==================== design 1
Fig. 1: design 1, clock distribution
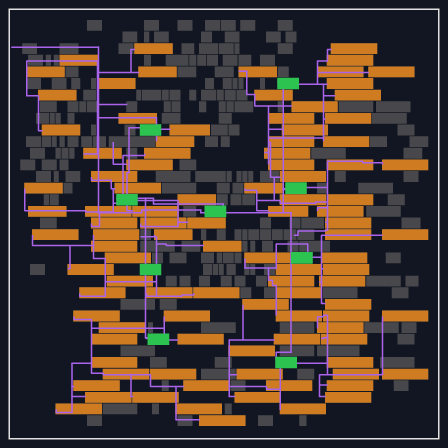

### src/rtl/is_uart_rx_buf.sv
// Receive buffer between the UART RX FSM and its consumer: a show-ahead FIFO
// of 10-bit words (frame error, parity error, data) with overrun and error counting.
module is_uart_rx_buf #(
    parameter int DEPTH = 8,
    parameter int CW    = $clog2(DEPTH) + 1
) (
    input  logic          clk_i,
    input  logic          rstn_i,
    input  logic          rx_data_en_i,
    input  logic [9:0]    rx_data_t_i,
    input  logic          rd_ready_i,
    output logic          rd_valid_o,
    output logic [7:0]    rd_data_o,
    output logic          rd_perr_o,
    output logic          rd_ferr_o,
    output logic [CW-1:0] count_o,
    output logic          empty_o,
    output logic          full_o,
    output logic          ovr_o,
    input  logic          ovr_clr_i,
    output logic [7:0]    err_cnt_o,
    input  logic          err_clr_i
);

    localparam int AW = $clog2(DEPTH);

    logic [9:0]    mem_q [DEPTH];
    logic [AW-1:0] wr_ptr_q, wr_ptr_d;
    logic [AW-1:0] rd_ptr_q, rd_ptr_d;
    logic [CW-1:0] count_q, count_d;
    logic          empty_q, empty_d;
    logic          full_q, full_d;
    logic          ovr_q, ovr_d;
    logic [7:0]    err_cnt_q, err_cnt_d;

    logic          pop;
    logic          push;
    logic          rx_err;

    // A pop frees a slot on the same edge, so a full buffer can still accept a word.
    assign pop    = ~empty_q & rd_ready_i;
    assign push   = rx_data_en_i & (~full_q | pop);
    assign rx_err = rx_data_t_i[9] | rx_data_t_i[8];

    always_comb begin
        wr_ptr_d = wr_ptr_q;
        rd_ptr_d = rd_ptr_q;
        count_d  = count_q;
        if (push) begin
            wr_ptr_d = wr_ptr_q + 1'b1;
        end
        if (pop) begin
            rd_ptr_d = rd_ptr_q + 1'b1;
        end
        if (push && !pop) begin
            count_d = count_q + 1'b1;
        end else if (!push && pop) begin
            count_d = count_q - 1'b1;
        end
        empty_d = (count_d == '0);
        full_d  = (count_d == CW'(DEPTH));
    end

    always_comb begin
        ovr_d = ovr_q;
        if (rx_data_en_i && full_q && !pop) begin
            ovr_d = 1'b1;
        end else if (ovr_clr_i) begin
            ovr_d = 1'b0;
        end
    end

    // Dropped words still count as errors; clear takes priority over increment.
    always_comb begin
        err_cnt_d = err_cnt_q;
        if (err_clr_i) begin
            err_cnt_d = '0;
        end else if (rx_data_en_i && rx_err && (err_cnt_q != 8'hFF)) begin
            err_cnt_d = err_cnt_q + 1'b1;
        end
    end

    always_ff @(posedge clk_i or negedge rstn_i) begin
        if (!rstn_i) begin
            wr_ptr_q  <= '0;
            rd_ptr_q  <= '0;
            count_q   <= '0;
            empty_q   <= 1'b1;
            full_q    <= 1'b0;
            ovr_q     <= 1'b0;
            err_cnt_q <= '0;
        end else begin
            wr_ptr_q  <= wr_ptr_d;
            rd_ptr_q  <= rd_ptr_d;
            count_q   <= count_d;
            empty_q   <= empty_d;
            full_q    <= full_d;
            ovr_q     <= ovr_d;
            err_cnt_q <= err_cnt_d;
        end
    end

    // Storage is deliberately left unreset.
    always_ff @(posedge clk_i) begin
        if (push) begin
            mem_q[wr_ptr_q] <= rx_data_t_i;
        end
    end

    assign rd_valid_o = ~empty_q;
    assign rd_data_o  = mem_q[rd_ptr_q][7:0];
    assign rd_perr_o  = mem_q[rd_ptr_q][8];
    assign rd_ferr_o  = mem_q[rd_ptr_q][9];
    assign count_o    = count_q;
    assign empty_o    = empty_q;
    assign full_o     = full_q;
    assign ovr_o      = ovr_q;
    assign err_cnt_o  = err_cnt_q;

endmodule

### config.mk
export PLATFORM = sky130hd
export DESIGN_NAME = is_uart_rx_buf
export DESIGN_NICKNAME = d
export VERILOG_FILES = /design/src/rtl/is_uart_rx_buf.sv
export SDC_FILE = /design/constraint.sdc
export NUM_CORES = 1
export LEC_CHECK = 0
export CAP_MARGIN = 20
export CORE_MARGIN = 2
export CORE_UTILIZATION = 45
export CTS_CLUSTER_DIAMETER = 150
export CTS_CLUSTER_SIZE = 30
export DETAILED_ROUTE_END_ITERATION = 16
export MAX_ROUTING_LAYER = met4
export PLACE_DENSITY = 0.61
export SKIP_LAST_GASP = 1
export SYNTH_ARGS = -nofsm -noshare
export SYNTH_HDL_FRONTEND = slang
export SYNTH_SLANG_ARGS = --single-unit
### constraint.sdc
create_clock -name clk_i -period 2.3 [get_ports clk_i]
set_input_delay 0.23 -clock clk_i [delete_from_list [all_inputs] [get_ports clk_i]]
set_output_delay 0.23 -clock clk_i [all_outputs]
set_load 0.01 [all_outputs]
==================== design 2
==> config.mk <==
export PLATFORM = sky130hd
export DESIGN_NAME = return_unit
export DESIGN_NICKNAME = d
export VERILOG_FILES = /design/src/rtl/bali_pkg.sv /design/src/rtl/stack_pop.sv /design/src/rtl/return_unit.sv
export SDC_FILE = /design/constraint.sdc
export NUM_CORES = 1
export LEC_CHECK = 0
export ABC_AREA = 1
export CAP_MARGIN = 20
export CORE_ASPECT_RATIO = 0.9
export CORE_MARGIN = 5
export CORE_UTILIZATION = 25
export DETAILED_ROUTE_END_ITERATION = 8
export SYNTH_ARGS = -nofsm -noshare
export SYNTH_HDL_FRONTEND = slang
export SYNTH_SLANG_ARGS = --single-unit
==> constraint.sdc <==
create_clock -name clk -period 3.7 [get_ports clk]
set_input_delay 0.925 -clock clk [delete_from_list [all_inputs] [get_ports clk]]
set_output_delay 0.925 -clock clk [all_outputs]
set_load 0.02 [all_outputs]
==> src/rtl/bali_pkg.sv <==
// Shared definitions for the bali bytecode CPU: opcode constants, the
// invokestatic length and the return-sequencer state encoding.
package bali_pkg;

  localparam logic [7:0] OP_INVOKESTATIC = 8'hb8;
  localparam logic [7:0] OP_IRETURN      = 8'hac;
  localparam logic [7:0] OP_ARETURN      = 8'hb0;
  localparam logic [7:0] OP_RETURN       = 8'hb1;

  localparam int INVOKE_LEN = 3;

  typedef enum logic [2:0] {
    ST_IDLE,
    ST_POP_CALL,
    ST_WAIT_CALL,
    ST_POP_LVA,
    ST_WAIT_LVA,
    ST_FIN,
    ST_FAULT
  } ret_state_t;

  function automatic logic is_return_op(input logic [7:0] op);
    return (op == OP_IRETURN) || (op == OP_ARETURN) || (op == OP_RETURN);
  endfunction

  function automatic logic is_value_return_op(input logic [7:0] op);
    return (op == OP_IRETURN) || (op == OP_ARETURN);
  endfunction

endpackage

==> src/rtl/stack_pop.sv <==
// Pop-side handshake for one stack: forwards the trigger, waits for the
// stack's completion and captures the popped word plus a fixed offset.
module stack_pop #(
  parameter int W   = 32,
  parameter int ADD = 0
) (
  input  logic         clk,
  input  logic         rst_n,
  input  logic         fire_i,
  input  logic         done_i,
  input  logic [W-1:0] read_i,
  output logic         trigger_o,
  output logic         ack_o,
  output logic [W-1:0] word_o
);

  logic         waiting_q;
  logic [W-1:0] word_q;

  // Completions that arrive while no pop is outstanding are simply dropped.
  assign ack_o     = waiting_q & done_i;
  assign trigger_o = fire_i;
  assign word_o    = word_q;

  always_ff @(posedge clk or negedge rst_n) begin
    if (!rst_n) begin
      waiting_q <= 1'b0;
      word_q    <= '0;
    end else if (fire_i) begin
      waiting_q <= 1'b1;
    end else if (ack_o) begin
      waiting_q <= 1'b0;
      word_q    <= read_i + W'(ADD);
    end
  end

endmodule

==> src/rtl/return_unit.sv <==
// Method-return sequencer: pops call-site pc and caller LVA offset, then
// restores pc / LVA base and optionally forwards the return value.
module return_unit
  import bali_pkg::*;
#(
  parameter int DEPTH      = 256,
  parameter int INVOKE_LEN = bali_pkg::INVOKE_LEN
) (
  input  logic        clk,
  input  logic        rst_n,
  input  logic        start,
  input  logic [7:0]  op_code,
  input  logic [31:0] ret_in,
  input  logic        frame_pushed,
  output logic        callstack_push,
  output logic        callstack_trigger,
  input  logic [31:0] callstack_read,
  input  logic        callstack_done,
  output logic        lvastack_push,
  output logic        lvastack_trigger,
  input  logic [31:0] lvastack_read,
  input  logic        lvastack_done,
  output logic [15:0] pc_out,
  output logic        pc_load,
  output logic [7:0]  lva_offset_out,
  output logic        lva_offset_load,
  output logic [31:0] ret_out,
  output logic        ret_valid,
  output logic        busy,
  output logic        done,
  output logic        underflow,
  output logic        overflow
);

  localparam int              FW   = $clog2(DEPTH + 1);
  localparam logic [FW-1:0]   FULL = FW'(DEPTH);

  ret_state_t    state_q;
  logic [FW-1:0] frames_q, frames_d;
  logic          value_q;
  logic [31:0]   ret_q, ret_out_q;
  logic          call_fire_q, lva_fire_q;
  logic          pc_load_q, lva_load_q, ret_valid_q, done_q, underflow_q, overflow_q;
  logic          call_ack, lva_ack, accept, pop, ovf_d;
  logic          unused_bits;

  stack_pop #(.W(16), .ADD(INVOKE_LEN)) u_call_pop (
    .clk      (clk),
    .rst_n    (rst_n),
    .fire_i   (call_fire_q),
    .done_i   (callstack_done),
    .read_i   (callstack_read[15:0]),
    .trigger_o(callstack_trigger),
    .ack_o    (call_ack),
    .word_o   (pc_out)
  );

  stack_pop #(.W(8), .ADD(0)) u_lva_pop (
    .clk      (clk),
    .rst_n    (rst_n),
    .fire_i   (lva_fire_q),
    .done_i   (lvastack_done),
    .read_i   (lvastack_read[7:0]),
    .trigger_o(lvastack_trigger),
    .ack_o    (lva_ack),
    .word_o   (lva_offset_out)
  );

  assign unused_bits = ^{callstack_read[31:16], lvastack_read[31:8]};

  assign accept = start && (state_q == ST_IDLE) && is_return_op(op_code);
  assign pop    = (state_q == ST_FIN);

  // A push coinciding with the FIN pop cancels out; a push at DEPTH saturates.
  always_comb begin
    frames_d = frames_q;
    ovf_d    = 1'b0;
    if (frame_pushed && !pop) begin
      if (frames_q == FULL) ovf_d = 1'b1;
      else                  frames_d = frames_q + FW'(1);
    end else if (!frame_pushed && pop) begin
      frames_d = frames_q - FW'(1);
    end
  end

  always_ff @(posedge clk or negedge rst_n) begin
    if (!rst_n) begin
      state_q     <= ST_IDLE;
      frames_q    <= '0;
      value_q     <= 1'b0;
      ret_q       <= '0;
      ret_out_q   <= '0;
      call_fire_q <= 1'b0;
      lva_fire_q  <= 1'b0;
      pc_load_q   <= 1'b0;
      lva_load_q  <= 1'b0;
      ret_valid_q <= 1'b0;
      done_q      <= 1'b0;
      underflow_q <= 1'b0;
      overflow_q  <= 1'b0;
    end else begin
      call_fire_q <= 1'b0;
      lva_fire_q  <= 1'b0;
      pc_load_q   <= 1'b0;
      lva_load_q  <= 1'b0;
      ret_valid_q <= 1'b0;
      done_q      <= 1'b0;
      underflow_q <= 1'b0;
      overflow_q  <= ovf_d;
      frames_q    <= frames_d;
      case (state_q)
        ST_IDLE: if (accept) begin
          if (frames_q == '0) begin
            done_q      <= 1'b1;
            underflow_q <= 1'b1;
            state_q     <= ST_FAULT;
          end else begin
            value_q     <= is_value_return_op(op_code);
            ret_q       <= ret_in;
            call_fire_q <= 1'b1;
            state_q     <= ST_POP_CALL;
          end
        end
        ST_POP_CALL:  state_q <= ST_WAIT_CALL;
        ST_WAIT_CALL: if (call_ack) begin
          lva_fire_q <= 1'b1;
          state_q    <= ST_POP_LVA;
        end
        ST_POP_LVA:   state_q <= ST_WAIT_LVA;
        // Strobes are raised on entry so they are visible exactly in the FIN cycle.
        ST_WAIT_LVA: if (lva_ack) begin
          pc_load_q   <= 1'b1;
          lva_load_q  <= 1'b1;
          done_q      <= 1'b1;
          ret_valid_q <= value_q;
          if (value_q) ret_out_q <= ret_q;
          state_q     <= ST_FIN;
        end
        ST_FIN:   state_q <= ST_IDLE;
        ST_FAULT: state_q <= ST_IDLE;
        default:  state_q <= ST_IDLE;
      endcase
    end
  end

  assign callstack_push  = 1'b0;
  assign lvastack_push   = 1'b0;
  assign pc_load         = pc_load_q;
  assign lva_offset_load = lva_load_q;
  assign ret_out         = ret_out_q;
  assign ret_valid       = ret_valid_q;
  assign busy            = (state_q != ST_IDLE);
  assign done            = done_q;
  assign underflow       = underflow_q;
  assign overflow        = overflow_q;

endmodule

==================== design 3
<file path="src/rtl/seven_seg_pkg.sv">
// Shared types, segment encodings and helper functions for the seven-segment scanner.
package seven_seg_pkg;

    typedef enum logic {
        IDLE,
        CONV
    } convState_t;

    localparam logic [6:0] SEG_BLANK = 7'h00;
    localparam logic [6:0] SEG_DASH  = 7'h01;

    // Index 0 is the rightmost entry; bits are a,b,c,d,e,f,g from MSB to LSB.
    localparam logic [9:0][6:0] SEG_DIGIT = {
        7'h7B, 7'h7F, 7'h70, 7'h5F, 7'h5B,
        7'h33, 7'h79, 7'h6D, 7'h30, 7'h7E
    };

    function automatic logic [6:0] nibbleToSeg(input logic [3:0] nib);
        if (nib <= 4'd9)
            return SEG_DIGIT[nib];
        return SEG_BLANK;
    endfunction

    function automatic logic [63:0] maxDecimal(input int digits);
        logic [63:0] pow;
        pow = 64'd1;
        for (int i = 0; i < digits; i++)
            pow = pow * 64'd10;
        return pow - 64'd1;
    endfunction

endpackage

</file>
<file path="src/rtl/bin2bcd_seq.sv">
// Sequential shift-add-3 binary to BCD converter with a load/ready handshake.
module bin2bcd_seq
    import seven_seg_pkg::*;
#(
    parameter int VAL_W      = 14,
    parameter int NUM_DIGITS = 4
) (
    input  logic                    Clk,
    input  logic                    Rst,
    input  logic                    start,
    input  logic [VAL_W-1:0]        bin,
    output logic                    ready,
    output logic                    done,
    output logic [4*NUM_DIGITS-1:0] bcd,
    output logic                    ovf
);

    localparam int BW = 4 * NUM_DIGITS;
    localparam int CW = $clog2(VAL_W + 1);

    convState_t       r_state;
    logic [VAL_W-1:0] r_bin;
    logic [BW-1:0]    r_bcd;
    logic [CW-1:0]    r_cnt;
    logic             r_ovf;
    logic [BW-1:0]    w_adj;
    logic [BW-1:0]    w_next;

    // Digits above NUM_DIGITS are dropped; the overflow flag covers that case.
    always_comb begin
        w_adj = r_bcd;
        for (int d = 0; d < NUM_DIGITS; d++) begin
            if (r_bcd[4*d +: 4] >= 4'd5)
                w_adj[4*d +: 4] = r_bcd[4*d +: 4] + 4'd3;
        end
        w_next = {w_adj[BW-2:0], r_bin[VAL_W-1]};
    end

    always_ff @(posedge Clk) begin
        if (Rst) begin
            r_state <= IDLE;
            r_bin   <= '0;
            r_bcd   <= '0;
            r_cnt   <= '0;
            r_ovf   <= 1'b0;
        end else begin
            case (r_state)
                IDLE: begin
                    if (start) begin
                        r_state <= CONV;
                        r_bin   <= bin;
                        r_bcd   <= '0;
                        r_cnt   <= CW'(VAL_W);
                        r_ovf   <= (64'(bin) > maxDecimal(NUM_DIGITS));
                    end
                end
                CONV: begin
                    r_bcd <= w_next;
                    r_bin <= r_bin << 1;
                    r_cnt <= r_cnt - 1'b1;
                    if (r_cnt == CW'(1))
                        r_state <= IDLE;
                end
                default: r_state <= IDLE;
            endcase
        end
    end

    // done and bcd describe the final shift so the consumer can capture it on the same edge.
    assign ready = (r_state == IDLE);
    assign done  = (r_state == CONV) && (r_cnt == CW'(1));
    assign bcd   = w_next;
    assign ovf   = r_ovf;

endmodule

</file>
<file path="src/rtl/seven_seg_scan.sv">
// Multiplexed seven-segment driver: BCD conversion, leading-zero blanking,
// digit scanning, decimal points, blinking and overflow dashes.
module seven_seg_scan
    import seven_seg_pkg::*;
#(
    parameter int NUM_DIGITS = 4,
    parameter int VAL_W      = 14,
    parameter int SCAN_DIV   = 1024,
    parameter int BLINK_LOG2 = 6
) (
    input  logic                  Clk,
    input  logic                  Rst,
    input  logic [VAL_W-1:0]      Val,
    input  logic                  Load,
    output logic                  Ready,
    input  logic [NUM_DIGITS-1:0] DpMask,
    input  logic [NUM_DIGITS-1:0] BlinkMask,
    input  logic                  BlankEn,
    output logic [NUM_DIGITS-1:0] seg_sel,
    output logic [7:0]            seg_data
);

    localparam int PW = (SCAN_DIV > 1) ? $clog2(SCAN_DIV) : 1;
    localparam int IW = (NUM_DIGITS > 1) ? $clog2(NUM_DIGITS) : 1;

    logic                        w_done;
    logic                        w_ovf;
    logic [4*NUM_DIGITS-1:0]     w_bcd;
    logic                        w_seen;
    logic [NUM_DIGITS-1:0][6:0]  w_dispNext;
    logic [NUM_DIGITS-1:0][6:0]  r_disp;
    logic                        r_blankEn;
    logic [PW-1:0]               r_presc;
    logic [IW-1:0]               r_idx;
    logic [IW-1:0]               w_idxNext;
    logic [BLINK_LOG2-1:0]       r_round;
    logic                        r_phase;
    logic                        w_phaseNext;
    logic                        w_presTc;
    logic                        w_roundDone;

    bin2bcd_seq #(
        .VAL_W      (VAL_W),
        .NUM_DIGITS (NUM_DIGITS)
    ) u_conv (
        .Clk   (Clk),
        .Rst   (Rst),
        .start (Load),
        .bin   (Val),
        .ready (Ready),
        .done  (w_done),
        .bcd   (w_bcd),
        .ovf   (w_ovf)
    );

    // Walk from the top digit down; once a non-zero nibble is seen nothing below is blanked.
    always_comb begin
        w_seen     = 1'b0;
        w_dispNext = '0;
        for (int i = NUM_DIGITS - 1; i >= 0; i--) begin
            if (w_bcd[4*i +: 4] != 4'd0)
                w_seen = 1'b1;
            if (w_ovf)
                w_dispNext[i] = SEG_DASH;
            else if (r_blankEn && !w_seen && (i != 0))
                w_dispNext[i] = SEG_BLANK;
            else
                w_dispNext[i] = nibbleToSeg(w_bcd[4*i +: 4]);
        end
    end

    always_ff @(posedge Clk) begin
        if (Rst) begin
            r_blankEn <= 1'b0;
            r_disp    <= {NUM_DIGITS{SEG_BLANK}};
        end else begin
            if (Load && Ready)
                r_blankEn <= BlankEn;
            if (w_done)
                r_disp <= w_dispNext;
        end
    end

    assign w_presTc = (r_presc == PW'(SCAN_DIV - 1));

    always_comb begin
        w_idxNext   = r_idx;
        w_roundDone = 1'b0;
        if (w_presTc) begin
            if (r_idx == IW'(NUM_DIGITS - 1)) begin
                w_idxNext   = '0;
                w_roundDone = 1'b1;
            end else begin
                w_idxNext = r_idx + 1'b1;
            end
        end
        w_phaseNext = r_phase ^ (w_roundDone && (&r_round));
    end

    always_ff @(posedge Clk) begin
        if (Rst) begin
            r_presc <= '0;
            r_idx   <= '0;
            r_round <= '0;
            r_phase <= 1'b0;
        end else begin
            r_presc <= w_presTc ? '0 : r_presc + 1'b1;
            r_idx   <= w_idxNext;
            if (w_roundDone)
                r_round <= r_round + 1'b1;
            r_phase <= w_phaseNext;
        end
    end

    // Outputs follow the next index and phase so select and data move together.
    always_ff @(posedge Clk) begin
        if (Rst) begin
            seg_sel  <= NUM_DIGITS'(1);
            seg_data <= 8'h00;
        end else begin
            seg_sel <= NUM_DIGITS'(1) << w_idxNext;
            if (w_phaseNext && BlinkMask[w_idxNext])
                seg_data <= 8'h00;
            else
                seg_data <= {DpMask[w_idxNext], r_disp[w_idxNext]};
        end
    end

endmodule

</file>
<file path="config.mk">
export PLATFORM = sky130hd
export DESIGN_NAME = seven_seg_scan
export DESIGN_NICKNAME = d
export VERILOG_FILES = /design/src/rtl/seven_seg_pkg.sv /design/src/rtl/bin2bcd_seq.sv /design/src/rtl/seven_seg_scan.sv
export SDC_FILE = /design/constraint.sdc
export NUM_CORES = 1
export LEC_CHECK = 0
export CAP_MARGIN = 30
export CORE_ASPECT_RATIO = 0.6
export CORE_MARGIN = 10
export CORE_UTILIZATION = 40
export DETAILED_ROUTE_END_ITERATION = 8
export PLACE_DENSITY_LB_ADDON = 0.08
export SETUP_SLACK_MARGIN = 0.1
export SKIP_CTS_REPAIR_TIMING = 1
export SLEW_MARGIN = 20
export SYNTH_ARGS = -nofsm -noshare
export SYNTH_HDL_FRONTEND = slang
export SYNTH_SLANG_ARGS = --single-unit
</file>
<file path="constraint.sdc">
create_clock -name Clk -period 2.8 [get_ports Clk]
set_input_delay 0.28 -clock Clk [delete_from_list [all_inputs] [get_ports Clk]]
set_output_delay 0.28 -clock Clk [all_outputs]
set_load 0.02 [all_outputs]
</file>
Fig. 2: design 3, routed metal, one colour a layer
Scale bar: 50 µm. Only two layers are drawn.
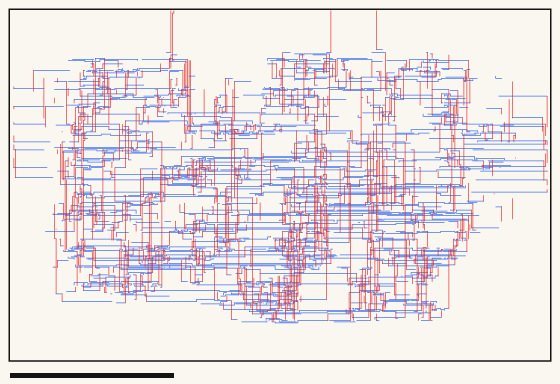
M2 -> red  # wire length 4440 µm
M1 -> blue  # wire length 6880 µm
total number of vias: 4072
Post-Route WL: 12.1 mm
GRT Util Overall: 13.9%
DR WL/cell: 15.1 µm

==> reports/results.txt, design 3 <==
share of cells above drive strength 1 -> 10.4%
buffers and inverters on the worst path -> 2
Final period util -> 90.9%
clock sink count -> 96
first-pass GRT wire length -> 19.7 mm
P_leak -> 2.48 nW
Clock buf/inv share -> 5.41%
Detailed Routing Iterations Pass 1 -> 4
# rows -> 31
CLK BUF -> 9
status -> finished clean
Seq pwr share -> 47.8%
Reg2Reg Setup Slack -> 260 ps
RSZ-0062 raised after global routing -> no
Log Warnings -> 51
Layout Area Growth over Synthesis -> 19.7%
top cells, area -> dfxtp_1 (38%), ha_1 (9.2%), nor2_1 (8.0%)
Post-synth regs -> 96
Clock Pin Slew Worst Setup and Hold Paths -> 70 ps
Final Instance Count excl. Fillers -> 800
R2R cell count -> 12
family with the most delay on the worst path -> simple AND/OR/NAND/NOR gates
chip width -> 164 µm
sequential power -> 1.43 mW
die area -> 17500 µm²
FP Util -> 41.2%
CP max stage cell -> dfxtp_1
power share of the clock group -> 45.0%
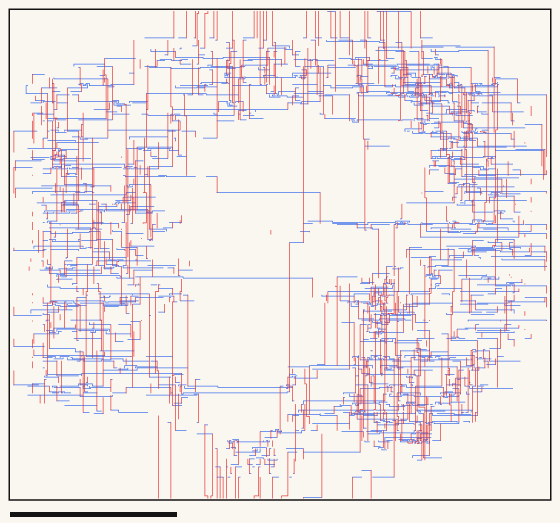
Fig. 3. Routed metal, one colour a layer (design 2).
Scale bar: 50 µm. Only two layers are drawn.
M2 -> red  # wire length 5140 µm
M1 -> blue  # wire length 5780 µm

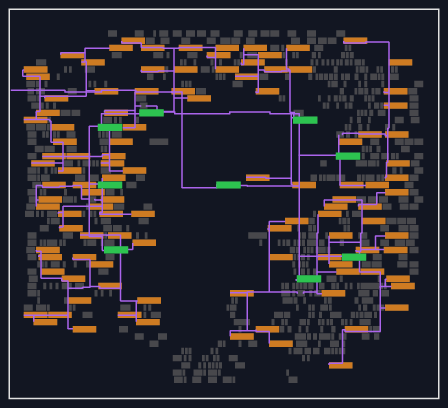
Fig. 4. Clock distribution (design 2).
flip-flops -> orange  # count 110
clock-net drivers -> green  # count 9
clock wires -> purple  # length 1540 µm
flops lie = widely spread
routed clock nets = 10

==> reports/results.txt, design 2 <==
status -> finished clean
Cell Type Count -> 38
ys flop type -> dfrtp_1
worst reg2reg path endpoint -> frames_q[6]$_DFFE_PN0P_
Antenna Violating Nets Remaining -> 0
yosys simple share -> 24.7%
Hold Crit Class -> flop to flop
Synth top area share -> 53.4%
buffers and inverters on the worst path -> 2
clk latency late pin -> 360 ps
Hold Path Cell Cnt -> 2
Reg2Reg Setup Slack -> 1530 ps
CTS Buffer Depth -> 2
share of flip-flops with an asynchronous set or reset after synthesis -> 100%
num sequential -> 110
Detailed Routing Iterations Pass 1 -> 4
Worst setup SP type -> flop
Hold-fix buffers, CTS -> 0
DR DRC count -> 0
setup slack at placement -> 698 ps
Core ar. -> 20100 µm²
Layout Utilization -> 34.8%
net switching power of the design -> 0.818 mW
IO buf count -> 134
GRT busiest layer -> met2
Hold Vio Cnt, Final -> 0
syn avg cell area -> 9.37 µm²
highest clock rate -> 379 MHz
M3 GR Usage -> 5.16%
Post-Syn Area -> 5150 µm²
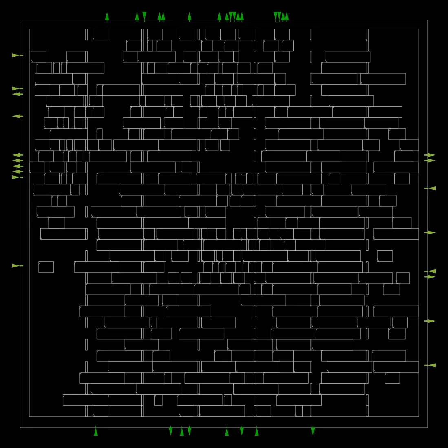
Fig. 5. Cell placement (design 1).
Layout Utilization: 56.7%
Core ar.: 9110 µm²

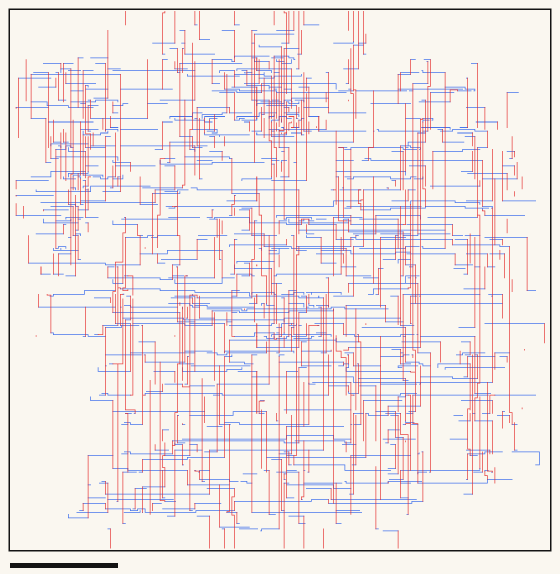
Fig. 6. Routed metal, one colour a layer (design 1).
Scale bar: 20 µm. Only two layers are drawn.
M2 -> red  # wire length 3730 µm
M1 -> blue  # wire length 3600 µm

About Fig. 1:
flip-flops -> orange  # count 101
clock-net drivers -> green  # count 9
clock wires -> purple  # length 1070 µm
routed clock nets = 10
Clock group: 1.08 mW
power share of the clock group: 18.6%
clk latency late pin: 360 ps
Final Skew: 7.17 ps

==> reports/results.txt, design 1 <==
status -> finished clean
DR WL/cell -> 18.2 µm
Clock Pin Slew Worst Setup and Hold Paths -> 90 ps
worst reg2reg path endpoint -> empty_o$_DFF_PN1_
family with the most delay on the worst path -> multiplexers
GRT Util Overall -> 17.3%
Biggest consumer -> sequential cells
worst-path cell chain -> buf_6, buf_16, mux4_2, mux2_2, dlygate4sd2_1
io pins -> 42
yosys warns -> 0
comb pwr -> 2.20 mW
ys flop type -> edfxtp_1
DR DRC count -> 0
Post-Route WL -> 7.79 mm
sequential cell area share -> 56.8%
Worst setup endpoint -> rd_data_o[7]
Final period util -> 99.2%
max incr delay on CP -> 490 ps
FP Util -> 45.7%
launch point of the worst reg-to-reg path -> count_o[0]$_DFF_PN0_
Total Power -> 5.81 mW
CP max stage cell -> mux4_2
largest class -> flip-flops and latches
die area -> 10000 µm²
Buffers, non-clock -> 73
DP HPWL -> 5.44 mm
top cells by count -> edfxtp_1 (80), dfrtp_1 (20), mux4_2 (20)
P_int -> 4.07 mW
Seq pwr share -> 43.5%
Layout Area Growth over Synthesis -> 24.0%
Max Cap Viol -> 0
dominant logic cell type in the layout -> edfxtp_1
Hold Crit Class -> primary input to asynchronous set/reset pin
Chip Height -> 100 µm
post-synthesis mux area share -> 14.8%
Final Instance Count excl. Fillers -> 427
Critical Path Stages -> 5
Pwr Density -> 1130 nW/µm²
Required @ worst endpoint -> 2070 ps

## Gallery

Floorplan with the power grid.
panel A
Scale bar: 50 µm. Pins as bars on the die edge. Tap cells in grey.
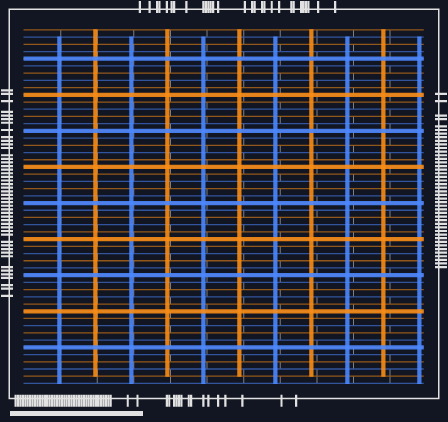
panel B
Scale bar: 20 µm. Pins as bars on the die edge. Tap cells in grey.
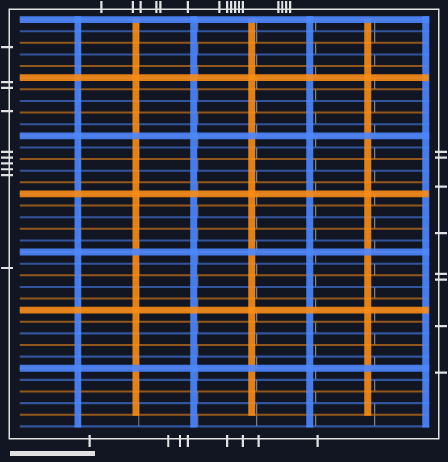
panel C
Scale bar: 50 µm. Pins as bars on the die edge. Tap cells in grey.
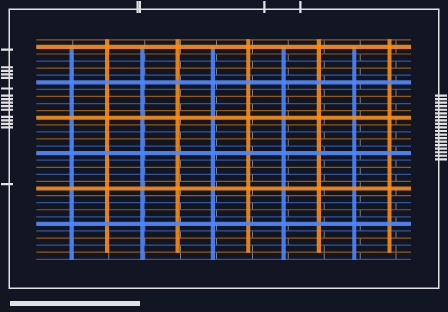
| picture | from |
|---|---|
| panel A | design 2 |
| panel C | design 3 |
| panel B | design 1 |
The one with the smallest die is panel B.
The one with the largest die is panel A.

Key to panel C:
VSS -> blue
VDD -> orange
tap cells = 165
met5 straps = 6
met1 rails = 32
rows = 31


==================== design 4
Fig. 7: design 4, cells coloured by class
Scale bar: 20 µm.
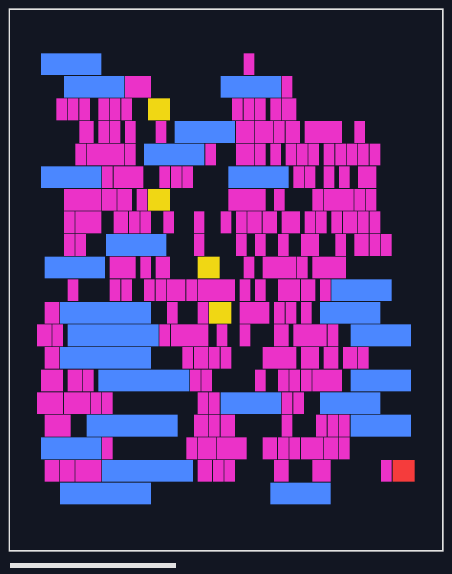

`src/rtl/dru_pkg.sv`:
```
// Shared types and constants for the 4x-oversampling bit recovery stage.
package dru_pkg;

  localparam int NUM_PHASES = 4;
  localparam int PHASE_W    = $clog2(NUM_PHASES);
  localparam int MAX_BITS   = 2;
  localparam int BITS_W     = MAX_BITS + 1;
  localparam int NUM_BITS_W = $clog2(MAX_BITS + 1);

  // Phase error between an observed edge and the current sampling point.
  typedef enum logic [1:0] {
    CENTRED = 2'd0,
    LATE    = 2'd1,
    AMBIG   = 2'd2,
    EARLY   = 2'd3
  } phase_err_e;

  // The eye centre sits two samples after the edge; the modulo-4 distance
  // from the current phase to that centre is the error code.
  function automatic phase_err_e phase_error(input logic [PHASE_W-1:0] pos,
                                             input logic [PHASE_W-1:0] phase);
    logic [PHASE_W-1:0] d;
    d = pos + PHASE_W'(2) - phase;
    return phase_err_e'(d);
  endfunction

endpackage

```
`src/rtl/dru_phase_filter.sv`:
```
// Early/late integrator and lock counter for the bit recovery phase tracker.
module dru_phase_filter
  import dru_pkg::*;
#(
  parameter int FILT_THRESH = 4,
  parameter int LOCK_COUNT  = 16
) (
  input  logic       aclk,
  input  logic       aresetn,
  input  logic       edge_valid,
  input  phase_err_e d,
  output logic       step_late,
  output logic       step_early,
  output logic       locked
);

  localparam int IW = $clog2(FILT_THRESH + 1) + 1;
  localparam int LW = $clog2(LOCK_COUNT + 1);
  localparam logic signed [IW-1:0] THR   = IW'(FILT_THRESH);
  localparam logic signed [IW-1:0] THR_N = -THR;
  localparam logic signed [IW:0]   THR_X = (IW+1)'(FILT_THRESH);

  logic signed [IW-1:0] integ;
  logic signed [IW-1:0] integ_next;
  logic [LW-1:0]        lock_cnt;

  // Step the integrator by one in either direction, clamped to +/-FILT_THRESH.
  function automatic logic signed [IW-1:0] sat_step(input logic signed [IW-1:0] a,
                                                    input logic up);
    logic signed [IW:0] ext;
    logic signed [IW:0] one;
    logic signed [IW:0] s;
    ext = {a[IW-1], a};
    one = (IW+1)'(1);
    s   = up ? (ext + one) : (ext - one);
    if (s > THR_X)       return THR;
    else if (s < -THR_X) return THR_N;
    else                 return s[IW-1:0];
  endfunction

  // Integrate late/early edges and flag a step when a threshold is reached.
  always_comb begin
    integ_next = integ;
    step_late  = 1'b0;
    step_early = 1'b0;
    if (edge_valid && d == LATE) begin
      integ_next = sat_step(integ, 1'b1);
      step_late  = (integ_next == THR);
    end else if (edge_valid && d == EARLY) begin
      integ_next = sat_step(integ, 1'b0);
      step_early = (integ_next == THR_N);
    end
  end

  // Integrator clears on a step; lock counts centred edges and drops on
  // any step or half-UI ambiguous edge.
  always_ff @(posedge aclk) begin
    if (!aresetn) begin
      integ    <= '0;
      lock_cnt <= '0;
    end else begin
      integ <= (step_late || step_early) ? '0 : integ_next;
      if (step_late || step_early || (edge_valid && d == AMBIG))
        lock_cnt <= '0;
      else if (edge_valid && d == CENTRED && lock_cnt != LW'(LOCK_COUNT))
        lock_cnt <= lock_cnt + LW'(1);
    end
  end

  assign locked = (lock_cnt == LW'(LOCK_COUNT));

endmodule

```
`src/rtl/oversample_bit_recovery.sv`:
```
// 4x-oversampling data recovery: tracks the eye centre from edge positions
// and emits 0, 1 or 2 recovered bits per input word.
module oversample_bit_recovery
  import dru_pkg::*;
#(
  parameter int FILT_THRESH = 4,
  parameter int LOCK_COUNT  = 16,
  parameter int INIT_PHASE  = 2
) (
  input  logic                  aclk,
  input  logic                  aresetn,
  input  logic [NUM_PHASES-1:0] in_samples,
  input  logic                  in_valid,
  output logic [BITS_W-1:0]     bits,
  output logic [NUM_BITS_W-1:0] num_bits,
  output logic                  locked,
  output logic [PHASE_W-1:0]    phase
);

  logic                  prev_sample;
  logic [NUM_PHASES:0]   w;
  logic [NUM_PHASES-1:0] e;
  logic                  edge_vld;
  logic [PHASE_W-1:0]    edge_pos;

  logic                  vld_p1;
  logic [NUM_PHASES-1:0] samples_p1;
  logic                  edge_vld_p1;
  logic [PHASE_W-1:0]    edge_pos_p1;
  phase_err_e            d_p1;

  logic                  skip;
  logic                  step_late;
  logic                  step_early;
  logic [PHASE_W-1:0]    phase_next;
  logic                  skip_next;
  logic [BITS_W-1:0]     bits_next;
  logic [NUM_BITS_W-1:0] num_bits_next;

  // Locate a single transition across the word, including the boundary
  // with the last sample of the previous word.
  always_comb begin
    w        = {in_samples, prev_sample};
    e        = w[NUM_PHASES-1:0] ^ w[NUM_PHASES:1];
    edge_vld = (e != '0) && ((e & (e - NUM_PHASES'(1))) == '0);
    edge_pos = '0;
    for (int k = 0; k < NUM_PHASES; k++)
      if (e[k]) edge_pos = PHASE_W'(k);
  end

  // ---- S1: edge info and samples ----
  // Control for stage 1 plus the inter-word sample history.
  always_ff @(posedge aclk) begin
    if (!aresetn) begin
      vld_p1      <= 1'b0;
      prev_sample <= 1'b0;
    end else begin
      vld_p1 <= in_valid;
      if (in_valid) prev_sample <= in_samples[NUM_PHASES-1];
    end
  end

  // Stage 1 data capture.
  always_ff @(posedge aclk) begin
    if (in_valid) begin
      samples_p1  <= in_samples;
      edge_vld_p1 <= edge_vld;
      edge_pos_p1 <= edge_pos;
    end
  end

  assign d_p1 = phase_error(edge_pos_p1, phase);

  dru_phase_filter #(
    .FILT_THRESH (FILT_THRESH),
    .LOCK_COUNT  (LOCK_COUNT)
  ) u_filter (
    .aclk       (aclk),
    .aresetn    (aresetn),
    .edge_valid (vld_p1 && edge_vld_p1),
    .d          (d_p1),
    .step_late  (step_late),
    .step_early (step_early),
    .locked     (locked)
  );

  // Select the recovered bit(s) with the pre-step phase and apply any step.
  // A late wrap 3->0 costs one bit on the next word; an early wrap 0->3
  // yields one extra bit now. A pending skip absorbs the whole word.
  always_comb begin
    phase_next    = phase;
    skip_next     = skip;
    bits_next     = '0;
    num_bits_next = '0;
    if (vld_p1) begin
      if (step_late)       phase_next = phase + PHASE_W'(1);
      else if (step_early) phase_next = phase - PHASE_W'(1);
      if (skip) begin
        skip_next = 1'b0;
      end else begin
        num_bits_next = NUM_BITS_W'(1);
        bits_next[0]  = samples_p1[phase];
        if (step_late && phase == PHASE_W'(NUM_PHASES - 1))
          skip_next = 1'b1;
        if (step_early && phase == '0) begin
          num_bits_next = NUM_BITS_W'(2);
          bits_next[1]  = samples_p1[0];
          bits_next[0]  = samples_p1[NUM_PHASES-1];
        end
      end
    end
  end

  // ---- S2: recovered bits and phase state ----
  // Output register and phase/skip state update.
  always_ff @(posedge aclk) begin
    if (!aresetn) begin
      phase    <= PHASE_W'(INIT_PHASE);
      skip     <= 1'b0;
      bits     <= '0;
      num_bits <= '0;
    end else begin
      phase    <= phase_next;
      skip     <= skip_next;
      bits     <= bits_next;
      num_bits <= num_bits_next;
    end
  end

endmodule

```
`config.mk`:
```
export PLATFORM = sky130hd
export DESIGN_NAME = oversample_bit_recovery
export DESIGN_NICKNAME = d
export VERILOG_FILES = /design/src/rtl/dru_pkg.sv /design/src/rtl/dru_phase_filter.sv /design/src/rtl/oversample_bit_recovery.sv
export SDC_FILE = /design/constraint.sdc
export NUM_CORES = 1
export LEC_CHECK = 0
export ABC_AREA = 1
export CAP_MARGIN = 30
export CORE_AREA = 3 3 49 62
export DETAILED_ROUTE_END_ITERATION = 10
export DIE_AREA = 0 0 52 65
export DONT_BUFFER_PORTS = 1
export GPL_TIMING_DRIVEN = 0
export PLACE_DENSITY_LB_ADDON = 0.15
export SLEW_MARGIN = 20
export SYNTH_ARGS = -nofsm -noshare
export SYNTH_HDL_FRONTEND = slang
export SYNTH_SLANG_ARGS = --single-unit
```
`constraint.sdc`:
```
create_clock -name aclk -period 4.5 [get_ports aclk]
set_input_delay 0.9 -clock aclk [delete_from_list [all_inputs] [get_ports aclk]]
set_output_delay 0.9 -clock aclk [all_outputs]
set_load 0.03 [all_outputs]
```
==================== design 5
$ cat src/rtl/wb_port_arbiter_if.sv
// wb_port_arbiter_if
// Bundles the writeback-port signals of wb_port_arbiter.
//   master : pipeline side (drives the ALU/MCU/issue/decode requests,
//            receives mcu_ready, stall and the register-file write)
//   slave  : arbiter side
// Signals:
//   alu_wen/alu_wadd/alu_wdata     ALU writeback request (never back-pressured)
//   mcu_valid/mcu_wadd/mcu_wdata   multi-cycle-unit result, qualified by mcu_ready
//   iss_valid/iss_wadd             multi-cycle op issued this cycle
//   rs1/rs2                        source registers of the instruction in decode
//   stall                          hold decode/issue this cycle
//   wsig/wadd/wdata                registered register-file write port
interface wb_port_arbiter_if;
  logic        alu_wen;
  logic [4:0]  alu_wadd;
  logic [31:0] alu_wdata;
  logic        mcu_valid;
  logic [4:0]  mcu_wadd;
  logic [31:0] mcu_wdata;
  logic        mcu_ready;
  logic        iss_valid;
  logic [4:0]  iss_wadd;
  logic [4:0]  rs1;
  logic [4:0]  rs2;
  logic        stall;
  logic        wsig;
  logic [4:0]  wadd;
  logic [31:0] wdata;

  modport master (
    output alu_wen, alu_wadd, alu_wdata,
    output mcu_valid, mcu_wadd, mcu_wdata,
    output iss_valid, iss_wadd, rs1, rs2,
    input  mcu_ready, stall, wsig, wadd, wdata
  );

  modport slave (
    input  alu_wen, alu_wadd, alu_wdata,
    input  mcu_valid, mcu_wadd, mcu_wdata,
    input  iss_valid, iss_wadd, rs1, rs2,
    output mcu_ready, stall, wsig, wadd, wdata
  );
endinterface

$ cat src/rtl/wb_port_arbiter.sv
// wb_port_arbiter
// Shares the single register-file write port between the ALU and a
// multi-cycle unit (MCU). The ALU always wins; MCU results wait in a small
// FIFO (DEPTH entries) and drain whenever the ALU leaves the port idle. With
// the buffer empty an MCU result can go straight to the port in the cycle it
// is handed over.
// Optional scoreboard (macro WB_ARB_SCOREBOARD_EN): tracks registers whose
// multi-cycle result is still outstanding and raises stall on a hazard.
// Without the macro stall is tied low and the issue/decode inputs are unused.
// Ports:
//   clk   clock, all state on posedge
//   rst   synchronous reset, active low
//   bus   wb_port_arbiter_if.slave (see interface file for the signal list)
// Parameters:
//   DEPTH number of MCU result buffer entries (>= 1)
module wb_port_arbiter #(
  parameter int DEPTH = 2
) (
  input  logic               clk,
  input  logic               rst,
  wb_port_arbiter_if.slave   bus
);

  localparam int PW = (DEPTH > 1) ? $clog2(DEPTH) : 1;
  localparam int CW = $clog2(DEPTH + 1);

  logic [4:0]    buf_wadd  [DEPTH];
  logic [31:0]   buf_wdata [DEPTH];
  logic [PW-1:0] head;
  logic [PW-1:0] tail;
  logic [CW-1:0] count;

  logic          empty;
  logic          full;
  logic          mcu_hs;
  logic          mcu_keep;
  logic          alu_sel;
  logic          pop;
  logic          bypass;
  logic          push;

  logic          sel_wen;
  logic          sel_mcu;
  logic [4:0]    sel_wadd;
  logic [31:0]   sel_wdata;

  logic          wsig_q;
  logic [4:0]    wadd_q;
  logic [31:0]   wdata_q;

  assign empty = (count == '0);
  assign full  = (count == CW'(DEPTH));

  // Ready depends on occupancy only; held low while reset is asserted.
  assign bus.mcu_ready = rst & ~full;

  assign mcu_hs   = bus.mcu_valid & bus.mcu_ready;
  // Results for x0 are accepted but never stored or written.
  assign mcu_keep = mcu_hs & (bus.mcu_wadd != 5'd0);
  assign alu_sel  = bus.alu_wen & (bus.alu_wadd != 5'd0);
  assign pop      = ~alu_sel & ~empty;
  // Bypass only with an empty buffer so MCU results stay in order.
  assign bypass   = ~alu_sel & empty & mcu_keep;
  assign push     = mcu_keep & ~bypass;

  always_comb begin
    sel_wen   = 1'b0;
    sel_mcu   = 1'b0;
    sel_wadd  = 5'd0;
    sel_wdata = 32'd0;
    if (alu_sel) begin
      sel_wen   = 1'b1;
      sel_wadd  = bus.alu_wadd;
      sel_wdata = bus.alu_wdata;
    end else if (pop) begin
      sel_wen   = 1'b1;
      sel_mcu   = 1'b1;
      sel_wadd  = buf_wadd[head];
      sel_wdata = buf_wdata[head];
    end else if (bypass) begin
      sel_wen   = 1'b1;
      sel_mcu   = 1'b1;
      sel_wadd  = bus.mcu_wadd;
      sel_wdata = bus.mcu_wdata;
    end
  end

  always_ff @(posedge clk) begin
    if (!rst) begin
      wsig_q  <= 1'b0;
      wadd_q  <= 5'd0;
      wdata_q <= 32'd0;
    end else begin
      wsig_q <= sel_wen;
      if (sel_wen) begin
        wadd_q  <= sel_wadd;
        wdata_q <= sel_wdata;
      end
    end
  end

  assign bus.wsig  = wsig_q;
  assign bus.wadd  = wadd_q;
  assign bus.wdata = wdata_q;

  // Buffer payload is not reset; count/pointers alone define validity.
  always_ff @(posedge clk) begin
    if (push) begin
      buf_wadd[tail]  <= bus.mcu_wadd;
      buf_wdata[tail] <= bus.mcu_wdata;
    end
  end

  always_ff @(posedge clk) begin
    if (!rst) begin
      head  <= '0;
      tail  <= '0;
      count <= '0;
    end else begin
      if (push) begin
        tail <= (tail == PW'(DEPTH - 1)) ? '0 : tail + 1'b1;
      end
      if (pop) begin
        head <= (head == PW'(DEPTH - 1)) ? '0 : head + 1'b1;
      end
      // Push at full cannot happen: mcu_ready is low there.
      if (push && !pop) begin
        count <= count + 1'b1;
      end else if (pop && !push) begin
        count <= count - 1'b1;
      end
    end
  end

`ifdef WB_ARB_SCOREBOARD_EN
  logic [31:0] pending;
  logic [31:0] set_mask;
  logic [31:0] clr_mask;
  logic        stall_int;

  assign stall_int = rst & (pending[bus.rs1] | pending[bus.rs2] |
                            (bus.iss_valid & pending[bus.iss_wadd]));
  assign bus.stall = stall_int;

  always_comb begin
    set_mask = 32'd0;
    clr_mask = 32'd0;
    if (bus.iss_valid && !stall_int && (bus.iss_wadd != 5'd0)) begin
      set_mask[bus.iss_wadd] = 1'b1;
    end
    // Cleared at the edge that launches the write, so decode sees the
    // hazard gone in the same cycle the write reaches the register file.
    if (sel_mcu) begin
      clr_mask[sel_wadd] = 1'b1;
    end
  end

  // Set is applied after clear so a re-issue to the same register wins.
  always_ff @(posedge clk) begin
    if (!rst) begin
      pending <= 32'd0;
    end else begin
      pending <= ((pending & ~clr_mask) | set_mask) & 32'hFFFF_FFFE;
    end
  end
`else
  logic unused_sb;
  assign unused_sb = ^{bus.iss_valid, bus.iss_wadd, bus.rs1, bus.rs2};
  assign bus.stall = 1'b0;
`endif

endmodule

$ cat src/flat_wrapper.sv
// flat-port wrapper written by rule: the top's interface ports become plain ports
module wb_port_arbiter_flat 
#(
  parameter int DEPTH = 2
)
  (clk, rst, bus_alu_wen, bus_alu_wadd, bus_alu_wdata, bus_mcu_valid, bus_mcu_wadd, bus_mcu_wdata, bus_iss_valid, bus_iss_wadd, bus_rs1, bus_rs2, bus_mcu_ready, bus_stall, bus_wsig, bus_wadd, bus_wdata);
  wb_port_arbiter_if bus_i ();
  input  logic clk;
  input  logic rst;
  input wire logic [$bits(bus_i.alu_wen)-1:0] bus_alu_wen;
  input wire logic [$bits(bus_i.alu_wadd)-1:0] bus_alu_wadd;
  input wire logic [$bits(bus_i.alu_wdata)-1:0] bus_alu_wdata;
  input wire logic [$bits(bus_i.mcu_valid)-1:0] bus_mcu_valid;
  input wire logic [$bits(bus_i.mcu_wadd)-1:0] bus_mcu_wadd;
  input wire logic [$bits(bus_i.mcu_wdata)-1:0] bus_mcu_wdata;
  input wire logic [$bits(bus_i.iss_valid)-1:0] bus_iss_valid;
  input wire logic [$bits(bus_i.iss_wadd)-1:0] bus_iss_wadd;
  input wire logic [$bits(bus_i.rs1)-1:0] bus_rs1;
  input wire logic [$bits(bus_i.rs2)-1:0] bus_rs2;
  output wire logic [$bits(bus_i.mcu_ready)-1:0] bus_mcu_ready;
  output wire logic [$bits(bus_i.stall)-1:0] bus_stall;
  output wire logic [$bits(bus_i.wsig)-1:0] bus_wsig;
  output wire logic [$bits(bus_i.wadd)-1:0] bus_wadd;
  output wire logic [$bits(bus_i.wdata)-1:0] bus_wdata;
  assign bus_i.alu_wen = bus_alu_wen;
  assign bus_i.alu_wadd = bus_alu_wadd;
  assign bus_i.alu_wdata = bus_alu_wdata;
  assign bus_i.mcu_valid = bus_mcu_valid;
  assign bus_i.mcu_wadd = bus_mcu_wadd;
  assign bus_i.mcu_wdata = bus_mcu_wdata;
  assign bus_i.iss_valid = bus_iss_valid;
  assign bus_i.iss_wadd = bus_iss_wadd;
  assign bus_i.rs1 = bus_rs1;
  assign bus_i.rs2 = bus_rs2;
  assign bus_mcu_ready = bus_i.mcu_ready;
  assign bus_stall = bus_i.stall;
  assign bus_wsig = bus_i.wsig;
  assign bus_wadd = bus_i.wadd;
  assign bus_wdata = bus_i.wdata;
  wb_port_arbiter #(.DEPTH(DEPTH)) u_core (.clk(clk), .rst(rst), .bus(bus_i));
endmodule
$ cat config.mk
export PLATFORM = sky130hd
export DESIGN_NAME = wb_port_arbiter_flat
export DESIGN_NICKNAME = d
export VERILOG_FILES = /design/src/rtl/wb_port_arbiter_if.sv /design/src/rtl/wb_port_arbiter.sv /design/src/flat_wrapper.sv
export SDC_FILE = /design/constraint.sdc
export NUM_CORES = 1
export LEC_CHECK = 0
export CORE_MARGIN = 1.5
export CORE_UTILIZATION = 42
export CTS_CLUSTER_SIZE = 10
export DETAILED_ROUTE_END_ITERATION = 8
export PLACE_DENSITY = 0.7
export SLEW_MARGIN = 20
export SYNTH_ARGS = -nofsm -noshare
export SYNTH_HDL_FRONTEND = slang
export SYNTH_SLANG_ARGS = --single-unit
$ cat constraint.sdc
create_clock -name clk -period 11.5 [get_ports clk]
set_clock_uncertainty 0.15 [all_clocks]
set_input_delay 1.15 -clock clk [delete_from_list [all_inputs] [get_ports clk]]
set_output_delay 1.15 -clock clk [all_outputs]
set_load 0.02 [all_outputs]
==================== design 6
$ cat config.mk
export PLATFORM = sky130hd
export DESIGN_NAME = arb_resp_router
export DESIGN_NICKNAME = d
export VERILOG_FILES = /design/src/rtl/arb_resp_router.sv
export SDC_FILE = /design/constraint.sdc
export NUM_CORES = 1
export LEC_CHECK = 0
export ABC_AREA = 1
export CAP_MARGIN = 20
export CORE_AREA = 2 2 100 54
export CTS_BUF_LIST = sky130_fd_sc_hd__clkbuf_4 sky130_fd_sc_hd__clkbuf_8 sky130_fd_sc_hd__clkbuf_16
export CTS_CLUSTER_SIZE = 24
export DETAILED_ROUTE_END_ITERATION = 6
export DIE_AREA = 0 0 102 56
export PLACE_DENSITY = 0.86
export SETUP_SLACK_MARGIN = 0.4
export SLEW_MARGIN = 10
export SYNTH_ARGS = -nofsm -noshare
export SYNTH_HDL_FRONTEND = slang
export SYNTH_SLANG_ARGS = --single-unit
$ cat constraint.sdc
create_clock -name clk -period 3.5 [get_ports clk]
set_input_delay 0.35 -clock clk [delete_from_list [all_inputs] [get_ports clk]]
set_output_delay 0.35 -clock clk [all_outputs]
set_load 0.01 [all_outputs]
$ cat src/rtl/arb_resp_router.sv
// Return-path router: remembers which requester each accepted request belongs to and steers
// in-order responses back to it. Define ARB_RESP_ROUTER_CHECK_EN to build the sticky protocol checker.
module arb_resp_router #(
    parameter int WIDTH  = 4,
    parameter int DEPTH  = 4,
    parameter int DATA_W = 64
) (
    input  logic                     clk,
    input  logic                     rst,
    input  logic [WIDTH-1:0]         req_grant,
    input  logic                     req_fire,
    output logic                     req_ready,
    input  logic                     resp_valid,
    output logic                     resp_ready,
    input  logic [DATA_W-1:0]        resp_data,
    output logic [WIDTH-1:0]         out_valid,
    input  logic [WIDTH-1:0]         out_ready,
    output logic [DATA_W-1:0]        out_data,
    output logic [$clog2(DEPTH):0]   outstanding,
    output logic                     err
);

    localparam int IDX_W = $clog2(WIDTH);
    localparam int PTR_W = $clog2(DEPTH);
    localparam int CNT_W = PTR_W + 1;

    logic [IDX_W-1:0] fifo_reg [DEPTH];
    logic [PTR_W-1:0] wr_ptr_reg, wr_ptr_next;
    logic [PTR_W-1:0] rd_ptr_reg, rd_ptr_next;
    logic [CNT_W-1:0] count_reg, count_next;

    logic [WIDTH:0]   lower_seen;
    logic [WIDTH-1:0] first_hot;
    logic [IDX_W-1:0] grant_idx;
    logic [IDX_W-1:0] head_idx;
    logic             not_empty;
    logic             push;
    logic             pop;

    // Lowest-index-first encode, matching the arbiter's precedence; all-zero yields 0.
    assign lower_seen[0] = 1'b0;
    generate
        for (genvar gi = 0; gi < WIDTH; gi++) begin : g_enc
            assign first_hot[gi]      = req_grant[gi] & ~lower_seen[gi];
            assign lower_seen[gi + 1] = lower_seen[gi] | req_grant[gi];
        end
    endgenerate

    always_comb begin
        grant_idx = '0;
        for (int i = 0; i < WIDTH; i++) begin
            if (first_hot[i]) begin
                grant_idx = grant_idx | IDX_W'(i);
            end
        end
    end

    // Ready depends on registered occupancy only, so no resp -> req_ready path exists.
    assign req_ready  = (count_reg != CNT_W'(DEPTH));
    assign not_empty  = (count_reg != '0);
    assign head_idx   = fifo_reg[rd_ptr_reg];
    assign resp_ready = not_empty & out_ready[head_idx];
    assign out_data   = resp_data;
    assign outstanding = count_reg;

    generate
        for (genvar gi = 0; gi < WIDTH; gi++) begin : g_route
            assign out_valid[gi] = not_empty & resp_valid & (head_idx == IDX_W'(gi));
        end
    endgenerate

    assign push = req_fire & req_ready;
    assign pop  = resp_valid & resp_ready;

    always_comb begin
        wr_ptr_next = wr_ptr_reg;
        rd_ptr_next = rd_ptr_reg;
        count_next  = count_reg;
        if (push) begin
            wr_ptr_next = wr_ptr_reg + PTR_W'(1);
        end
        if (pop) begin
            rd_ptr_next = rd_ptr_reg + PTR_W'(1);
        end
        case ({push, pop})
            2'b10:   count_next = count_reg + CNT_W'(1);
            2'b01:   count_next = count_reg - CNT_W'(1);
            default: count_next = count_reg;
        endcase
    end

    always_ff @(posedge clk) begin
        if (rst) begin
            wr_ptr_reg <= '0;
            rd_ptr_reg <= '0;
            count_reg  <= '0;
        end else begin
            wr_ptr_reg <= wr_ptr_next;
            rd_ptr_reg <= rd_ptr_next;
            count_reg  <= count_next;
        end
    end

    // Storage needs no reset: entries are only read while count marks them live.
    always_ff @(posedge clk) begin
        if (push) begin
            fifo_reg[wr_ptr_reg] <= grant_idx;
        end
    end

`ifdef ARB_RESP_ROUTER_CHECK_EN
    logic err_reg, err_next;

    always_comb begin
        err_next = err_reg
                 | (req_fire & ~req_ready)
                 | (req_fire & ~$onehot(req_grant))
                 | (resp_valid & ~not_empty);
    end

    always_ff @(posedge clk) begin
        if (rst) begin
            err_reg <= 1'b0;
        end else begin
            err_reg <= err_next;
        end
    end

    assign err = err_reg;
`else
    assign err = 1'b0;
`endif

endmodule

==================== design 7
--- config.mk ---
export PLATFORM = sky130hd
export DESIGN_NAME = reorder_buffer
export DESIGN_NICKNAME = d
export VERILOG_FILES = /design/src/rtl/reorder_buffer.sv
export SDC_FILE = /design/constraint.sdc
export NUM_CORES = 2
export LEC_CHECK = 0
export CORE_MARGIN = 2
export CORE_UTILIZATION = 40
export CTS_BUF_LIST = sky130_fd_sc_hd__clkbuf_8
export DETAILED_ROUTE_END_ITERATION = 12
export RECOVER_POWER = 50
export SLEW_MARGIN = 20
export SYNTH_ARGS = -nofsm -noshare
export SYNTH_HDL_FRONTEND = slang
export SYNTH_SLANG_ARGS = --single-unit
--- constraint.sdc ---
create_clock -name clk -period 5.4 [get_ports clk]
set_clock_uncertainty 0.15 [all_clocks]
set_input_delay 1.08 -clock clk [delete_from_list [all_inputs] [get_ports clk]]
set_output_delay 1.08 -clock clk [all_outputs]
set_load 0.01 [all_outputs]
--- src/rtl/reorder_buffer.sv ---
// Circular reorder buffer: allocates entries in program order, accepts out-of-order
// writeback with operand bypass, and retires completed entries in order from the head.

`ifndef RF_ADDR_BUS_WIDTH
`define RF_ADDR_BUS_WIDTH 5
`endif
`ifndef EXC_TYPE_BUS_WIDTH
`define EXC_TYPE_BUS_WIDTH 8
`endif
`ifndef ADDR_BUS_WIDTH
`define ADDR_BUS_WIDTH 32
`endif
`ifndef DATA_BUS_WIDTH
`define DATA_BUS_WIDTH 32
`endif

module reorder_buffer #(
    parameter int ROB_DEPTH      = 16,
    parameter int ROB_ADDR_WIDTH = 4
) (
    input  logic                            clk,
    input  logic                            rst,
    input  logic                            flush,

    input  logic                            alloc_en,
    input  logic                            alloc_reg_write_en,
    input  logic [`RF_ADDR_BUS_WIDTH-1:0]   alloc_reg_write_addr,
    input  logic [`EXC_TYPE_BUS_WIDTH-1:0]  alloc_exception_type,
    input  logic                            alloc_is_delayslot,
    input  logic [`ADDR_BUS_WIDTH-1:0]      alloc_pc,
    output logic                            alloc_ready,
    output logic [ROB_ADDR_WIDTH-1:0]       alloc_id,

    input  logic                            wb_en,
    input  logic [ROB_ADDR_WIDTH-1:0]       wb_id,
    input  logic [`DATA_BUS_WIDTH-1:0]      wb_data,
    input  logic [`EXC_TYPE_BUS_WIDTH-1:0]  wb_exception_type,

    input  logic [ROB_ADDR_WIDTH-1:0]       read_id_1,
    output logic                            read_ready_1,
    output logic [`DATA_BUS_WIDTH-1:0]      read_data_1,
    input  logic [ROB_ADDR_WIDTH-1:0]       read_id_2,
    output logic                            read_ready_2,
    output logic [`DATA_BUS_WIDTH-1:0]      read_data_2,

    output logic                            commit_valid,
    input  logic                            commit_ready,
    output logic [ROB_ADDR_WIDTH-1:0]       commit_id,
    output logic                            commit_reg_write_en,
    output logic [`RF_ADDR_BUS_WIDTH-1:0]   commit_reg_write_addr,
    output logic [`DATA_BUS_WIDTH-1:0]      commit_data,
    output logic [`EXC_TYPE_BUS_WIDTH-1:0]  commit_exception_type,
    output logic                            commit_is_delayslot,
    output logic [`ADDR_BUS_WIDTH-1:0]      commit_pc,

    output logic                            rob_empty,
    output logic                            rob_full
);

    localparam logic [ROB_ADDR_WIDTH:0] PTR_ONE = {{ROB_ADDR_WIDTH{1'b0}}, 1'b1};

    logic [ROB_ADDR_WIDTH:0]            head_q, head_d;
    logic [ROB_ADDR_WIDTH:0]            tail_q, tail_d;
    logic [ROB_DEPTH-1:0]               busy_q, busy_d;
    logic [ROB_DEPTH-1:0]               done_q, done_d;
    logic [`DATA_BUS_WIDTH-1:0]         data_q     [ROB_DEPTH];
    logic [`DATA_BUS_WIDTH-1:0]         data_d     [ROB_DEPTH];
    logic [`EXC_TYPE_BUS_WIDTH-1:0]     exc_q      [ROB_DEPTH];
    logic [`EXC_TYPE_BUS_WIDTH-1:0]     exc_d      [ROB_DEPTH];
    logic [`ADDR_BUS_WIDTH-1:0]         pc_q       [ROB_DEPTH];
    logic [`ADDR_BUS_WIDTH-1:0]         pc_d       [ROB_DEPTH];
    logic [`RF_ADDR_BUS_WIDTH-1:0]      reg_addr_q [ROB_DEPTH];
    logic [`RF_ADDR_BUS_WIDTH-1:0]      reg_addr_d [ROB_DEPTH];
    logic [ROB_DEPTH-1:0]               reg_we_q, reg_we_d;
    logic [ROB_DEPTH-1:0]               dslot_q, dslot_d;

    logic [ROB_ADDR_WIDTH-1:0]          head_idx;
    logic [ROB_ADDR_WIDTH-1:0]          tail_idx;
    logic                               alloc_fire;
    logic                               wb_fire;
    logic                               commit_fire;

    // Occupancy comes purely from registered pointers, so a retiring head never
    // frees space for an allocation in the same cycle.
    always_comb begin
        head_idx     = head_q[ROB_ADDR_WIDTH-1:0];
        tail_idx     = tail_q[ROB_ADDR_WIDTH-1:0];
        rob_empty    = (head_q == tail_q);
        rob_full     = (head_idx == tail_idx) && (head_q[ROB_ADDR_WIDTH] != tail_q[ROB_ADDR_WIDTH]);
        alloc_ready  = !rob_full;
        alloc_id     = tail_idx;
        commit_valid = !rob_empty && done_q[head_idx];
        commit_id    = head_idx;
        alloc_fire   = alloc_en && alloc_ready;
        wb_fire      = wb_en && busy_q[wb_id];
        commit_fire  = commit_valid && commit_ready;
    end

    always_comb begin
        commit_reg_write_en   = reg_we_q[head_idx];
        commit_reg_write_addr = reg_addr_q[head_idx];
        commit_data           = data_q[head_idx];
        commit_exception_type = exc_q[head_idx];
        commit_is_delayslot   = dslot_q[head_idx];
        commit_pc             = pc_q[head_idx];
    end

    // Operand lookup: a writeback landing this cycle is forwarded ahead of stored data.
    always_comb begin
        read_ready_1 = 1'b0;
        read_data_1  = '0;
        if (busy_q[read_id_1]) begin
            if (wb_en && (wb_id == read_id_1)) begin
                read_ready_1 = 1'b1;
                read_data_1  = wb_data;
            end else if (done_q[read_id_1]) begin
                read_ready_1 = 1'b1;
                read_data_1  = data_q[read_id_1];
            end
        end
    end

    always_comb begin
        read_ready_2 = 1'b0;
        read_data_2  = '0;
        if (busy_q[read_id_2]) begin
            if (wb_en && (wb_id == read_id_2)) begin
                read_ready_2 = 1'b1;
                read_data_2  = wb_data;
            end else if (done_q[read_id_2]) begin
                read_ready_2 = 1'b1;
                read_data_2  = data_q[read_id_2];
            end
        end
    end

    // Next-state: flush wins over every other operation; otherwise wb, alloc and
    // commit act on distinct entries and are applied together.
    always_comb begin
        head_d     = head_q;
        tail_d     = tail_q;
        busy_d     = busy_q;
        done_d     = done_q;
        data_d     = data_q;
        exc_d      = exc_q;
        pc_d       = pc_q;
        reg_addr_d = reg_addr_q;
        reg_we_d   = reg_we_q;
        dslot_d    = dslot_q;

        if (flush) begin
            head_d = '0;
            tail_d = '0;
            busy_d = '0;
            done_d = '0;
        end else begin
            if (wb_fire) begin
                done_d[wb_id] = 1'b1;
                data_d[wb_id] = wb_data;
                exc_d[wb_id]  = exc_q[wb_id] | wb_exception_type;
            end
            if (alloc_fire) begin
                busy_d[tail_idx]     = 1'b1;
                done_d[tail_idx]     = 1'b0;
                data_d[tail_idx]     = '0;
                exc_d[tail_idx]      = alloc_exception_type;
                pc_d[tail_idx]       = alloc_pc;
                reg_addr_d[tail_idx] = alloc_reg_write_addr;
                reg_we_d[tail_idx]   = alloc_reg_write_en;
                dslot_d[tail_idx]    = alloc_is_delayslot;
                tail_d               = tail_q + PTR_ONE;
            end
            if (commit_fire) begin
                busy_d[head_idx] = 1'b0;
                done_d[head_idx] = 1'b0;
                head_d           = head_q + PTR_ONE;
            end
        end
    end

    always_ff @(posedge clk) begin
        if (rst) begin
            head_q   <= '0;
            tail_q   <= '0;
            busy_q   <= '0;
            done_q   <= '0;
            reg_we_q <= '0;
            dslot_q  <= '0;
            for (int i = 0; i < ROB_DEPTH; i++) begin
                data_q[i]     <= '0;
                exc_q[i]      <= '0;
                pc_q[i]       <= '0;
                reg_addr_q[i] <= '0;
            end
        end else begin
            head_q     <= head_d;
            tail_q     <= tail_d;
            busy_q     <= busy_d;
            done_q     <= done_d;
            reg_we_q   <= reg_we_d;
            dslot_q    <= dslot_d;
            data_q     <= data_d;
            exc_q      <= exc_d;
            pc_q       <= pc_d;
            reg_addr_q <= reg_addr_d;
        end
    end

endmodule

Fig. 8: design 4, routed metal, one colour a layer
Scale bar: 20 µm. Only two layers are drawn.
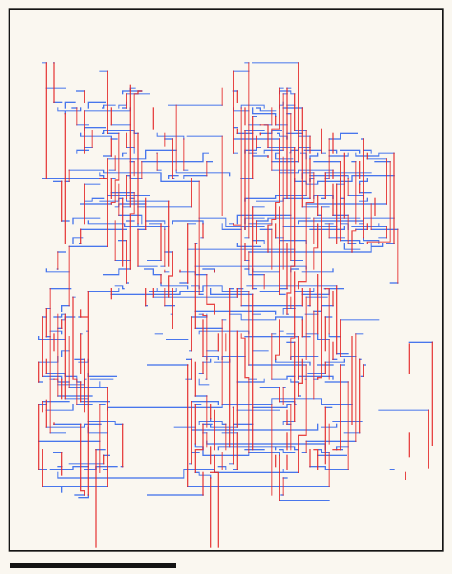
M1 -> blue  # wire length 1150 µm
M2 -> red  # wire length 1370 µm

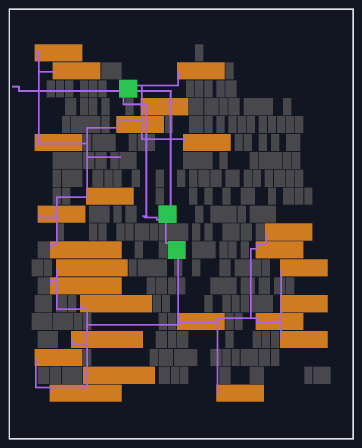
Fig. 9. Clock distribution (design 4).
clock wires -> purple  # length 288 µm
clock-net drivers -> green  # count 3
flip-flops -> orange  # count 25
flops lie = widely spread
routed clock nets = 4

## Picture notes: Fig. 7
clock drivers and dummy loads -> yellow  # cells 4, share of their area 2.0%
remaining logic cells -> magenta  # cells 180, share of their area 60%
remaining buffers and delay cells -> red  # cells 1, share of their area 0.50%
registers -> blue  # cells 25, share of their area 38%

==> reports/results.txt, design 4 <==
CTS Buffer Depth -> 2
Hold Vio Cnt, Final -> 0
worst reg2reg path endpoint -> bits[1]$_SDFF_PP0_
Hold Path Cell Cnt -> 2
worst vdd ir -> 0.151 mV
FP Util -> 59.5%
status -> finished clean
Buffers, non-clock -> 1
share of cells above drive strength 1 -> 10.5%
Detailed Routing Iterations Pass 1 -> 4
CTS Buf Count -> 3
Synthesized Nets -> 218
Antenna Violating Nets Remaining -> 0
fa+ha+maj area frac -> 4.24%
# Cells Yosys -> 206
GP Congestion -> 0.869
top cells by count -> nand2_1 (48), inv_1 (34), nor2_1 (32)
Pwr Density -> 264 nW/µm²
Core ar. -> 2480 µm²
routed wl met2 -> 1.37 mm
Total Power -> 0.407 mW
first-pass GRT wire length -> 4.78 mm
chip width -> 52 µm
top cells, area -> dfxtp_1 (24%), edfxtp_1 (14%), nand2_1 (12%)
net switching power of the design -> 0.111 mW
Tapcells -> 33
fin area -> 1550 µm²
Clock buf/inv share -> 1.94%
WL met1 -> 1.15 mm
ys flop type -> dfxtp_1
Storage cell area -> 571 µm²
num sequential -> 25
buffers and inverters on the worst path -> 1
Worst setup SP type -> flop
clk latency late pin -> 320 ps
largest net degree at the start of global routing -> 16
vias in the first global route -> 1210
invs w/o clock -> 36
GRT Util Overall -> 18.3%
Layout Area Growth over Synthesis -> 4.84%
sequential power -> 0.250 mW
Reg2Reg Setup Slack -> 2420 ps
comb. cell area -> 761 µm²
WHS Endpoint -> skip$_SDFFE_PN0P_
largest class -> combinational gates
# rows -> 20
Final Instance Count excl. Fillers -> 243
DP HPWL -> 2.10 mm
Post-Syn Area -> 1470 µm²
htree depth -> 1
R2R cell count -> 6
M2 GR Usage -> 32.2%
P_int -> 0.296 mW
Layout Utilization -> 62.4%
aoi share -> 7.81%
Biggest consumer -> sequential cells
DR DRC count -> 0
Main logic family -> simple AND/OR/NAND/NOR gates
Seq pwr share -> 61.3%
DR WL/cell -> 11.1 µm
max_slew headroom -> 59.9%
cell taking the most area after synthesis -> dfxtp_1
worst-path cell chain -> inv_1, ha_1, nand2_1, nor3_2
Critical path origin -> u_filter.lock_cnt[1]$_SDFFE_PP0P_
sequential cell area share -> 36.9%
io pins -> 15
top layer in use -> met4
launch point of the worst reg-to-reg path -> phase[0]$_SDFFE_PN0P_
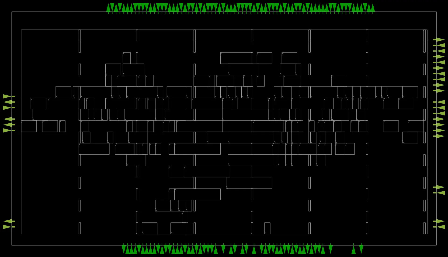
Fig. 10. Cell placement (design 6).
# rows: 18
Core ar.: 4770 µm²
Layout Utilization: 28.8%

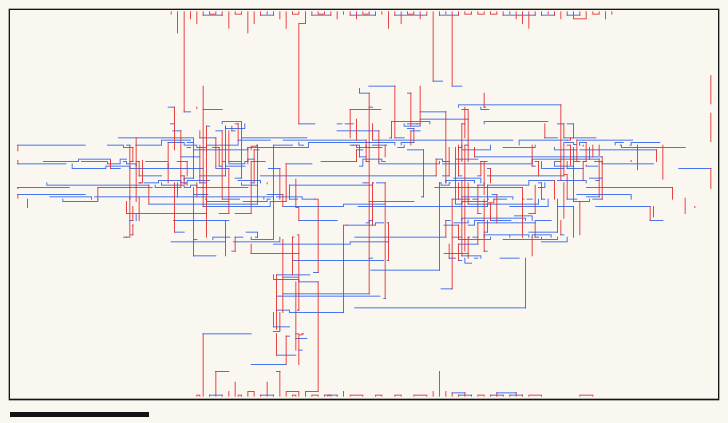
Fig. 11. Routed metal, one colour a layer (design 6).
Scale bar: 20 µm. Only two layers are drawn.
M1 -> blue  # wire length 1230 µm
M2 -> red  # wire length 938 µm

==> reports/results.txt, design 6 <==
Hold Path Cell Cnt -> 2
area post-placement -> 1330 µm²
Worst setup SP type -> flop
Layout Area Growth over Synthesis -> -10.7%
Final Instance Count excl. Fillers -> 223
sequential cell area share -> 30.5%
first-pass GRT wire length -> 4.06 mm
GRT busiest layer -> met1
cell count after synthesis -> 195
CTS Buf Count -> 3
CTS Buffer Depth -> 2
yosys simple share -> 23.0%
Fillers -> 516
top cells, area -> buf_4 (32%), edfxtp_1 (16%), dfxtp_1 (12%)
invs w/o clock -> 27
Data buffer area share -> 14.5%
register share after synthesis -> 27.3%
Post-synth regs -> 17
Hold WS -> 500 ps
clock sink count -> 17
FP Util -> 32.3%
share of cells above drive strength 1 -> 15.7%
Worst setup endpoint -> outstanding[2]$_SDFFE_PP0P_
buffers and inverters on the worst path -> 2
GRT overflow -> 0
highest clock rate -> 402 MHz
WL met1 -> 1.23 mm
Critical Path Stages -> 15
top cells by count -> buf_4 (65), inv_1 (25), nand2_1 (18)
status -> finished clean
RSZ-0062 raised after global routing -> no
fa+ha+maj area frac -> 5.36%
Hold Crit Class -> flop to flop
CTS tree -> built
comb_multi_in -> 85
Hold-fix buffers, CTS -> 0
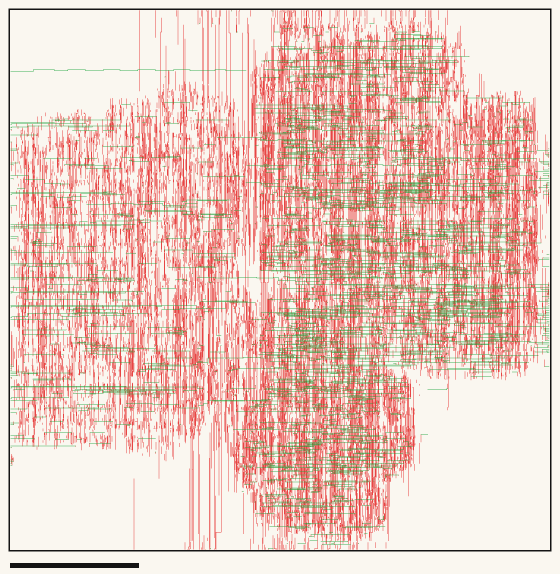
Fig. 12. Routed metal, one colour a layer (design 7).
Scale bar: 100 µm. Only two layers are drawn.
M3 -> green  # wire length 27.1 mm
M2 -> red  # wire length 116 mm

==> reports/results.txt, design 7 <==
status -> finished with violations
failing checks -> capacitance limit, slew limit, setup timing
final number of setup-violating endpoints -> 1
Max Cap Viol -> 22
area post-placement -> 73300 µm²
initial antenna violation count -> 23
P_int -> 15.0 mW
comb pwr -> 1.49 mW
Storage cell area -> 26200 µm²
critical path peak fanout -> 33
routed wl met2 -> 116 mm
post-DR vias/cell -> 6.39
die area -> 175000 µm²
vias in the first global route -> 55367
Clock buf/inv share -> 5.87%
Chip Height -> 418 µm
Hold Path Cell Cnt -> 2
buffers and inverters on the worst path -> 4
io pins -> 262
DP HPWL -> 150 mm
Seq pwr share -> 47.6%
IO buf count -> 261
post-synthesis mux area share -> 31.0%
aoi share -> 15.6%
final worst slack -> -17.3 ps
Regs by FF count -> data_q: 512 flops, pc_q: 512 flops, exc_q: 128 flops
Setup crit end kind -> output pin
WL met1 -> 99.2 mm
Slew Limit Fails -> 520
CLK BUF -> 281
Post-Route WL -> 258 mm
largest class -> combinational gates
GRT Util Overall -> 28.8%
Worst-Margin Slew -> 2580 ps
sequential cell area share -> 33.9%
comb_multi_in -> 4406
setup slack at placement -> -396 ps
share of cells above drive strength 1 -> 20.6%
yosys warns -> 0
largest net degree at the start of global routing -> 239
dominant logic cell type in the layout -> dfxtp_1
M2 GR Usage -> 44.6%
Hold WS -> 300 ps
clk latency late pin -> 1020 ps
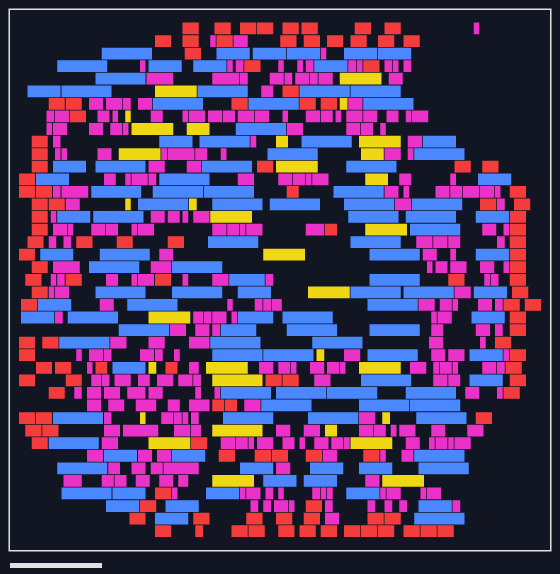
Fig. 13. Cells coloured by class (design 5).
Scale bar: 20 µm.
clock drivers and dummy loads -> yellow  # cells 32, share of their area 8.3%
remaining buffers and delay cells -> red  # cells 122, share of their area 17%
remaining logic cells -> magenta  # cells 293, share of their area 30%
registers -> blue  # cells 117, share of their area 44%
fin area: 7190 µm²
Core ar.: 12600 µm²
Layout Utilization: 56.9%
# rows: 41
sequential cell area share: 43.0%

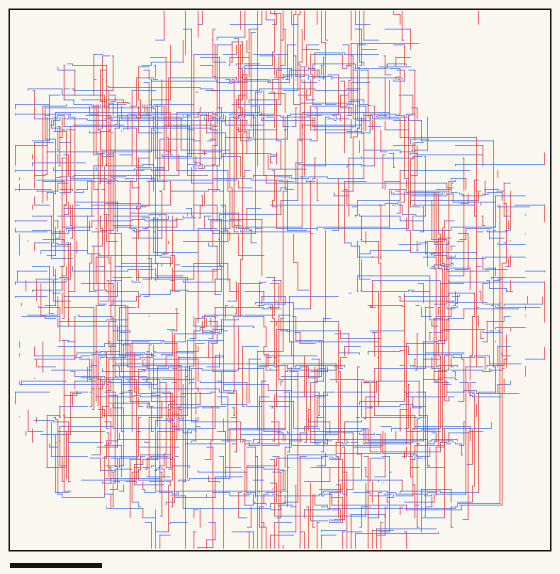
Fig. 14. Routed metal, one colour a layer (design 5).
Scale bar: 20 µm. Only two layers are drawn.
M1 -> blue  # wire length 5930 µm
M2 -> red  # wire length 6740 µm
DR WL/cell: 18.6 µm
GRT Util Overall: 21.0%
total number of vias: 4102
Post-Route WL: 13.7 mm

==> reports/results.txt, design 5 <==
ys flop type -> edfxtp_1
max reg flops -> 64
register share after synthesis -> 56.6%
FP Util -> 43.2%
invs w/o clock -> 34
Setup crit end kind -> output pin
critical path peak fanout -> 47
htree depth -> 4
critical path class -> primary input to output pin
aoi share -> 18.0%
comb pwr -> 0.437 mW
largest class -> flip-flops and latches
clock sink count -> 117
RSZ-0062 raised after global routing -> no
Fillers -> 1109
Slew Limit Fails -> 0
Max Cap Viol -> 0
# diodes -> 0
dominant logic cell type in the layout -> clkdlybuf4s50_1
Required @ worst endpoint -> 10200 ps
met1 Use GR -> 27.2%
yosys simple share -> 9.65%
Synthesized Nets -> 554
comb_multi_in -> 259
GRT overflow -> 0
initial antenna violation count -> 0
post-synthesis xor/xnor area fraction -> 0.322%
Setup Fix Bufs, Post-CTS -> 0
dpl cells -> 704
flip-flops with a built-in enable -> 74
GRT busiest layer -> met2
net switching power of the design -> 0.497 mW
cell taking the most area after synthesis -> edfxtp_1
post-synthesis mux area share -> 7.72%
final worst slack -> 7530 ps
Main logic family -> AND-OR/OR-AND gates
CTS Buf Count -> 17
sw frac -> 32.2%
Log Warnings -> 42
comb. cell area -> 1980 µm²
P_leak -> 2.31 nW
M2 GR Usage -> 34.5%
Total Power -> 1.54 mW
Worst-Margin Slew -> 1020 ps
Tmin final -> 3970 ps
num sequential -> 117
final setup TNS -> 0 ps
Hold WS -> 302 ps
Hold Crit Class -> flop to flop
Chip Height -> 117 µm
worst-path cell chain -> buf_2, and2_1, clkdlybuf4s50_1
DR WL met3 -> 891 µm
status -> finished clean
power share of the clock group -> 33.2%
P_int -> 1.05 mW
Worst setup endpoint -> bus_mcu_ready


==> notes/layouts.md <==
Pictures saved along the way, in no particular order.

Floorplan with the power grid.
image #1
Scale bar: 20 µm. Pins as bars on the die edge. Tap cells in grey.
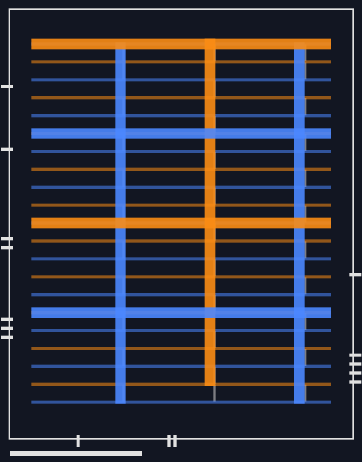
image #2
Scale bar: 20 µm. Pins as bars on the die edge. Tap cells in grey.
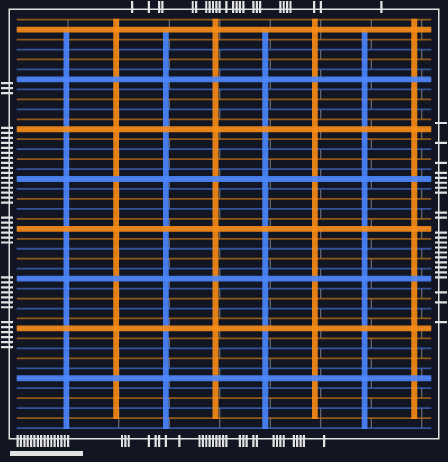
image #3
Scale bar: 20 µm. Pins as bars on the die edge. Tap cells in grey.
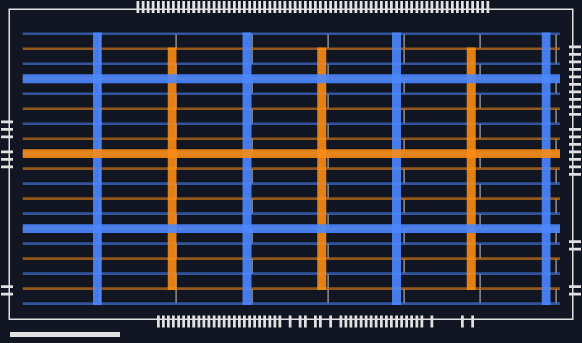
image #4
Scale bar: 100 µm. Pins as bars on the die edge. Tap cells in grey.
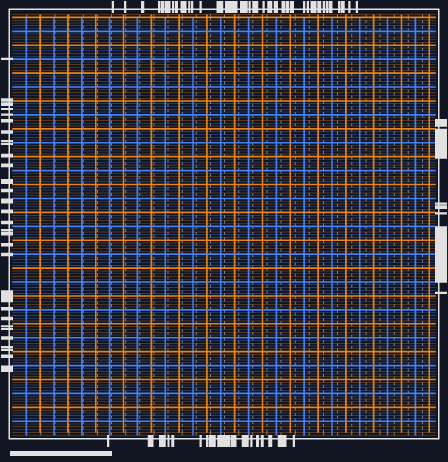
image #3 -> design 6
image #2 -> design 5
image #1 -> design 4
image #4 -> design 7


==> gallery <==
Cells coloured by class.
Plate I
Scale bar: 20 µm.
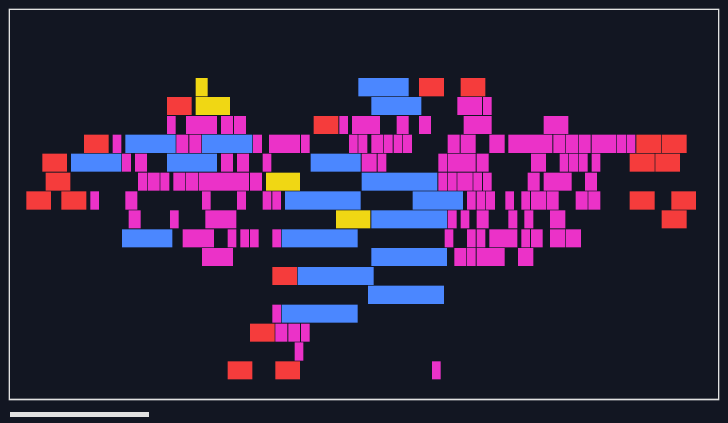
Plate II
Scale bar: 50 µm.
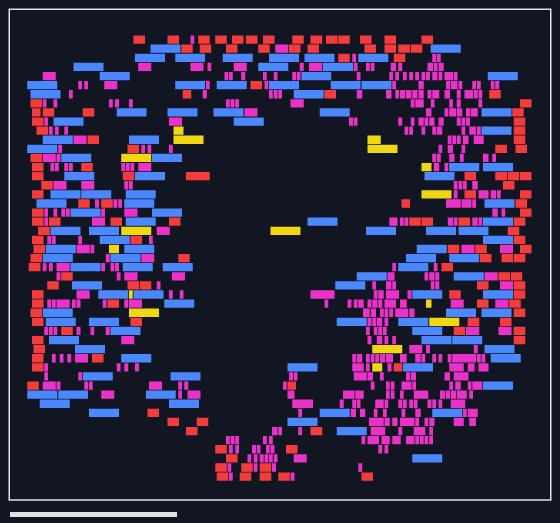
Plate III
Scale bar: 20 µm.
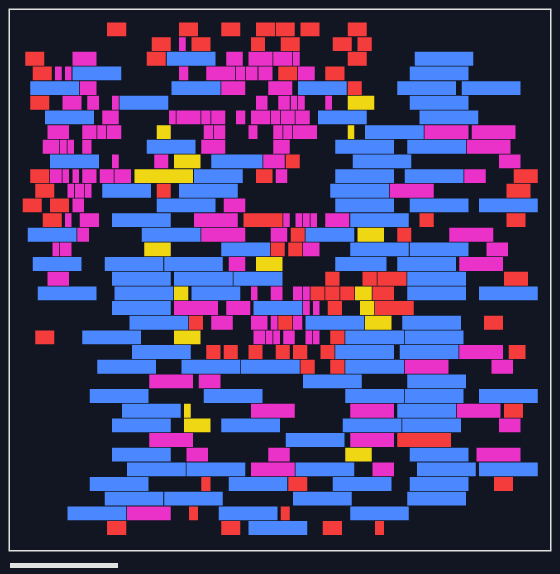
Plate IV
Scale bar: 100 µm.
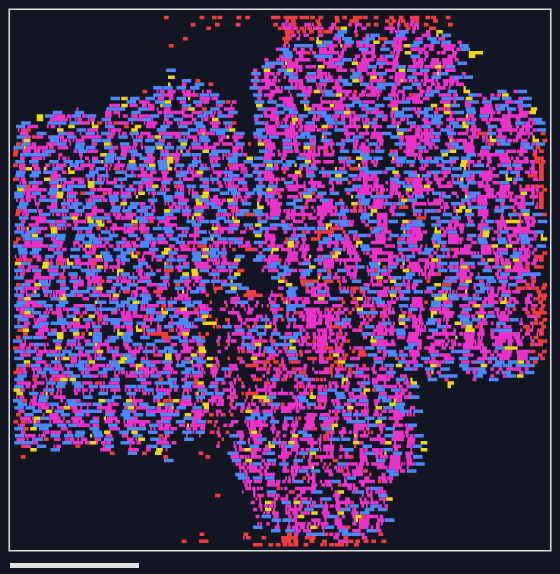
Plate V
Scale bar: 50 µm.
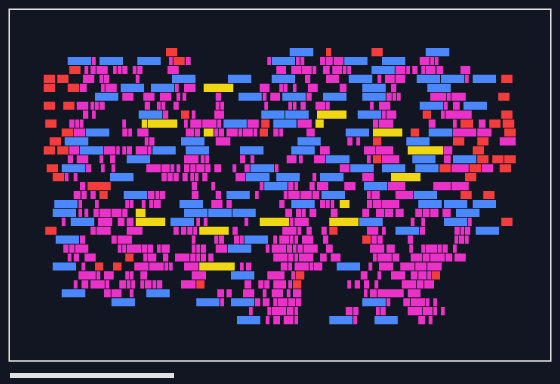
Of these, largest die: Plate IV
design 6 -> Plate I
design 3 -> Plate V
design 1 -> Plate III
design 2 -> Plate II
design 7 -> Plate IV

Power figures rest on the tool's default switching activity, not on a simulated workload.
